######## sprite_anim_ctrl ########
File: src/rtl/sprite_anim_ctrl.sv
// Sprite animation controller: tear-free position handshake, frame-step divider,
// sprite ROM addressing and 2-cycle pixel pipeline. Define SPRITE_MIRROR_EN for horizontal mirroring.
module sprite_anim_ctrl #(
  parameter int SPR_W      = 110,
  parameter int SPR_H      = 86,
  parameter int FRAMES     = 4,
  parameter int FRAME_DIV  = 8,
  parameter int ADDR_W     = 16,
  parameter int TRANSP_IDX = 0
) (
  input  logic              vga_clk,
  input  logic              reset_n,
  input  logic [9:0]        DrawX,
  input  logic [9:0]        DrawY,
  input  logic              blank,
  input  logic [9:0]        pos_x,
  input  logic [9:0]        pos_y,
  input  logic              pos_load,
  output logic              pos_ack,
`ifdef SPRITE_MIRROR_EN
  input  logic              mirror,
`endif
  input  logic              anim_en,
  output logic [ADDR_W-1:0] rom_address,
  input  logic [3:0]        rom_q,
  output logic [3:0]        pixel_idx,
  output logic              pixel_valid,
  output logic [1:0]        frame_idx
);

  localparam int DIV_W = (FRAME_DIV > 1) ? $clog2(FRAME_DIV) : 1;
  localparam logic [ADDR_W-1:0] FRAME_WORDS = ADDR_W'(SPR_W * SPR_H);

  logic [9:0]        act_x, act_y;
  logic [DIV_W-1:0]  div_cnt;
  logic              in_box_d1, in_box_d2;
  logic              frame_start;
  logic              in_box;
  logic [9:0]        dx, dy, col;
  logic [10:0]       x_ext, y_ext, x_end, y_end;
  logic [ADDR_W-1:0] addr_next;

`ifdef SPRITE_MIRROR_EN
  logic act_mirror;
`endif

  assign frame_start = (DrawX == 10'd0) && (DrawY == 10'd480);

  // 11-bit compares so a box hanging past the screen edge clips instead of wrapping.
  assign x_ext = {1'b0, DrawX};
  assign y_ext = {1'b0, DrawY};
  assign x_end = {1'b0, act_x} + 11'(SPR_W);
  assign y_end = {1'b0, act_y} + 11'(SPR_H);

  // NOTE: every always_comb output gets a default first so no latch is inferred.
  always_comb begin
    in_box    = 1'b0;
    dx        = DrawX - act_x;
    dy        = DrawY - act_y;
    col       = dx;
    addr_next = '0;
    in_box = blank
          && (x_ext >= {1'b0, act_x}) && (x_ext < x_end)
          && (y_ext >= {1'b0, act_y}) && (y_ext < y_end);
`ifdef SPRITE_MIRROR_EN
    if (act_mirror) col = 10'(SPR_W - 1) - dx;
`endif
    addr_next = ADDR_W'(frame_idx) * FRAME_WORDS
              + ADDR_W'(dy) * ADDR_W'(SPR_W)
              + ADDR_W'(col);
  end

  // NOTE: non-blocking assignments so every register samples pre-edge values.
  always_ff @(posedge vga_clk or negedge reset_n) begin
    if (!reset_n) begin
      act_x       <= '0;
      act_y       <= '0;
      div_cnt     <= '0;
      frame_idx   <= '0;
      pos_ack     <= 1'b0;
      rom_address <= '0;
      in_box_d1   <= 1'b0;
      in_box_d2   <= 1'b0;
`ifdef SPRITE_MIRROR_EN
      act_mirror  <= 1'b0;
`endif
    end else begin
      pos_ack <= 1'b0;
      if (frame_start) begin
        if (pos_load) begin
          act_x   <= pos_x;
          act_y   <= pos_y;
          pos_ack <= 1'b1;
`ifdef SPRITE_MIRROR_EN
          act_mirror <= mirror;
`endif
        end
        if (anim_en) begin
          if (div_cnt == DIV_W'(FRAME_DIV - 1)) begin
            div_cnt   <= '0;
            frame_idx <= (frame_idx == 2'(FRAMES - 1)) ? 2'd0 : frame_idx + 2'd1;
          end else begin
            div_cnt <= div_cnt + 1'b1;
          end
        end
      end
      rom_address <= in_box ? addr_next : '0;
      in_box_d1   <= in_box;
      in_box_d2   <= in_box_d1;
    end
  end

  // NOTE: pixel outputs are gated combinationally by the reset-cleared flag, keeping
  // latency at 2 cycles while reset still forces them to 0 immediately.
  assign pixel_idx   = in_box_d2 ? rom_q : 4'd0;
  assign pixel_valid = in_box_d2 && (rom_q != 4'(TRANSP_IDX));

endmodule

File: config.mk
export PLATFORM = sky130hd
export DESIGN_NAME = sprite_anim_ctrl
export DESIGN_NICKNAME = d
export VERILOG_FILES = /design/src/rtl/sprite_anim_ctrl.sv
export SDC_FILE = /design/constraint.sdc
export NUM_CORES = 1
export LEC_CHECK = 0
export CAP_MARGIN = 20
export CELL_PAD_IN_SITES_DETAIL_PLACEMENT = 0
export CELL_PAD_IN_SITES_GLOBAL_PLACEMENT = 1
export CORE_ASPECT_RATIO = 1.25
export CORE_MARGIN = 5
export CORE_UTILIZATION = 24
export DETAILED_ROUTE_END_ITERATION = 10
export PLACE_DENSITY_LB_ADDON = 0.1
export SKIP_LAST_GASP = 1
export SYNTH_ARGS = -nofsm -noshare
export SYNTH_HDL_FRONTEND = slang
export SYNTH_SLANG_ARGS = --single-unit
File: constraint.sdc
create_clock -name vga_clk -period 10.2 [get_ports vga_clk]
set_input_delay 1.53 -clock vga_clk [delete_from_list [all_inputs] [get_ports vga_clk]]
set_output_delay 1.53 -clock vga_clk [all_outputs]
set_load 0.05 [all_outputs]
######## seq_divider ########
[src/rtl/seq_divider.sv]
// seq_divider: multi-cycle signed integer divider using a non-restoring
// shift/add-subtract loop on operand magnitudes, followed by sign correction.
// Quotient feeds LO and remainder feeds HI; done strobes their write enables.
module seq_divider #(
  parameter int WIDTH = 32
) (
  input  logic             clk,
  input  logic             clr,
  input  logic             start,
  input  logic [WIDTH-1:0] dividend,
  input  logic [WIDTH-1:0] divisor,
  output logic             busy,
  output logic             done,
  output logic [WIDTH-1:0] quotient,
  output logic [WIDTH-1:0] remainder,
  output logic             div_by_zero
);

  localparam int CW = $clog2(WIDTH);
  localparam logic [CW-1:0] LAST_STEP = CW'(WIDTH - 1);

  typedef enum logic [1:0] {
    IDLE,
    RUN,
    FIXUP,
    DONE
  } state_t;

  state_t state, next_state;

  logic [CW-1:0]    count;
  logic [WIDTH:0]   prem;
  logic [WIDTH-1:0] quo;
  logic [WIDTH-1:0] dvs_mag;
  logic             q_neg;
  logic             r_neg;

  logic             divisor_zero;
  logic [WIDTH-1:0] dvd_abs;
  logic [WIDTH-1:0] dvs_abs;
  logic [WIDTH:0]   shifted;
  logic [WIDTH:0]   step_p;
  logic [WIDTH-1:0] rem_mag;
  logic [WIDTH-1:0] fix_q;
  logic [WIDTH-1:0] fix_r;

  // Operand magnitudes, one non-restoring step, and the final sign/remainder fixup.
  always_comb begin
    divisor_zero = (divisor == '0);
    dvd_abs      = dividend[WIDTH-1] ? -dividend : dividend;
    dvs_abs      = divisor[WIDTH-1]  ? -divisor  : divisor;
    shifted      = {prem[WIDTH-1:0], quo[WIDTH-1]};
    step_p       = prem[WIDTH] ? (shifted + {1'b0, dvs_mag})
                               : (shifted - {1'b0, dvs_mag});
    rem_mag      = prem[WIDTH] ? (prem[WIDTH-1:0] + dvs_mag) : prem[WIDTH-1:0];
    fix_q        = q_neg ? -quo : quo;
    fix_r        = r_neg ? -rem_mag : rem_mag;
  end

  // State register; clr forces IDLE and aborts any division in flight.
  always_ff @(posedge clk) begin
    if (!clr) state <= IDLE;
    else      state <= next_state;
  end

  // Next-state selection plus busy/done decoded from the current state.
  always_comb begin
    next_state = state;
    busy       = 1'b0;
    done       = 1'b0;
    case (state)
      IDLE:  if (start) next_state = divisor_zero ? DONE : RUN;
      RUN:   if (count == LAST_STEP) next_state = FIXUP;
      FIXUP: next_state = DONE;
      DONE:  next_state = IDLE;
      default: next_state = IDLE;
    endcase
    busy = (state != IDLE);
    done = (state == DONE);
  end

  // Datapath: latch operands on accept, iterate in RUN, publish results entering DONE.
  always_ff @(posedge clk) begin
    if (!clr) begin
      count       <= '0;
      prem        <= '0;
      quo         <= '0;
      dvs_mag     <= '0;
      q_neg       <= 1'b0;
      r_neg       <= 1'b0;
      quotient    <= '0;
      remainder   <= '0;
      div_by_zero <= 1'b0;
    end else begin
      case (state)
        IDLE: begin
          if (start) begin
            if (divisor_zero) begin
              quotient    <= '1;
              remainder   <= dividend;
              div_by_zero <= 1'b1;
            end else begin
              count   <= '0;
              prem    <= '0;
              quo     <= dvd_abs;
              dvs_mag <= dvs_abs;
              q_neg   <= dividend[WIDTH-1] ^ divisor[WIDTH-1];
              r_neg   <= dividend[WIDTH-1];
            end
          end
        end
        RUN: begin
          prem  <= step_p;
          quo   <= {quo[WIDTH-2:0], ~step_p[WIDTH]};
          count <= count + 1'b1;
        end
        FIXUP: begin
          quotient    <= fix_q;
          remainder   <= fix_r;
          div_by_zero <= 1'b0;
        end
        default: ;
      endcase
    end
  end

endmodule

[config.mk]
export PLATFORM = sky130hd
export DESIGN_NAME = seq_divider
export DESIGN_NICKNAME = d
export VERILOG_FILES = /design/src/rtl/seq_divider.sv
export SDC_FILE = /design/constraint.sdc
export NUM_CORES = 1
export LEC_CHECK = 0
export ABC_CLOCK_PERIOD_IN_PS = 8050
export CORE_MARGIN = 2
export CORE_UTILIZATION = 50
export DETAILED_ROUTE_END_ITERATION = 10
export GPL_ROUTABILITY_DRIVEN = 0
export PLACE_DENSITY = 0.82
export SKIP_LAST_GASP = 1
export SLEW_MARGIN = 5
export SYNTH_ARGS = -nofsm -noshare
export SYNTH_HDL_FRONTEND = slang
export SYNTH_SLANG_ARGS = --single-unit
[constraint.sdc]
create_clock -name clk -period 8.05 [get_ports clk]
set_clock_uncertainty 0.1 [all_clocks]
set_input_delay 0.805 -clock clk [delete_from_list [all_inputs] [get_ports clk]]
set_output_delay 0.805 -clock clk [all_outputs]
set_load 0.005 [all_outputs]
######## uart_csr_bridge ########
==> src/rtl/uart_csr_bridge_pkg.sv <==
// Shared constants and FSM state encoding for the UART-to-CSR command bridge.
// Framing bytes, status codes and the CRC-8 polynomial are defined here once.
package uart_csr_pkg;

    localparam logic [7:0] SOF_REQ    = 8'hA5;
    localparam logic [7:0] SOF_RSP    = 8'h5A;
    localparam logic [7:0] CMD_WR     = 8'h01;
    localparam logic [7:0] CMD_RD     = 8'h02;

    localparam logic [7:0] ST_OK      = 8'h00;
    localparam logic [7:0] ST_CRC     = 8'h01;
    localparam logic [7:0] ST_ILLEGAL = 8'h02;

    localparam logic [7:0] CRC_POLY   = 8'h07;
    localparam int         RSP_LEN    = 7;

    typedef enum logic [3:0] {
        S_IDLE,
        S_CMD,
        S_ADDR,
        S_DATA0,
        S_DATA1,
        S_DATA2,
        S_DATA3,
        S_CRC,
        S_EXEC,
        S_RESP
    } state_t;

endpackage

==> src/rtl/uart_csr_bridge_crc8.sv <==
// Combinational CRC-8 step: folds one byte into a running CRC (MSB-first,
// no reflection). Polynomial comes from uart_csr_pkg.
module crc8_update
    import uart_csr_pkg::*;
(
    input  logic [7:0] i_crc,
    input  logic [7:0] i_data,
    output logic [7:0] o_crc
);

    always_comb begin
        o_crc = i_crc ^ i_data;
        for (int i = 0; i < 8; i++) begin
            if (o_crc[7]) begin
                o_crc = {o_crc[6:0], 1'b0} ^ CRC_POLY;
            end else begin
                o_crc = {o_crc[6:0], 1'b0};
            end
        end
    end

endmodule

==> src/rtl/uart_csr_bridge.sv <==
// UART command-frame parser that issues single-cycle CSR accesses and returns a
// 7-byte response frame. Optional inter-byte timeout: define UART_CSR_TIMEOUT_EN.
module uart_csr_bridge
    import uart_csr_pkg::*;
#(
    parameter int ADDR_W      = 8,
    parameter int TIMEOUT_CYC = 100000
) (
    input  logic              clk,
    input  logic              rst_n,
    input  logic              rx_valid,
    input  logic [7:0]        rx_data,
    output logic [7:0]        tx_data,
    output logic              tx_valid,
    input  logic              tx_ready,
    input  logic              crc_en,
    output logic              csr_wen,
    output logic              csr_ren,
    output logic [ADDR_W-1:0] csr_addr,
    output logic [31:0]       csr_wdata,
    input  logic [31:0]       csr_rdata,
    output logic              rx_crc_error,
    output logic              rx_illegal_cmd,
    output logic              busy
);

    state_t            r_state;
    state_t            w_next;
    logic [7:0]        r_crc;
    logic [7:0]        w_req_crc_next;
    logic              r_is_wr;
    logic [ADDR_W-1:0] r_req_addr;
    logic [31:0]       r_req_wdata;
    logic [ADDR_W-1:0] r_csr_addr;
    logic [31:0]       r_csr_wdata;
    logic [31:0]       r_rdata;
    logic [7:0]        r_status;
    logic [2:0]        r_tx_idx;
    logic [7:0]        r_rsp_crc;
    logic [7:0]        w_rsp_crc_next;
    logic [7:0]        w_tx_byte;
    logic              r_crc_error;
    logic              r_illegal;
    logic              w_set_crc_err;
    logic              w_set_illegal;
    logic              w_timeout;
    logic              w_tx_fire;

    crc8_update u_req_crc (
        .i_crc  (r_crc),
        .i_data (rx_data),
        .o_crc  (w_req_crc_next)
    );

    crc8_update u_rsp_crc (
        .i_crc  (r_rsp_crc),
        .i_data (w_tx_byte),
        .o_crc  (w_rsp_crc_next)
    );

`ifdef UART_CSR_TIMEOUT_EN
    localparam int TO_W = $clog2(TIMEOUT_CYC + 1);

    logic [TO_W-1:0] r_to_cnt;
    logic            w_parsing;

    assign w_parsing = (r_state inside {S_CMD, S_ADDR, S_DATA0, S_DATA1,
                                        S_DATA2, S_DATA3, S_CRC});

    always_ff @(posedge clk or negedge rst_n) begin
        if (!rst_n) begin
            r_to_cnt <= '0;
        end else if (!w_parsing || rx_valid) begin
            r_to_cnt <= '0;
        end else begin
            r_to_cnt <= r_to_cnt + 1'b1;
        end
    end

    // Fires on the TIMEOUT_CYC-th consecutive idle cycle inside a partial frame.
    assign w_timeout = w_parsing && !rx_valid &&
                       (r_to_cnt == TO_W'(TIMEOUT_CYC - 1));
`else
    logic w_unused_timeout;
    assign w_unused_timeout = (TIMEOUT_CYC != 0);
    assign w_timeout        = 1'b0;
`endif

    assign w_tx_fire = tx_valid && tx_ready;

    always_comb begin
        w_next        = r_state;
        w_set_crc_err = 1'b0;
        w_set_illegal = 1'b0;
        case (r_state)
            S_IDLE: begin
                if (rx_valid && rx_data == SOF_REQ) w_next = S_CMD;
            end
            S_CMD: begin
                if (rx_valid) begin
                    if (rx_data == CMD_WR || rx_data == CMD_RD) begin
                        w_next = S_ADDR;
                    end else begin
                        w_set_illegal = 1'b1;
                        w_next        = S_RESP;
                    end
                end
            end
            S_ADDR: begin
                if (rx_valid) begin
                    if (rx_data[1:0] != 2'b00) begin
                        w_set_illegal = 1'b1;
                        w_next        = S_RESP;
                    end else begin
                        w_next = r_is_wr ? S_DATA0 : S_CRC;
                    end
                end
            end
            S_DATA0: if (rx_valid) w_next = S_DATA1;
            S_DATA1: if (rx_valid) w_next = S_DATA2;
            S_DATA2: if (rx_valid) w_next = S_DATA3;
            S_DATA3: if (rx_valid) w_next = S_CRC;
            S_CRC: begin
                if (rx_valid) begin
                    if (crc_en && rx_data != r_crc) begin
                        w_set_crc_err = 1'b1;
                        w_next        = S_RESP;
                    end else begin
                        w_next = S_EXEC;
                    end
                end
            end
            S_EXEC: w_next = S_RESP;
            S_RESP: begin
                if (w_tx_fire && r_tx_idx == 3'(RSP_LEN - 1)) w_next = S_IDLE;
            end
            default: w_next = S_IDLE;
        endcase
        if (w_timeout) begin
            w_set_illegal = 1'b1;
            w_next        = S_IDLE;
        end
    end

    always_comb begin
        w_tx_byte = 8'h00;
        if (r_state == S_RESP) begin
            case (r_tx_idx)
                3'd0:    w_tx_byte = SOF_RSP;
                3'd1:    w_tx_byte = r_status;
                3'd2:    w_tx_byte = r_rdata[7:0];
                3'd3:    w_tx_byte = r_rdata[15:8];
                3'd4:    w_tx_byte = r_rdata[23:16];
                3'd5:    w_tx_byte = r_rdata[31:24];
                3'd6:    w_tx_byte = r_rsp_crc;
                default: w_tx_byte = 8'h00;
            endcase
        end
    end

    always_ff @(posedge clk or negedge rst_n) begin
        if (!rst_n) begin
            r_state     <= S_IDLE;
            r_crc       <= 8'h00;
            r_is_wr     <= 1'b0;
            r_req_addr  <= '0;
            r_req_wdata <= '0;
            r_csr_addr  <= '0;
            r_csr_wdata <= '0;
            r_rdata     <= '0;
            r_status    <= 8'h00;
            r_tx_idx    <= '0;
            r_rsp_crc   <= 8'h00;
            r_crc_error <= 1'b0;
            r_illegal   <= 1'b0;
        end else begin
            r_state     <= w_next;
            r_crc_error <= w_set_crc_err;
            r_illegal   <= w_set_illegal;
            case (r_state)
                S_IDLE: begin
                    if (rx_valid && rx_data == SOF_REQ) r_crc <= 8'h00;
                end
                S_CMD: begin
                    if (rx_valid) begin
                        r_crc   <= w_req_crc_next;
                        r_is_wr <= (rx_data == CMD_WR);
                    end
                end
                S_ADDR: begin
                    if (rx_valid) begin
                        r_crc      <= w_req_crc_next;
                        r_req_addr <= ADDR_W'(rx_data);
                    end
                end
                S_DATA0: if (rx_valid) begin
                    r_crc              <= w_req_crc_next;
                    r_req_wdata[7:0]   <= rx_data;
                end
                S_DATA1: if (rx_valid) begin
                    r_crc              <= w_req_crc_next;
                    r_req_wdata[15:8]  <= rx_data;
                end
                S_DATA2: if (rx_valid) begin
                    r_crc              <= w_req_crc_next;
                    r_req_wdata[23:16] <= rx_data;
                end
                S_DATA3: if (rx_valid) begin
                    r_crc              <= w_req_crc_next;
                    r_req_wdata[31:24] <= rx_data;
                end
                // CSR-facing address/data only move when a checked request commits.
                S_CRC: begin
                    if (w_next == S_EXEC) begin
                        r_csr_addr <= r_req_addr;
                        if (r_is_wr) r_csr_wdata <= r_req_wdata;
                    end
                end
                S_EXEC: begin
                    r_status <= ST_OK;
                    r_rdata  <= r_is_wr ? 32'h0 : csr_rdata;
                end
                S_RESP: begin
                    if (w_tx_fire) begin
                        r_tx_idx <= r_tx_idx + 3'd1;
                        if (r_tx_idx >= 3'd1 && r_tx_idx <= 3'd5) r_rsp_crc <= w_rsp_crc_next;
                    end
                end
                default: ;
            endcase
            if (w_set_crc_err || (w_set_illegal && w_next == S_RESP)) begin
                r_status <= w_set_crc_err ? ST_CRC : ST_ILLEGAL;
                r_rdata  <= 32'h0;
            end
            if (r_state != S_RESP) begin
                r_tx_idx  <= '0;
                r_rsp_crc <= 8'h00;
            end
        end
    end

    assign tx_data        = w_tx_byte;
    assign tx_valid       = (r_state == S_RESP);
    assign csr_wen        = (r_state == S_EXEC) &&  r_is_wr;
    assign csr_ren        = (r_state == S_EXEC) && !r_is_wr;
    assign csr_addr       = r_csr_addr;
    assign csr_wdata      = r_csr_wdata;
    assign rx_crc_error   = r_crc_error;
    assign rx_illegal_cmd = r_illegal;
    assign busy           = (r_state != S_IDLE);

endmodule

==> config.mk <==
export PLATFORM = sky130hd
export DESIGN_NAME = uart_csr_bridge
export DESIGN_NICKNAME = d
export VERILOG_FILES = /design/src/rtl/uart_csr_bridge_pkg.sv /design/src/rtl/uart_csr_bridge_crc8.sv /design/src/rtl/uart_csr_bridge.sv
export SDC_FILE = /design/constraint.sdc
export NUM_CORES = 1
export LEC_CHECK = 0
export CORE_ASPECT_RATIO = 0.8
export CORE_MARGIN = 5
export CORE_UTILIZATION = 49
export CTS_CLUSTER_DIAMETER = 50
export DETAILED_ROUTE_END_ITERATION = 16
export GPL_TIMING_DRIVEN = 0
export PLACE_DENSITY = 0.73
export SYNTH_ARGS = -nofsm -noshare
export SYNTH_HDL_FRONTEND = slang
export SYNTH_SLANG_ARGS = --single-unit
==> constraint.sdc <==
create_clock -name clk -period 4.45 [get_ports clk]
set_input_delay 0.89 -clock clk [delete_from_list [all_inputs] [get_ports clk]]
set_output_delay 0.89 -clock clk [all_outputs]
set_load 0.01 [all_outputs]

==> notes/layouts.md <==
Pictures saved along the way, in no particular order.

Power grid.
The bar under the picture is 50 um long. Pins as bars on the die edge.
image #1
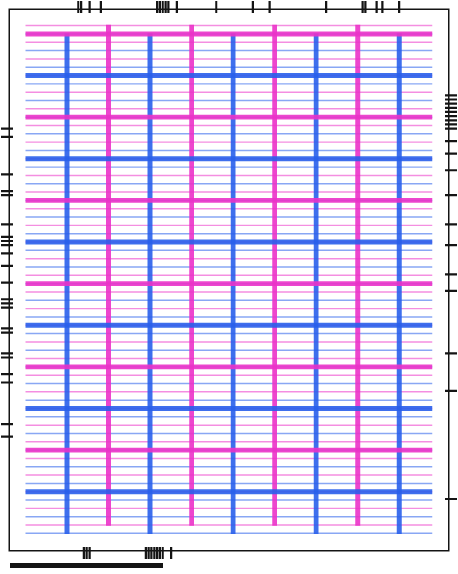
image #2
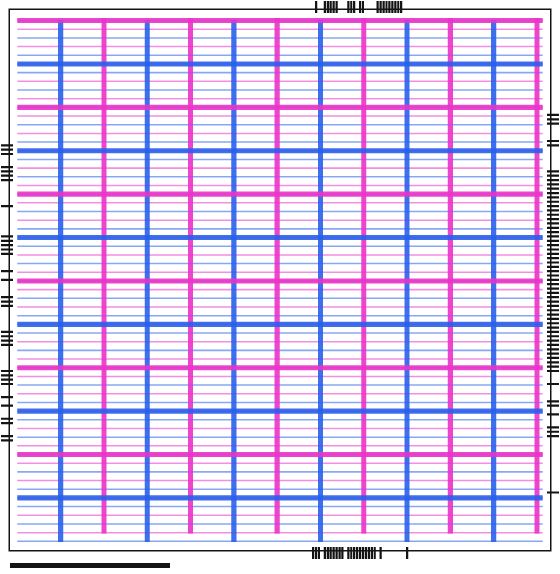
image #3
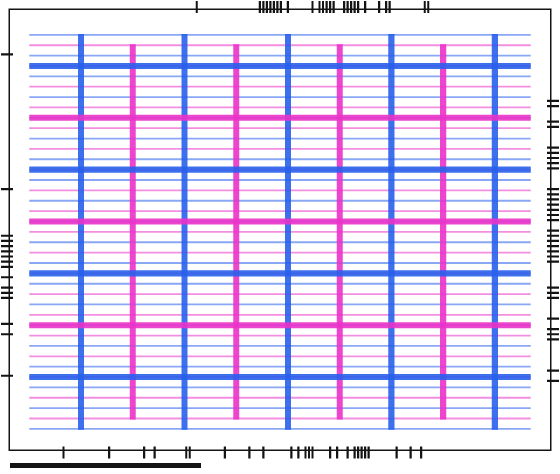
The one with the fewest pins is image #1.
The one with the most pins is image #2.
- uart_csr_bridge = image #3
- seq_divider = image #2
- sprite_anim_ctrl = image #1

Key to image #2:
| color | net |
|---|---|
| magenta | VDD |
| blue | VSS |
met1 rails: 61
met5 straps: 12
signal pins: 134

sprite_anim_ctrl/clock_map.png
The bar under the picture is 50 um long.
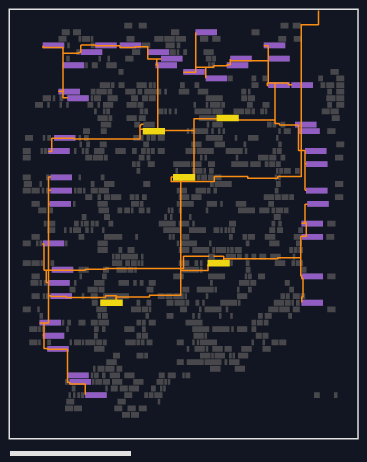
[purple] flip-flops | count: 44
[yellow] cells driving clock nets | count: 5
[orange] clock wires | length: 954 um
routed clock nets: 6
flops lie: widely spread
P_clk: 202 uW
worst skew pair latency: 0.30 ns
skew final: 0.004411 ns
Clock power frac: 15.7%

==> CHANGELOG.md, sprite_anim_ctrl <==
## Implementation

* Status: finished, final reports clean
* Inverter count at 87
* Comb gates at 460
* FMAX at 0.1204 GHz
* DR top layer: met4
* Switching power at 567.6 uW
* Post-synth area from yosys stat at 0.005320 mm^2
* Placed Area at 0.006384 mm^2
* Number of enable flip-flop cells at 0
* Fraction of area in multi-input gates at 59.00%
* Fp util at 24.12%
* Antenna cell count at 0
* WL met1 at 5730 um
* Post-Syn Instances at 596
* P_seq at 174 uW
* Wirelength per Cell at 13.79 um
* Crit path largest cell delay at 0.53 ns
* AO/OA Area Share at 15.43%
* Adder Share, Synth at 33.40%
* CP bufs+invs at 6
* Buffering overhead at 11.14%
* All-Layer GR Usage at 11.04%
* Ys async rst share at 100.0%
* Detail Route Antenna Nets at 0
* Max-slew violations at 0
* Site Rows at 61
* Met2 GRT Util at 19.77%
* Setup Fix Bufs, Post-CTS at 0
* Combinational power at 912 uW
* CP Launch Type: input pin
* Core Region at 0.02206 mm^2
* Largest net degree at the start of global routing at 45
* Commonest flop: dfrtp_1
* Crit path kind: input pin to flip-flop
* Syn-to-layout area delta at 23.33%
* DR WL met3 at 424 um
* RSZ-0062 raised after global routing: false
* Critical path depth at 29
* Setup crit end: rom_address[15]
* Total Nets Final at 845
* Final Total Pwr at 1287 uW
* Clock Path Buffers at 2
* Gate power share at 70.8%
[sprite_anim_ctrl: state kept, by name, indices dropped and copies added (netlist names)]
| signal | cells |
|---|---|
| rom_address | 16 |
| in_box_d2 | 1 |
| pos_ack | 1 |
| act_x | 10 |
| div_cnt | 3 |
| frame_idx | 2 |
| act_y | 10 |
| in_box_d1 | 1 |
[sprite_anim_ctrl: cells in the mapped netlist (2+ instances only)]
cell type	n	area, um^2
fa_1	30	600.6
a21oi_1	35	175.2
and3_1	3	18.77
xor2_1	15	131.4
o31ai_1	2	15.01
nor3_1	14	70.07
a211oi_1	2	15.01
or3_1	4	25.02
a21o_1	23	172.7
nand2b_1	5	31.28
nand3_1	6	30.03
mux2i_1	2	20.02
nor2_1	14	52.55
o2111ai_1	3	26.28
o21bai_1	5	37.54
inv_1	87	326.6
or4_1	3	22.52
clkbuf_1	4	15.01
a21boi_0	4	30.03
nand2_1	46	172.7
dfrtp_1	44	1101
or2_2	3	18.77
nor4_1	8	50.05
nor2b_1	10	62.56
nand4_1	10	62.56
ha_1	94	1176
xnor2_1	35	306.5
mux2_2	2	22.52
o21ai_0	43	215.2
and2_1	17	106.4
a31oi_1	2	12.51
o21a_1	5	37.54
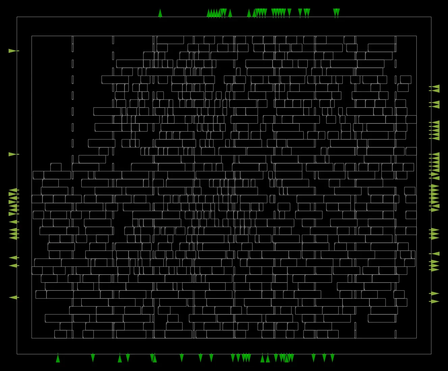
uart_csr_bridge/final_placement.png
Site Rows: 38
flop share of the area: 41.22%
Post-Layout Cell Count: 839
Fillers: 1,094

==> CHANGELOG.md, uart_csr_bridge <==
## Implementation

* Pre-CTS WS at 0.2432 ns
* Reg clk slew, reported paths at 0.05 ns
* Post-CTS sizing at 0
* Final min period at 4.136 ns
* Starting DRT DRC Count at 342
* Final worst slack at 0.3142 ns
* Count of tool warnings at 29
* Mean Syn Cell Area at 12.65 um^2
* Syn nets at 590
* Post-Syn Instances at 537
* Main power group: combinational logic
* Vias post-DR at 4,750
* AO/OA Area Share at 12.52%
* Internal power at 3212 uW
* Most used routing layer: met1
* Critical R2R Capture: r_rsp_crc[2]
* Drc violations at 0
* Cell taking the most area after synthesis: dfrtp_1
* Status: finished, final reports clean
* Finish-stage setup viols at 0
* Leakage at 0.003920 uW
* Die height at 115.3 um
* GR Overflow Total at 0
* P_seq at 1780 uW
* Met2 GRT Util at 29.50%
==> uart_csr_bridge: flip-flops by register name, indices dropped and copies added (netlist names), 2 cells and up <==
signal / count
csr_addr: 8
csr_wdata: 32
r_crc: 8
r_rdata: 32
r_req_addr: 8
r_req_wdata: 32
r_rsp_crc: 8
r_state: 4
r_status: 2
r_tx_idx: 3
==> uart_csr_bridge: how the worst min path moves through the flow <==
stage,from,end,slack [ns]
after floorplan,r_status[0],r_status[0],0.45
after global placement,r_req_wdata[1],csr_wdata[1],0.47
after detailed placement,r_req_wdata[1],csr_wdata[1],0.48
after CTS,rst_n,r_req_wdata[20],0.47
after global routing,rst_n,r_req_wdata[20],0.48
final,rst_n,r_req_wdata[20],0.45
==> uart_csr_bridge: final cells by class <==
| type | instances | area share, % |
|---|---|---|
| plain buffers | 33 | 2.194 |
| clock inverters | 6 | 0.4417 |
| repair buffers | 92 | 11.06 |
| flip-flops and latches | 140 | 41.22 |
| clock buffers | 24 | 5.904 |
| well taps | 180 | 2.650 |
| inverters | 10 | 0.4564 |
| multi-input cells | 354 | 36.07 |
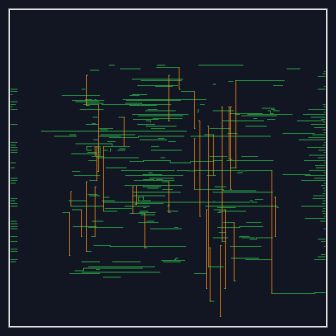
seq_divider/metal_stack.png
Only two layers are drawn.
| color | layer | wire length |
|---|---|---|
| green | met3 | 2,780 um |
| orange | met4 | 985 um |
vias post-DR: 13,710
final wirelength: 37,900 um

==> CHANGELOG.md, seq_divider <==
## Implementation

* Most common cell on crit path: o21ai_0
* Max-cap viol count at 0
* Most used routing layer: met2
* Status: finished, final reports clean
* Setup Fix Bufs, Post-CTS at 0
* Synth warn at 0
* Ys async rst share at 0%
* CP bufs+invs at 2
* Site Rows at 60
* Flop2flop setup slack at 2.88 ns
* All-Layer GR Usage at 26.12%
* Critical R2R Capture: prem[32]
* Internal power at 2975 uW
* Most used logic cell in the final layout: nand2_1
* Die width at 169.2 um
* Post-CTS Hold Buffers at 0
* Final core utilization at 58.56%
* Reg clk slew, reported paths at 0.07 ns
* Commonest flop: dfxtp_1
* # IOs at 134
* Worst skew pair latency at 0.44 ns
* Synth Cell Area at 0.01365 mm^2
* Main power group: combinational logic
* Worst path slowest cell: buf_4
## seq_divider: worst min-delay path, delay by kind of cell, from the launching register on
kind            cells  cell delay (ns)
compound gates      1             0.05
simple gates        1             0.06
flops               1             0.32
## seq_divider: cell type report
type | instances | area, um^2 | area share (%)
Clock buffer | 17 | 425.4 | 2.703
Clock inverter | 14 | 146.4 | 0.9302
Inverter | 49 | 186.4 | 1.185
Multi-Input combinational cell | 1480 | 9677 | 61.49
Sequential cell | 171 | 3425 | 21.76
Tap cell | 341 | 426.7 | 2.711
Timing Repair Buffer | 149 | 1451 | 9.222
## seq_divider: state kept, by name (all words and copies together) (netlist names)
| name | count |
|---|---|
| q_neg | 1 |
| div_by_zero | 1 |
| quotient | 32 |
| remainder | 32 |
| dvs_mag | 32 |
| count | 5 |
| prem | 33 |
| r_neg | 1 |
| quo | 32 |
| state | 2 |
## seq_divider: logic make-up after synthesis
logic type / after synthesis / synth area share, %
AOI/OAI and AO/OA: 569 / 27.83
xor gates and xnor gates: 188 / 12.06
adders and majority gates: 77 / 7.168
buffers and inverters: 152 / 4.290
DFF: 171 / 25.08
muxes: 28 / 2.081
and+or+nand+nor: 618 / 21.49

######## pb_event_conditioner ########
pb_event_conditioner/pdn.png
The bar under the picture is 20 um long. Pins as bars on the die edge.
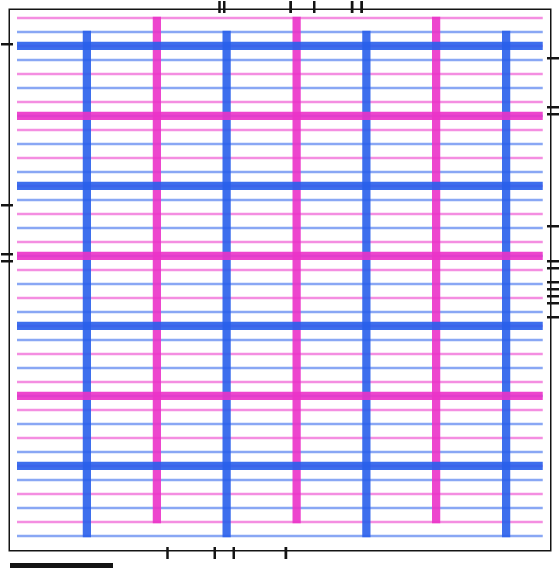

`config.mk`:
```
export PLATFORM = sky130hd
export DESIGN_NAME = pb_event_conditioner
export DESIGN_NICKNAME = d
export VERILOG_FILES = /design/src/rtl/pb_event_conditioner_pkg.sv /design/src/rtl/pb_debounce_channel.sv /design/src/rtl/pb_event_conditioner.sv
export SDC_FILE = /design/constraint.sdc
export NUM_CORES = 1
export LEC_CHECK = 0
export ABC_CLOCK_PERIOD_IN_PS = 3300
export CAP_MARGIN = 15
export CORE_UTILIZATION = 55
export CTS_CLUSTER_DIAMETER = 50
export CTS_CLUSTER_SIZE = 28
export DETAILED_ROUTE_END_ITERATION = 12
export GPL_TIMING_DRIVEN = 0
export PLACE_DENSITY_LB_ADDON = 0.08
export SYNTH_ARGS = -nofsm -noshare
export SYNTH_HDL_FRONTEND = slang
export SYNTH_SLANG_ARGS = --single-unit
```
`constraint.sdc`:
```
create_clock -name CLOCK_50_I -period 3.3 [get_ports CLOCK_50_I]
set_input_delay 0.66 -clock CLOCK_50_I [delete_from_list [all_inputs] [get_ports CLOCK_50_I]]
set_output_delay 0.66 -clock CLOCK_50_I [all_outputs]
set_load 0.01 [all_outputs]
```
`src/rtl/pb_event_conditioner_pkg.sv`:
```
`default_nettype none
// ============================================================================
//  Module      : pb_cond_pkg
//  Description : Shared constants, event type and event record for the
//                push-button event conditioner.
//  Revision    : 1.0 - initial release
// ============================================================================
package pb_cond_pkg;

    localparam int NUM_PB  = 4;
    // Event sources: press0..3 occupy bits 0..3, hold0..3 occupy bits 4..7.
    localparam int NUM_SRC = 2 * NUM_PB;
    localparam int SRC_W   = $clog2(NUM_SRC);

    typedef enum logic {
        EVT_PRESS = 1'b0,
        EVT_HOLD  = 1'b1
    } evt_type_e;

    typedef struct packed {
        evt_type_e  evt_type;
        logic [1:0] idx;
    } pb_evt_t;

    // A source index maps straight onto the event record: the top bit
    // separates presses from holds, the low bits are the button number.
    function automatic pb_evt_t src_to_evt(input logic [SRC_W-1:0] src);
        pb_evt_t evt;
        evt.evt_type = evt_type_e'(src[SRC_W-1]);
        evt.idx      = src[1:0];
        return evt;
    endfunction

endpackage
`default_nettype wire

```
`src/rtl/pb_debounce_channel.sv`:
```
`default_nettype none
// ============================================================================
//  Module      : pb_debounce_channel
//  Description : One push button: two-flop synchroniser, tick-based
//                symmetric debounce, hold counter, press/hold pulses.
//  Revision    : 1.0 - initial release
// ============================================================================
module pb_debounce_channel #(
    parameter int DEBOUNCE_MS = 10,
    parameter int HOLD_MS     = 1000
) (
    input  logic clk,
    input  logic resetn,
    input  logic tick,
    input  logic pb_n,
    output logic level,
    output logic press,
    output logic hold
);

    localparam int DW = $clog2(DEBOUNCE_MS + 1);
    localparam int HW = $clog2(HOLD_MS + 1);
    localparam logic [DW-1:0] DCNT_LAST = DW'(DEBOUNCE_MS - 1);
    localparam logic [HW-1:0] HCNT_LAST = HW'(HOLD_MS - 1);
    localparam logic [HW-1:0] HCNT_MAX  = HW'(HOLD_MS);

    logic          sync_meta;
    logic          sync_q;
    logic          level_q;
    logic          level_next;
    logic [DW-1:0] dcnt;
    logic [DW-1:0] dcnt_next;
    logic [HW-1:0] hcnt;

    // Bring the asynchronous, inverted button into the clock domain.
    always_ff @(posedge clk) begin
        if (!resetn) begin
            sync_meta <= 1'b0;
            sync_q    <= 1'b0;
        end else begin
            sync_meta <= ~pb_n;
            sync_q    <= sync_meta;
        end
    end

    // Debounce decision: count ticks of disagreement, flip on the last one.
    always_comb begin
        level_next = level_q;
        dcnt_next  = dcnt;
        if (tick) begin
            if (sync_q != level_q) begin
                if (dcnt == DCNT_LAST) begin
                    level_next = ~level_q;
                    dcnt_next  = '0;
                end else begin
                    dcnt_next  = dcnt + 1'b1;
                end
            end else begin
                dcnt_next = '0;
            end
        end
    end

    // Debounced level and press pulse; the pulse is registered alongside
    // the level so both rise in the same cycle.
    always_ff @(posedge clk) begin
        if (!resetn) begin
            level_q <= 1'b0;
            dcnt    <= '0;
            press   <= 1'b0;
        end else begin
            level_q <= level_next;
            dcnt    <= dcnt_next;
            press   <= level_next & ~level_q;
        end
    end

    // Hold counter saturates so exactly one hold pulse fires per press.
    always_ff @(posedge clk) begin
        if (!resetn) begin
            hcnt <= '0;
            hold <= 1'b0;
        end else begin
            hold <= level_q & tick & (hcnt == HCNT_LAST);
            if (!level_q) begin
                hcnt <= '0;
            end else if (tick && (hcnt != HCNT_MAX)) begin
                hcnt <= hcnt + 1'b1;
            end
        end
    end

    assign level = level_q;

endmodule
`default_nettype wire

```
`src/rtl/pb_event_conditioner.sv`:
```
`default_nettype none
// ============================================================================
//  Module      : pb_event_conditioner
//  Description : Debounces four active-low push buttons, emits press/hold
//                pulses and queues them through a show-ahead event FIFO.
//  Revision    : 1.0 - initial release
// ============================================================================
module pb_event_conditioner
    import pb_cond_pkg::*;
#(
    parameter int TICK_CYCLES = 50000,
    parameter int DEBOUNCE_MS = 10,
    parameter int HOLD_MS     = 1000,
    parameter int FIFO_DEPTH  = 4
) (
    input  logic                  CLOCK_50_I,
    input  logic                  resetn,
    input  logic [NUM_PB-1:0]     PUSH_BUTTON_N_I,
    output logic                  tick_1ms_o,
    output logic [NUM_PB-1:0]     pb_level_o,
    output logic [NUM_PB-1:0]     pb_press_o,
    output logic [NUM_PB-1:0]     pb_hold_o,
    output logic                  evt_valid_o,
    output logic [$bits(pb_evt_t)-1:0] evt_data_o,
    input  logic                  evt_ready_i,
    output logic                  evt_overflow_o
);

    localparam int TW = (TICK_CYCLES > 1) ? $clog2(TICK_CYCLES) : 1;
    localparam int PW = (FIFO_DEPTH > 1) ? $clog2(FIFO_DEPTH) : 1;
    localparam int CW = $clog2(FIFO_DEPTH + 1);
    localparam logic [TW-1:0] TICK_LAST = TW'(TICK_CYCLES - 1);
    localparam logic [PW-1:0] PTR_LAST  = PW'(FIFO_DEPTH - 1);
    localparam logic [CW-1:0] CNT_FULL  = CW'(FIFO_DEPTH);

    logic [TW-1:0]      tick_cnt;
    logic               tick;
    logic [NUM_SRC-1:0] events;
    logic [NUM_SRC-1:0] pending;
    logic [NUM_SRC-1:0] grant;
    logic [SRC_W-1:0]   grant_src;
    logic               grant_any;
    logic               fifo_full;
    logic               pop;
    pb_evt_t            mem [FIFO_DEPTH];
    logic [PW-1:0]      wr_ptr;
    logic [PW-1:0]      rd_ptr;
    logic [CW-1:0]      count;

    function automatic logic [PW-1:0] next_ptr(input logic [PW-1:0] p);
        return (p == PTR_LAST) ? '0 : p + 1'b1;
    endfunction

    // Free-running divider producing the debounce tick.
    always_ff @(posedge CLOCK_50_I) begin
        if (!resetn) begin
            tick_cnt <= '0;
        end else if (tick_cnt == TICK_LAST) begin
            tick_cnt <= '0;
        end else begin
            tick_cnt <= tick_cnt + 1'b1;
        end
    end

    assign tick       = (tick_cnt == TICK_LAST);
    assign tick_1ms_o = tick;

    for (genvar i = 0; i < NUM_PB; i++) begin : g_chan
        pb_debounce_channel #(
            .DEBOUNCE_MS (DEBOUNCE_MS),
            .HOLD_MS     (HOLD_MS)
        ) u_chan (
            .clk    (CLOCK_50_I),
            .resetn (resetn),
            .tick   (tick),
            .pb_n   (PUSH_BUTTON_N_I[i]),
            .level  (pb_level_o[i]),
            .press  (pb_press_o[i]),
            .hold   (pb_hold_o[i])
        );
    end

    assign events = {pb_hold_o, pb_press_o};

    // Fixed-priority pick of the lowest pending source while the FIFO has room.
    always_comb begin
        grant     = '0;
        grant_src = '0;
        grant_any = 1'b0;
        for (int k = 0; k < NUM_SRC; k++) begin
            if (pending[k] && !grant_any && !fifo_full) begin
                grant_any = 1'b1;
                grant_src = SRC_W'(k);
                grant[k]  = 1'b1;
            end
        end
    end

    // Pending bits collect pulses; a pulse landing on an occupied bit is lost.
    always_ff @(posedge CLOCK_50_I) begin
        if (!resetn) begin
            pending        <= '0;
            evt_overflow_o <= 1'b0;
        end else begin
            pending <= (pending & ~grant) | (events & ~pending);
            if (|(events & pending)) begin
                evt_overflow_o <= 1'b1;
            end
        end
    end

    // Fullness uses the registered count only: a pop never frees a slot
    // for a push in the same cycle.
    assign fifo_full   = (count == CNT_FULL);
    assign evt_valid_o = (count != '0);
    assign pop         = evt_valid_o & evt_ready_i;
    assign evt_data_o  = mem[rd_ptr];

    // Show-ahead event FIFO storage, pointers and occupancy.
    always_ff @(posedge CLOCK_50_I) begin
        if (!resetn) begin
            wr_ptr <= '0;
            rd_ptr <= '0;
            count  <= '0;
            for (int k = 0; k < FIFO_DEPTH; k++) begin
                mem[k] <= '0;
            end
        end else begin
            if (grant_any) begin
                mem[wr_ptr] <= src_to_evt(grant_src);
                wr_ptr      <= next_ptr(wr_ptr);
            end
            if (pop) begin
                rd_ptr <= next_ptr(rd_ptr);
            end
            if (grant_any && !pop) begin
                count <= count + 1'b1;
            end else if (!grant_any && pop) begin
                count <= count - 1'b1;
            end
        end
    end

endmodule
`default_nettype wire

```
######## placar_n ########
==> src/rtl/placar_pkg.sv <==
// Shared constants for the placar_n scoreboard: default parameters, button point
// values and the active-high 7-segment digit table (bit0=a .. bit6=g).
package placar_pkg;

  localparam int unsigned DefNPlayers   = 2;
  localparam int unsigned DefMaxScore   = 99;
  localparam int unsigned DefNDigits    = 2;
  localparam int unsigned DefRefreshDiv = 50000;

  localparam logic [1:0] PtsBtn0 = 2'd1;
  localparam logic [1:0] PtsBtn1 = 2'd2;
  localparam logic [1:0] PtsBtn2 = 2'd3;

  // Element d holds the pattern for decimal digit d.
  localparam logic [9:0][6:0] SegLut = {
    7'h6F, 7'h7F, 7'h07, 7'h7D, 7'h6D, 7'h66, 7'h4F, 7'h5B, 7'h06, 7'h3F
  };

endpackage

==> src/rtl/bin_bcd_n.sv <==
// Combinational binary-to-BCD converter (double-dabble) producing N_DIGITS
// nibbles, digit 0 in the least significant nibble.
module bin_bcd_n #(
  parameter int unsigned WIDTH    = 7,
  parameter int unsigned N_DIGITS = 2
) (
  input  logic [WIDTH-1:0]      bin_i,
  output logic [4*N_DIGITS-1:0] bcd_o
);

  logic [4*N_DIGITS-1:0] acc;

  always_comb begin
    acc = '0;
    for (int i = int'(WIDTH) - 1; i >= 0; i--) begin
      for (int d = 0; d < int'(N_DIGITS); d++) begin
        if (acc[4*d +: 4] >= 4'd5) begin
          acc[4*d +: 4] = acc[4*d +: 4] + 4'd3;
        end
      end
      acc = {acc[4*N_DIGITS-2:0], bin_i[i]};
    end
    bcd_o = acc;
  end

endmodule

==> src/rtl/placar_n.sv <==
// Multi-player saturating scoreboard with synchronized point buttons, preset load
// and a time-multiplexed 7-segment display.
module placar_n
  import placar_pkg::*;
#(
  parameter int unsigned N_PLAYERS   = DefNPlayers,
  parameter int unsigned MAX_SCORE   = DefMaxScore,
  parameter int unsigned N_DIGITS    = DefNDigits,
  parameter int unsigned REFRESH_DIV = DefRefreshDiv
) (
  input  logic                                              clk,
  input  logic                                              rst_n,
  input  logic [2:0]                                        btn,
  input  logic                                              sinal,
  input  logic [(N_PLAYERS > 1 ? $clog2(N_PLAYERS) : 1)-1:0] sel,
  input  logic                                              load,
  input  logic [6:0]                                        chave,
  output logic [6:0]                                        saida,
  output logic [N_PLAYERS*N_DIGITS-1:0]                     sclk,
  output logic                                              alerta
);

  localparam int unsigned SelW = (N_PLAYERS > 1) ? $clog2(N_PLAYERS) : 1;
  localparam int unsigned SW   = (MAX_SCORE > 0) ? $clog2(MAX_SCORE + 1) : 1;
  localparam int unsigned AW   = ((SW > 2) ? SW : 2) + 1;
  localparam int unsigned NS   = N_PLAYERS * N_DIGITS;
  localparam int unsigned CW   = (REFRESH_DIV > 1) ? $clog2(REFRESH_DIV) : 1;
  localparam int unsigned KW   = (NS > 1) ? $clog2(NS) : 1;

  // Bit 3 is load, bits 2:0 are the point buttons.
  logic [3:0] raw;
  logic [3:0] meta_q, meta_d, sync_q, sync_d, prev_q, prev_d, pulse_q, pulse_d;
  logic [1:0] arm_q, arm_d;

  assign raw = {load, btn};

  // Edges are only trusted once prev_q holds a real post-reset sample, so a
  // button held through reset release never produces a pulse.
  always_comb begin
    meta_d  = raw;
    sync_d  = meta_q;
    prev_d  = sync_q;
    arm_d   = (arm_q == 2'd3) ? arm_q : arm_q + 2'd1;
    pulse_d = (arm_q == 2'd3) ? (sync_q & ~prev_q) : 4'b0000;
  end

  logic [N_PLAYERS-1:0][SW-1:0] score_q, score_d;
  logic                         alerta_q, alerta_d;
  logic [SW-1:0]                cur, nv;
  logic [AW-1:0]                sum;
  logic [1:0]                   pts;
  logic                         sel_ok, do_op, clamp;

  always_comb begin
    score_d  = score_q;
    alerta_d = alerta_q;
    cur      = '0;
    nv       = '0;
    sum      = '0;
    pts      = 2'd0;
    clamp    = 1'b0;
    do_op    = 1'b0;
    sel_ok   = (32'(sel) < N_PLAYERS);
    for (int p = 0; p < int'(N_PLAYERS); p++) begin
      if (sel == SelW'(p)) cur = score_q[p];
    end
    if (pulse_q[3]) begin
      do_op = 1'b1;
      clamp = (32'(chave) > MAX_SCORE);
      nv    = clamp ? SW'(MAX_SCORE) : SW'(chave);
    end else if (|pulse_q[2:0]) begin
      do_op = 1'b1;
      if (pulse_q[2])      pts = PtsBtn2;
      else if (pulse_q[1]) pts = PtsBtn1;
      else                 pts = PtsBtn0;
      if (!sinal) begin
        sum   = AW'(cur) + AW'(pts);
        clamp = (sum > AW'(MAX_SCORE));
        nv    = clamp ? SW'(MAX_SCORE) : SW'(sum);
      end else begin
        sum   = AW'(cur) - AW'(pts);
        clamp = (AW'(pts) > AW'(cur));
        nv    = clamp ? '0 : SW'(sum);
      end
    end
    if (do_op && sel_ok) begin
      alerta_d = pulse_q[3] ? clamp : (alerta_q | clamp);
      for (int p = 0; p < int'(N_PLAYERS); p++) begin
        if (sel == SelW'(p)) score_d[p] = nv;
      end
    end
  end

  logic [CW-1:0]         cnt_q, cnt_d;
  logic [KW-1:0]         slot_q, slot_d;
  logic                  wrap;
  logic [SW-1:0]         disp_score;
  logic [4*N_DIGITS-1:0] disp_bcd;
  logic [3:0]            nib;
  logic [6:0]            saida_q, saida_d;
  logic [NS-1:0]         sclk_q, sclk_d;

  always_comb begin
    wrap   = (cnt_q == CW'(REFRESH_DIV - 1));
    cnt_d  = wrap ? '0 : cnt_q + CW'(1);
    slot_d = slot_q;
    if (wrap) slot_d = (slot_q == KW'(NS - 1)) ? '0 : slot_q + KW'(1);
  end

  always_comb begin
    disp_score = '0;
    for (int k = 0; k < int'(NS); k++) begin
      if (slot_q == KW'(k)) disp_score = score_q[k / int'(N_DIGITS)];
    end
  end

  bin_bcd_n #(
    .WIDTH    (SW),
    .N_DIGITS (N_DIGITS)
  ) u_bcd (
    .bin_i (disp_score),
    .bcd_o (disp_bcd)
  );

  always_comb begin
    nib    = 4'd0;
    sclk_d = '0;
    for (int k = 0; k < int'(NS); k++) begin
      if (slot_q == KW'(k)) begin
        nib       = disp_bcd[4*(k % int'(N_DIGITS)) +: 4];
        sclk_d[k] = 1'b1;
      end
    end
    saida_d = (nib < 4'd10) ? SegLut[nib] : 7'h00;
  end

  always_ff @(posedge clk or negedge rst_n) begin
    if (!rst_n) begin
      meta_q   <= '0;
      sync_q   <= '0;
      prev_q   <= '0;
      pulse_q  <= '0;
      arm_q    <= '0;
      score_q  <= '0;
      alerta_q <= 1'b0;
      cnt_q    <= '0;
      slot_q   <= '0;
      saida_q  <= '0;
      sclk_q   <= '0;
    end else begin
      meta_q   <= meta_d;
      sync_q   <= sync_d;
      prev_q   <= prev_d;
      pulse_q  <= pulse_d;
      arm_q    <= arm_d;
      score_q  <= score_d;
      alerta_q <= alerta_d;
      cnt_q    <= cnt_d;
      slot_q   <= slot_d;
      saida_q  <= saida_d;
      sclk_q   <= sclk_d;
    end
  end

  assign saida  = saida_q;
  assign sclk   = sclk_q;
  assign alerta = alerta_q;

endmodule

==> config.mk <==
export PLATFORM = sky130hd
export DESIGN_NAME = placar_n
export DESIGN_NICKNAME = d
export VERILOG_FILES = /design/src/rtl/placar_pkg.sv /design/src/rtl/bin_bcd_n.sv /design/src/rtl/placar_n.sv
export SDC_FILE = /design/constraint.sdc
export NUM_CORES = 1
export LEC_CHECK = 0
export ABC_AREA = 0
export CAP_MARGIN = 25
export CORE_MARGIN = 1.5
export CORE_UTILIZATION = 35
export DETAILED_ROUTE_END_ITERATION = 10
export GPL_TIMING_DRIVEN = 0
export PLACE_DENSITY = 0.61
export SYNTH_ARGS = -nofsm -noshare
export SYNTH_HDL_FRONTEND = slang
export SYNTH_SLANG_ARGS = --single-unit
==> constraint.sdc <==
create_clock -name clk -period 10.91 [get_ports clk]
set_input_delay 1.6365 -clock clk [delete_from_list [all_inputs] [get_ports clk]]
set_output_delay 1.6365 -clock clk [all_outputs]
set_load 0.03 [all_outputs]
######## sparse_stream_arbiter ########
<file path="src/rtl/sparse_stream_arbiter.sv">
// sparse_stream_arbiter: merges NUM_IN 17-bit ready/valid token streams onto one registered
// output. The grant is held for a whole stream and released on DONE_TOKEN. The next grant is
// chosen round-robin.
// Optional feature: define SPARSE_ARB_TIMEOUT_EN to release a grant whose input stays idle
// for TIMEOUT cycles.
module sparse_stream_arbiter #(
  parameter int unsigned NUM_IN     = 4,
  parameter int unsigned TX_NUM     = 1,
  parameter logic [16:0] DONE_TOKEN = 17'h10100,
  parameter int unsigned TIMEOUT    = 64
) (
  input  logic                      clk,
  input  logic                      rst_n,
  input  logic                      flush,
  input  logic [17*NUM_IN-1:0]      in_data,
  input  logic [NUM_IN-1:0]         in_valid,
  output logic [NUM_IN-1:0]         in_ready,
  output logic [16:0]               out_data,
  output logic                      out_valid,
  input  logic                      out_ready,
  output logic [$clog2(NUM_IN)-1:0] out_src,
  output logic                      done
);

  localparam int unsigned PtrW = $clog2(NUM_IN);
  localparam int unsigned CntW = $clog2(TX_NUM + 1);

  typedef enum logic [1:0] {StIdle, StArb, StLock, StDone} state_e;

  state_e            state_q, state_d;
  logic [PtrW-1:0]   rr_ptr_q, rr_ptr_d;
  logic [PtrW-1:0]   grant_q, grant_d;
  logic [CntW-1:0]   done_cnt_q [NUM_IN];
  logic [CntW-1:0]   done_cnt_d [NUM_IN];
  logic [NUM_IN-1:0] finished_q, finished_d;
  logic              out_valid_q, out_valid_d;
  logic [16:0]       out_data_q, out_data_d;
  logic [PtrW-1:0]   out_src_q, out_src_d;

`ifdef SPARSE_ARB_TIMEOUT_EN
  localparam int unsigned IdleW = $clog2(TIMEOUT + 1);
  logic [IdleW-1:0] idle_cnt_q, idle_cnt_d;
`endif

  logic            arb_hit;
  logic [PtrW-1:0] arb_idx;
  logic [PtrW-1:0] scan_idx;
  logic [16:0]     gnt_tok;
  logic            gnt_valid;
  logic            can_load;
  logic            xfer;
  logic [PtrW-1:0] grant_inc;

  // Round-robin scan from rr_ptr upward, first valid and unfinished input wins
  always_comb begin
    arb_hit  = 1'b0;
    arb_idx  = '0;
    scan_idx = '0;
    for (int unsigned k = 0; k < NUM_IN; k++) begin
      scan_idx = PtrW'((32'(rr_ptr_q) + k) % NUM_IN);
      if (!arb_hit && in_valid[scan_idx] && !finished_q[scan_idx]) begin
        arb_hit = 1'b1;
        arb_idx = scan_idx;
      end
    end
  end

  // Select the granted input's token and derive the handshake
  always_comb begin
    gnt_tok = '0;
    for (int unsigned i = 0; i < NUM_IN; i++) begin
      if (grant_q == PtrW'(i)) gnt_tok = in_data[17*i +: 17];
    end
    gnt_valid = in_valid[grant_q];
    can_load  = !out_valid_q || out_ready;
    grant_inc = PtrW'((32'(grant_q) + 32'd1) % NUM_IN);
    in_ready  = '0;
    // Ready is masked during flush so no token is accepted and then dropped
    if (state_q == StLock && !flush) in_ready[grant_q] = can_load;
    xfer = (state_q == StLock) && !flush && gnt_valid && can_load;
  end

  // Next-state logic for the FSM, counters and output register
  always_comb begin
    state_d     = state_q;
    rr_ptr_d    = rr_ptr_q;
    grant_d     = grant_q;
    done_cnt_d  = done_cnt_q;
    finished_d  = finished_q;
    out_valid_d = out_valid_q;
    out_data_d  = out_data_q;
    out_src_d   = out_src_q;
`ifdef SPARSE_ARB_TIMEOUT_EN
    idle_cnt_d  = idle_cnt_q;
`endif

    // Load and drain in the same cycle replaces the contents without a bubble
    if (xfer) begin
      out_valid_d = 1'b1;
      out_data_d  = gnt_tok;
      out_src_d   = grant_q;
    end else if (out_ready) begin
      out_valid_d = 1'b0;
    end

    unique case (state_q)
      StIdle: state_d = StArb;
      StArb: begin
`ifdef SPARSE_ARB_TIMEOUT_EN
        idle_cnt_d = '0;
`endif
        if (arb_hit) begin
          grant_d = arb_idx;
          state_d = StLock;
        end
      end
      StLock: begin
        if (xfer) begin
`ifdef SPARSE_ARB_TIMEOUT_EN
          idle_cnt_d = '0;
`endif
          if (gnt_tok == DONE_TOKEN) begin
            if (32'(done_cnt_q[grant_q]) < TX_NUM) begin
              done_cnt_d[grant_q] = done_cnt_q[grant_q] + CntW'(1);
            end
            if (32'(done_cnt_d[grant_q]) >= TX_NUM) finished_d[grant_q] = 1'b1;
            rr_ptr_d = grant_inc;
            state_d  = (&finished_d) ? StDone : StArb;
          end
        end
`ifdef SPARSE_ARB_TIMEOUT_EN
        else if (!gnt_valid) begin
          // Idle input gives up the grant but stays eligible
          if (32'(idle_cnt_q) + 32'd1 >= TIMEOUT) begin
            idle_cnt_d = '0;
            rr_ptr_d   = grant_inc;
            state_d    = StArb;
          end else begin
            idle_cnt_d = idle_cnt_q + IdleW'(1);
          end
        end
`endif
      end
      StDone: state_d = StDone;
      default: state_d = StIdle;
    endcase

    if (flush) begin
      state_d     = StIdle;
      rr_ptr_d    = '0;
      grant_d     = '0;
      finished_d  = '0;
      out_valid_d = 1'b0;
      out_data_d  = '0;
      out_src_d   = '0;
      for (int unsigned i = 0; i < NUM_IN; i++) done_cnt_d[i] = '0;
`ifdef SPARSE_ARB_TIMEOUT_EN
      idle_cnt_d  = '0;
`endif
    end
  end

  // State registers with asynchronous active-low reset
  always_ff @(posedge clk or negedge rst_n) begin
    if (!rst_n) begin
      state_q     <= StIdle;
      rr_ptr_q    <= '0;
      grant_q     <= '0;
      finished_q  <= '0;
      out_valid_q <= 1'b0;
      out_data_q  <= '0;
      out_src_q   <= '0;
      for (int unsigned i = 0; i < NUM_IN; i++) done_cnt_q[i] <= '0;
`ifdef SPARSE_ARB_TIMEOUT_EN
      idle_cnt_q  <= '0;
`endif
    end else begin
      state_q     <= state_d;
      rr_ptr_q    <= rr_ptr_d;
      grant_q     <= grant_d;
      finished_q  <= finished_d;
      out_valid_q <= out_valid_d;
      out_data_q  <= out_data_d;
      out_src_q   <= out_src_d;
      for (int unsigned i = 0; i < NUM_IN; i++) done_cnt_q[i] <= done_cnt_d[i];
`ifdef SPARSE_ARB_TIMEOUT_EN
      idle_cnt_q  <= idle_cnt_d;
`endif
    end
  end

  assign out_valid = out_valid_q;
  assign out_data  = out_data_q;
  assign out_src   = out_src_q;
  assign done      = (state_q == StDone) && !out_valid_q;

endmodule

</file>
<file path="config.mk">
export PLATFORM = sky130hd
export DESIGN_NAME = sparse_stream_arbiter
export DESIGN_NICKNAME = d
export VERILOG_FILES = /design/src/rtl/sparse_stream_arbiter.sv
export SDC_FILE = /design/constraint.sdc
export NUM_CORES = 1
export LEC_CHECK = 0
export CAP_MARGIN = 20
export CORE_MARGIN = 5
export CORE_UTILIZATION = 37
export DETAILED_ROUTE_END_ITERATION = 6
export HOLD_SLACK_MARGIN = 0.05
export PLACE_DENSITY = 0.71
export SETUP_SLACK_MARGIN = 0.2
export SLEW_MARGIN = 0
export SYNTH_ARGS = -nofsm -noshare
export SYNTH_HDL_FRONTEND = slang
export SYNTH_SLANG_ARGS = --single-unit
</file>
<file path="constraint.sdc">
create_clock -name clk -period 3.3 [get_ports clk]
set_input_delay 0.825 -clock clk [delete_from_list [all_inputs] [get_ports clk]]
set_output_delay 0.825 -clock clk [all_outputs]
set_load 0.005 [all_outputs]
</file>
######## aesl_axis_block_detector ########
### src/rtl/aesl_deadlock_pkg.sv
// Shared definitions for the cosim deadlock infrastructure: report FSM
// states and width helpers used by the stall detector and the monitors.
package aesl_deadlock_pkg;

    typedef enum logic {
        IDLE = 1'b0,
        HOLD = 1'b1
    } rpt_state_t;

    // Ceiling log2; clog2(1) = 0.
    function automatic int clog2(input int value);
        int res;
        int v;
        res = 0;
        v   = value - 1;
        while (v > 0) begin
            res = res + 1;
            v   = v >> 1;
        end
        return res;
    endfunction

    // Width of a counter that must hold 0..thresh inclusive.
    function automatic int cnt_w(input int thresh);
        return clog2(thresh + 1);
    endfunction

    // Width of a channel index, never narrower than one bit.
    function automatic int idx_w(input int num_chan);
        return (num_chan < 2) ? 1 : clog2(num_chan);
    endfunction

endpackage

### src/rtl/aesl_axis_stall_counter.sv
// Per-channel stall counter: counts consecutive wait cycles, raises block
// once the threshold is reached and flags the 0->1 edge of block.
module aesl_axis_stall_counter
    import aesl_deadlock_pkg::*;
#(
    parameter int STALL_THRESH = 16
) (
    input  logic clock,
    input  logic reset,
    input  logic enable,
    input  logic waiting,
    output logic block,
    output logic rise
);

    localparam int CNT_W = cnt_w(STALL_THRESH);

    logic [CNT_W-1:0] cnt;
    logic             block_prev;

    // Consecutive-wait counter, saturating at the threshold.
    always_ff @(posedge clock or negedge reset) begin
        if (!reset) begin
            cnt <= '0;
        end else if (!enable || !waiting) begin
            cnt <= '0;
        end else if (cnt != CNT_W'(STALL_THRESH)) begin
            cnt <= cnt + CNT_W'(1);
        end
    end

    // Previous block value so each rise is reported exactly once.
    always_ff @(posedge clock or negedge reset) begin
        if (!reset) begin
            block_prev <= 1'b0;
        end else begin
            block_prev <= block;
        end
    end

    assign block = (cnt == CNT_W'(STALL_THRESH));
    assign rise  = block & ~block_prev;

endmodule

### src/rtl/aesl_axis_block_detector.sv
// Per-channel AXI-Stream stall detector with a first-event report slot.
// Channel flags feed the dataflow deadlock monitors; the report slot hands
// the first stall (channel + timestamp) to the testbench reporter.
module aesl_axis_block_detector
    import aesl_deadlock_pkg::*;
#(
    parameter int                  NUM_CHAN     = 2,
    parameter logic [NUM_CHAN-1:0] DIR_MASK     = '0,
    parameter int                  STALL_THRESH = 16,
    parameter int                  TS_W         = 32
) (
    input  logic                          clock,
    input  logic                          reset,
    input  logic                          enable,
    input  logic                          clear,
    input  logic [NUM_CHAN-1:0]           axis_tvalid,
    input  logic [NUM_CHAN-1:0]           axis_tready,
    output logic [NUM_CHAN-1:0]           axis_block_sigs,
    output logic                          any_block,
    output logic                          report_valid,
    input  logic                          report_ready,
    output logic [idx_w(NUM_CHAN)-1:0]    report_idx,
    output logic [TS_W-1:0]               report_ts,
    output logic                          report_overflow
);

    localparam int IDX_W = idx_w(NUM_CHAN);

    logic [NUM_CHAN-1:0] waiting;
    logic [NUM_CHAN-1:0] rise;
    logic [TS_W-1:0]     timestamp;

    rpt_state_t          state, state_nxt;
    logic [IDX_W-1:0]    idx_q, idx_nxt;
    logic [TS_W-1:0]     ts_q, ts_nxt;
    logic                ovf_q, ovf_nxt;

    logic                rise_any;
    logic                rise_multi;
    logic [IDX_W-1:0]    rise_idx;

    // Direction decides which side is the one left waiting; a transfer never waits.
    assign waiting = (DIR_MASK & axis_tready & ~axis_tvalid) |
                     (~DIR_MASK & axis_tvalid & ~axis_tready);

    for (genvar i = 0; i < NUM_CHAN; i++) begin : g_chan
        aesl_axis_stall_counter #(
            .STALL_THRESH (STALL_THRESH)
        ) u_cnt (
            .clock   (clock),
            .reset   (reset),
            .enable  (enable),
            .waiting (waiting[i]),
            .block   (axis_block_sigs[i]),
            .rise    (rise[i])
        );
    end

    assign any_block = |axis_block_sigs;

    // Lowest-index rising channel, plus whether more than one rose at once.
    always_comb begin
        rise_any   = 1'b0;
        rise_multi = 1'b0;
        rise_idx   = '0;
        for (int i = 0; i < NUM_CHAN; i++) begin
            if (rise[i]) begin
                if (rise_any) begin
                    rise_multi = 1'b1;
                end else begin
                    rise_idx = IDX_W'(i);
                    rise_any = 1'b1;
                end
            end
        end
    end

    // Free-running cycle timestamp, restarted by clear.
    always_ff @(posedge clock or negedge reset) begin
        if (!reset) begin
            timestamp <= '0;
        end else if (clear) begin
            timestamp <= '0;
        end else begin
            timestamp <= timestamp + TS_W'(1);
        end
    end

    // Report FSM next state: capture when the slot is free (or being freed),
    // otherwise only note that a rise was lost.
    always_comb begin
        state_nxt = state;
        idx_nxt   = idx_q;
        ts_nxt    = ts_q;
        ovf_nxt   = ovf_q;
        if (clear) begin
            state_nxt = IDLE;
            ovf_nxt   = 1'b0;
        end else if (state == HOLD && !report_ready) begin
            if (rise_any) begin
                ovf_nxt = 1'b1;
            end
        end else if (rise_any) begin
            state_nxt = HOLD;
            idx_nxt   = rise_idx;
            ts_nxt    = timestamp;
            if (rise_multi) begin
                ovf_nxt = 1'b1;
            end
        end else begin
            state_nxt = IDLE;
        end
    end

    // Report FSM state and captured event registers.
    always_ff @(posedge clock or negedge reset) begin
        if (!reset) begin
            state <= IDLE;
            idx_q <= '0;
            ts_q  <= '0;
            ovf_q <= 1'b0;
        end else begin
            state <= state_nxt;
            idx_q <= idx_nxt;
            ts_q  <= ts_nxt;
            ovf_q <= ovf_nxt;
        end
    end

    assign report_valid    = (state == HOLD);
    assign report_idx      = idx_q;
    assign report_ts       = ts_q;
    assign report_overflow = ovf_q;

endmodule

### config.mk
export PLATFORM = sky130hd
export DESIGN_NAME = aesl_axis_block_detector
export DESIGN_NICKNAME = d
export VERILOG_FILES = /design/src/rtl/aesl_deadlock_pkg.sv /design/src/rtl/aesl_axis_stall_counter.sv /design/src/rtl/aesl_axis_block_detector.sv
export SDC_FILE = /design/constraint.sdc
export NUM_CORES = 1
export LEC_CHECK = 0
export CORE_ASPECT_RATIO = 1.75
export CORE_UTILIZATION = 44
export CTS_CLUSTER_DIAMETER = 80
export DETAILED_ROUTE_END_ITERATION = 12
export GPL_TIMING_DRIVEN = 0
export PLACE_DENSITY_LB_ADDON = 0.12
export SYNTH_ARGS = -nofsm -noshare
export SYNTH_HDL_FRONTEND = slang
export SYNTH_SLANG_ARGS = --single-unit
### constraint.sdc
create_clock -name clock -period 3.25 [get_ports clock]
set_clock_uncertainty 0.05 [all_clocks]
set_input_delay 0.65 -clock clock [delete_from_list [all_inputs] [get_ports clock]]
set_output_delay 0.65 -clock clock [all_outputs]
set_load 0.02 [all_outputs]
sparse_stream_arbiter/metal_stack.png
Only two layers are drawn.
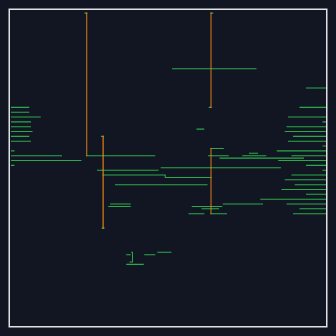
| color | layer | wire length |
|---|---|---|
| green | met3 | 532 um |
| orange | met4 | 111 um |
vias post-DR: 2,446
All-Layer GR Usage: 19.72%
final wirelength: 7917 um
Wirelength per Cell: 18.58 um

==> CHANGELOG.md, sparse_stream_arbiter <==
## Implementation

* Period Utilization, post-route at 92.72%
* Final core utilization at 59.57%
* Most numerous logic cells after layout: clkdlybuf4s50_1 (97), dfrtp_1 (33), nand3_1 (21)
* Most used logic cell in the final layout: clkdlybuf4s50_1
* Clk sink count at 34
* Die height at 88.95 um
* Site Rows at 28
* Placed Area at 0.003435 mm^2
* Number of global-route vias before repair at 2,411
* Syn nets at 326
* FMAX at 0.3268 GHz
* Crit path largest cell delay at 0.49 ns
* Yosys cell count at 246
* Max-cap viol count at 0
* Crit-path cells: clkdlybuf4s50_1 > nand2b_4 > and4_4 > and2_1 > clkdlybuf4s50_1
* # IOs at 101
* Synth Cell Area at 0.002306 mm^2
* Final hold viol count at 0
* Post-synth area from yosys stat at 0.002306 mm^2
* Die area at 0.007911 mm^2
* Total Nets Final at 430
* Cell taking the most area after synthesis: dfrtp_1
* Register area at 852.1 um^2
* Skew final at 0.002633 ns
* Setup crit end: in_ready[3]
* Worst r2r path cells at 9
* Status: finished, final reports clean
* Clock buf count at 7
[sparse_stream_arbiter: cell families after synthesis]
group | after synthesis | share of synthesized area [%]
AND-OR/OR-AND | 95 | 31.85
adder cells (fa/ha/maj) | 4 | 2.170
buffers and inverters | 30 | 5.262
flip-flops | 34 | 36.90
multiplexers | 6 | 4.340
AND/OR/NAND/NOR | 77 | 19.48
[sparse_stream_arbiter: power breakdown]
part / switching [uW] / internal (uW)
Combinational: 198 / 218
Clock: 147 / 168
Sequential: 13.2 / 433
Total: 358 / 819
[sparse_stream_arbiter: metal layers]
metal	track usage, %	vias up
met2	31.58	88
met5	0	-
li1	-	1168
met1	27.79	1180
met3	3.041	10
met4	5.548	0
[sparse_stream_arbiter: critical path, delay by kind of cell]
family,cells,cell delay (ns)
simple gates,3,0.46
buf+inv,2,0.94
[sparse_stream_arbiter: sequential cells by signal, summed over array words and instances, names as in the netlist]
signal	count
out_data	17
grant_q	2
out_valid	1
rr_ptr_q	2
finished_q	4
state_q	2
done_cnt_q	4
out_src	2
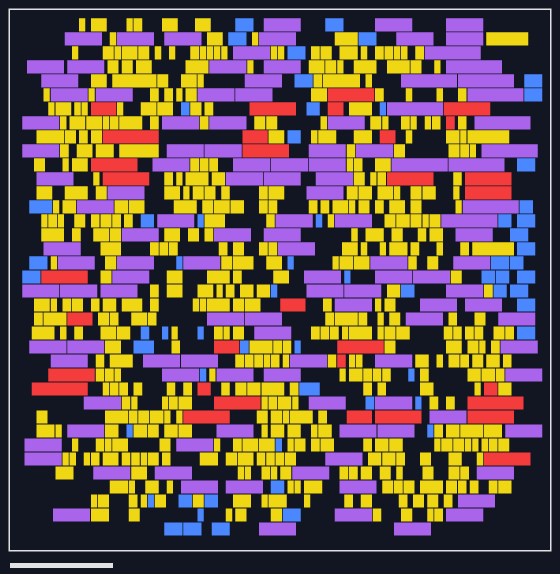
pb_event_conditioner/cell_classes.png
The bar under the picture is 20 um long.
| color | class | cells |
|---|---|---|
| yellow | all other logic | 488 |
| blue | other buffers and delay cells | 61 |
| purple | flip-flops | 122 |
| red | clock drivers and dummy loads | 32 |
Core Region: 0.01028 mm^2
Final Instance Area: 0.006897 mm^2
flop share of the area: 37.16%

About pb_event_conditioner/pdn.png:
| color | net |
|---|---|
| magenta | VDD |
| blue | VSS |
met4 straps: 7
signal pins: 25
die height: 104.9 um
Peak VDD IR: 0.5507 mV
die width: 104.9 um

==> CHANGELOG.md, pb_event_conditioner <==
## Implementation

* Crit-path cells: ha_2 > and4_2 > nand4_4 > buf_6 > clkinv_2 > buf_6 > dlymetal6s2s_1
* Seq pwr share at 41.6%
* Detail Route Antenna Nets at 0
* Number of tapcells at 136
* Setup TNS at 0 ns
* Synth warn at 0
* Post-Layout Cell Count at 839
* AND/OR/NAND/NOR Cells, Area Fraction at 27.11%
* Yosys cell count at 646
* Status: finished, final reports clean
* Htree depth at 4
* Final hold viol count at 0
* Worst EP arrival at 2.21 ns
* Setup Fix Bufs, Post-CTS at 1
* Post-CTS Hold Buffers at 0
## pb_event_conditioner: worst min-delay path by stage
stage | cells past startpoint | to | slack, ns | from
2_1_floorplan | 1 | g_chan[0].u_chan.sync_q | 0.41 | g_chan[0].u_chan.sync_meta
3_3_place_gp | 1 | g_chan[2].u_chan.sync_q | 0.42 | g_chan[2].u_chan.sync_meta
3_5_place_dp | 1 | g_chan[1].u_chan.sync_q | 0.42 | g_chan[1].u_chan.sync_meta
4_1_cts | 1 | g_chan[1].u_chan.sync_q | 0.43 | g_chan[1].u_chan.sync_meta
5_1_grt | 1 | g_chan[2].u_chan.sync_q | 0.45 | g_chan[2].u_chan.sync_meta
6_report | 1 | g_chan[2].u_chan.sync_q | 0.43 | g_chan[2].u_chan.sync_meta
## pb_event_conditioner: through the flow
stage               setup slack (ns)  hold slack, ns
floorplan                      1.148          0.4119
global placement              0.2601          0.4226
detailed placement            0.2080          0.4199
CTS                          0.01167          0.4331
global route                  0.3456          0.4538
finish                        0.4307          0.4317
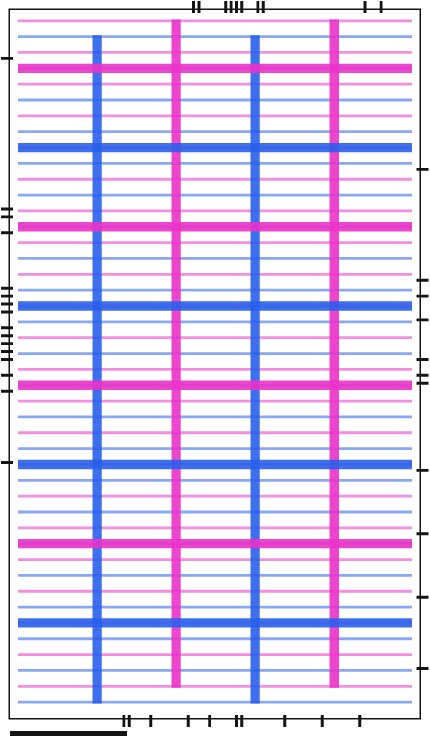
aesl_axis_block_detector/pdn.png
The bar under the picture is 20 um long. Pins as bars on the die edge.
| color | net |
|---|---|
| blue | VSS |
| magenta | VDD |
signal pins: 47
rows: 43
met5 straps: 8
Core Region: 0.007909 mm^2
die width: 70.30 um
die height: 121.5 um

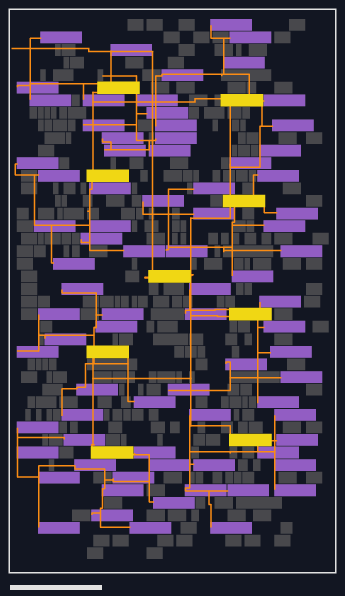
aesl_axis_block_detector/clock_map.png
The bar under the picture is 20 um long.
[purple] flip-flops | count: 79
[yellow] cells driving clock nets | count: 9
[orange] clock wires | length: 972 um
flops lie: widely spread
routed clock nets: 10
Clock power frac: 52.2%
worst skew pair latency: 0.33 ns
P_clk: 1210 uW

==> CHANGELOG.md, aesl_axis_block_detector <==
## Implementation

* Inverter count at 9
* RSZ-0062 raised after global routing: false
* Fp util at 45.42%
* Final core utilization at 57.55%
* Post-CTS Hold Buffers at 0
* Synth Cell Area at 0.003592 mm^2
* Num sequential at 79
* Syn nets at 323
* All-Layer GR Usage at 18.77%
* Finish-stage setup viols at 0
* Status: finished, final reports clean
* # IOs at 47
* Hold Worst Slack at 0.2306 ns
* Total Nets Final at 381
* Cell taking the most area after synthesis: dfrtp_1
* CTS Buf Count at 9
* Fillers at 702
* Final wirelength at 7132 um
* Placed cell count at 446
* Leakage at 0.002055 uW
* DR top layer: met4
* Seq pwr share at 43.6%
* Placer Congestion at 0.7524
* Internal power at 1866 uW
* Post-synth seq share at 55.03%
* Slew @ Worst Pin at 0.4787 ns
* Leading cell kind: sequential cells
* Global-route track usage on met3 at 4.053%
* CP endpoint kind: output pin
* Final hold viol count at 0
* Combinational power at 96.6 uW
* Post-Layout Cell Count at 462
* Worst EP arrival at 2.22 ns
* CP required at 2.55 ns
* Number of global-route vias before repair at 2,636
* Top cells by count: dfrtp_1 (79), mux2_2 (35), nor2_1 (33)
* Clock buf count at 10
* Starting DRT DRC Count at 115
* Gate power share at 4.2%
* P_seq at 1010 uW
[aesl_axis_block_detector: per-stage QoR]
step | setup TNS (ns) | area [um^2]
finish | 0 | 4552
detailed placement | 0 | 4190
CTS | 0 | 4552
floorplan | 0 | 3592
global placement | -105.28 | 4165
global route | 0 | 4552
[aesl_axis_block_detector: worst paths after layout]
kind,slack [ns],depth (start not counted),end,from
worst max-delay path,0.33,6,axis_block_sigs[1],g_chan[1].u_cnt.cnt[0]
worst min-delay path,0.23,1,report_ts[18],reset
worst max register to register,1.21,7,report_ts[26],g_chan[1].u_cnt.cnt[0]
worst min register to register,0.45,1,report_ts[30],report_ts[30]
max in group asynchronous,2.35,2,report_ts[27],reset
min in group clock,0.45,1,report_ts[30],report_ts[30]
[aesl_axis_block_detector: logic make-up after synthesis]
| kind of cell | synth area share (%) |
|---|---|
| xor gates and xnor gates | 4.633 |
| adders and majority gates | 1.742 |
| AOI/OAI and AO/OA | 5.433 |
| and+or+nand+nor | 18.43 |
| muxes | 11.29 |
| DFF | 55.03 |
| buffers and inverters | 3.448 |
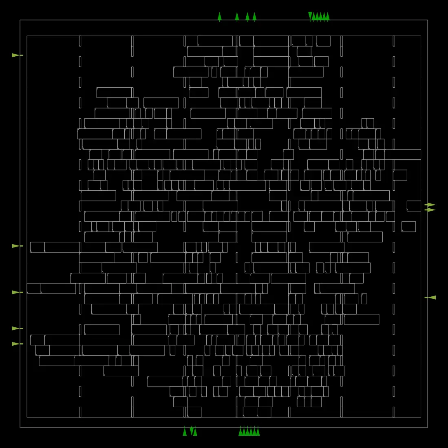
placar_n/final_placement.png
num sequential: 62
Post-Layout Cell Count: 578
Core Region: 0.01046 mm^2
number of tapcells: 136
flop share of the area: 34.92%

==> CHANGELOG.md, placar_n <==
## Implementation

* PwrDens at 223.5 mW/mm^2
* Via-to-Cell Ratio at 5.062
* # IOs at 27
* Status: finished, final reports clean
* Xor/xnor share of the synthesized area at 4.348%
* CP Max Fanout at 8
* Syn-to-layout area delta at 16.08%
* Drc violations at 0
* Period Utilization, post-route at 61.76%
* WL met1 at 3741 um
* CTS Buf Count at 9
* Wirelength per Cell at 13.26 um
* Synth warn at 0
* Worst EP arrival at 7.02 ns
* Most used logic cell in the final layout: dfrtp_1
* Die height at 107.6 um
* Top-area cell share at 40.54%
* Synth Cell Area at 0.003827 mm^2
* Hold Path Cell Cnt at 0
* Final Instance Area at 0.004443 mm^2
placar_n: final timing paths:
kind,slack (ns),to,from
min reg2reg,0.35,prev_d[2],meta_q[2]
max,4.17,saida[6],slot_q[1]
min in group asynchronous,1.25,saida[2],rst_n
max reg2reg,4.17,saida[6],slot_q[1]
max in group asynchronous,9.08,alerta,rst_n
min,0.35,prev_d[2],meta_q[2]
placar_n: area by class of cell:
type                    count  area share (%)
inverters                  27           2.337
multi-input cells         303           48.04
clock inverters             7           1.267
repair buffers             26           5.970
flip-flops and latches     62           34.92
plain buffers               8          0.8448
clock buffers               9           2.788
well taps                 136           3.830
placar_n: metrics by stage:
step | std cells | hold slack [ns]
floorplan | 400 | 0.3312
global placement | 561 | 0.3315
detailed placement | 562 | 0.3347
CTS | 578 | 0.3499
global route | 578 | 0.3536
finish | 578 | 0.3495
placar_n: where the power goes:
part           internal (uW)  switching [uW]  leakage [uW]
registers                260            15.8      0.000754
logic                    228             303       0.00109
clock network           85.4             100     0.0000910
total                    574             419       0.00193
placar_n: state kept, by name, summed over array words and instances (netlist names), 4 cells and up:
name	count
cnt_q	16
meta_q	4
pulse_q	4
saida	7
prev_q	4
prev_d	4
sclk	4
score_q	14


==> layout pictures side by side <==
Cell outlines without signal wires.
shot_01.png
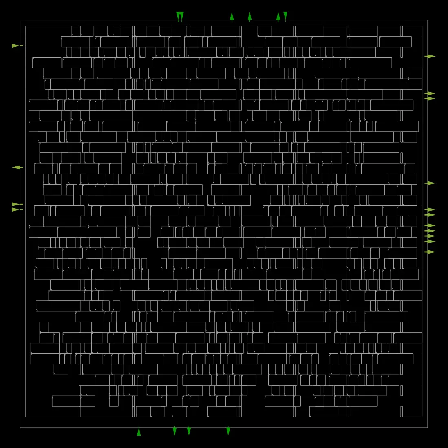
shot_02.png
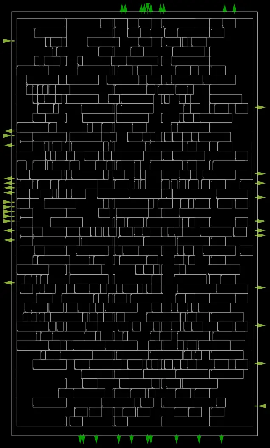
shot_03.png
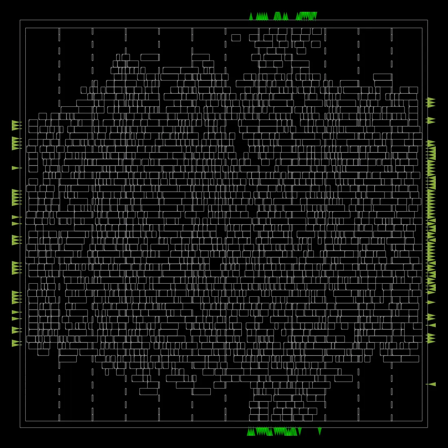
shot_04.png
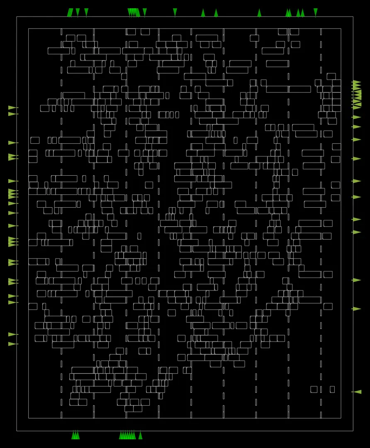
shot_05.png
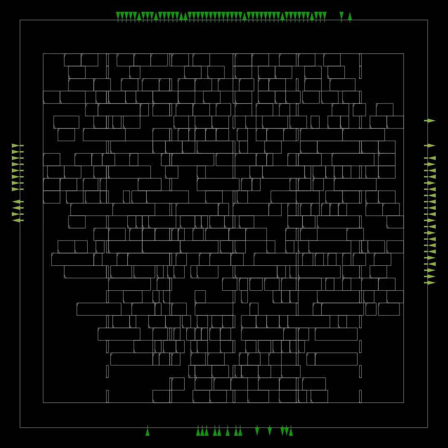
Of these, most cells: shot_03.png
Of these, most sequential cells: shot_03.png
aesl_axis_block_detector: shot_02.png
seq_divider: shot_03.png
pb_event_conditioner: shot_01.png
sprite_anim_ctrl: shot_04.png
sparse_stream_arbiter: shot_05.png


## Gallery

Signal wires by layer.
Only two layers are drawn.
(a)
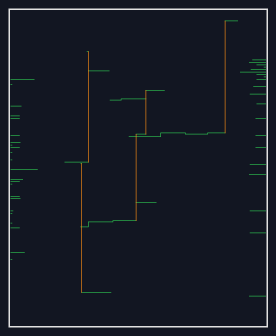
(b)
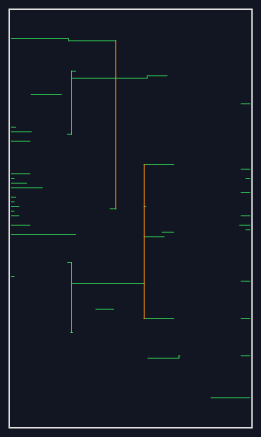
(c)
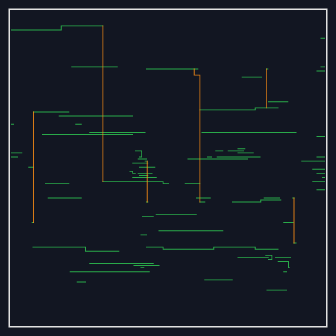
(d)
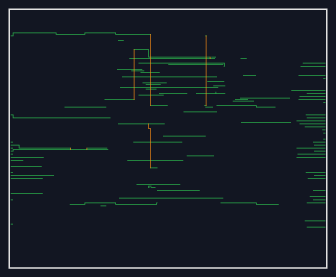
(e)
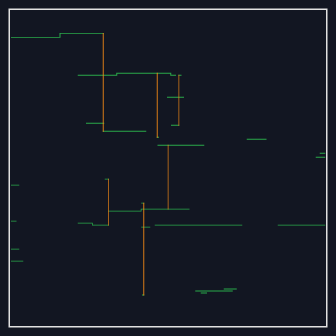
For aesl_axis_block_detector, see (b).
For uart_csr_bridge, see (d).
For placar_n, see (e).
For sprite_anim_ctrl, see (a).
For pb_event_conditioner, see (c).

Key to (b):
| color | layer | wire length |
|---|---|---|
| green | met3 | 233 um |
| orange | met4 | 133 um |

Power and IR drop assume default switching activity.
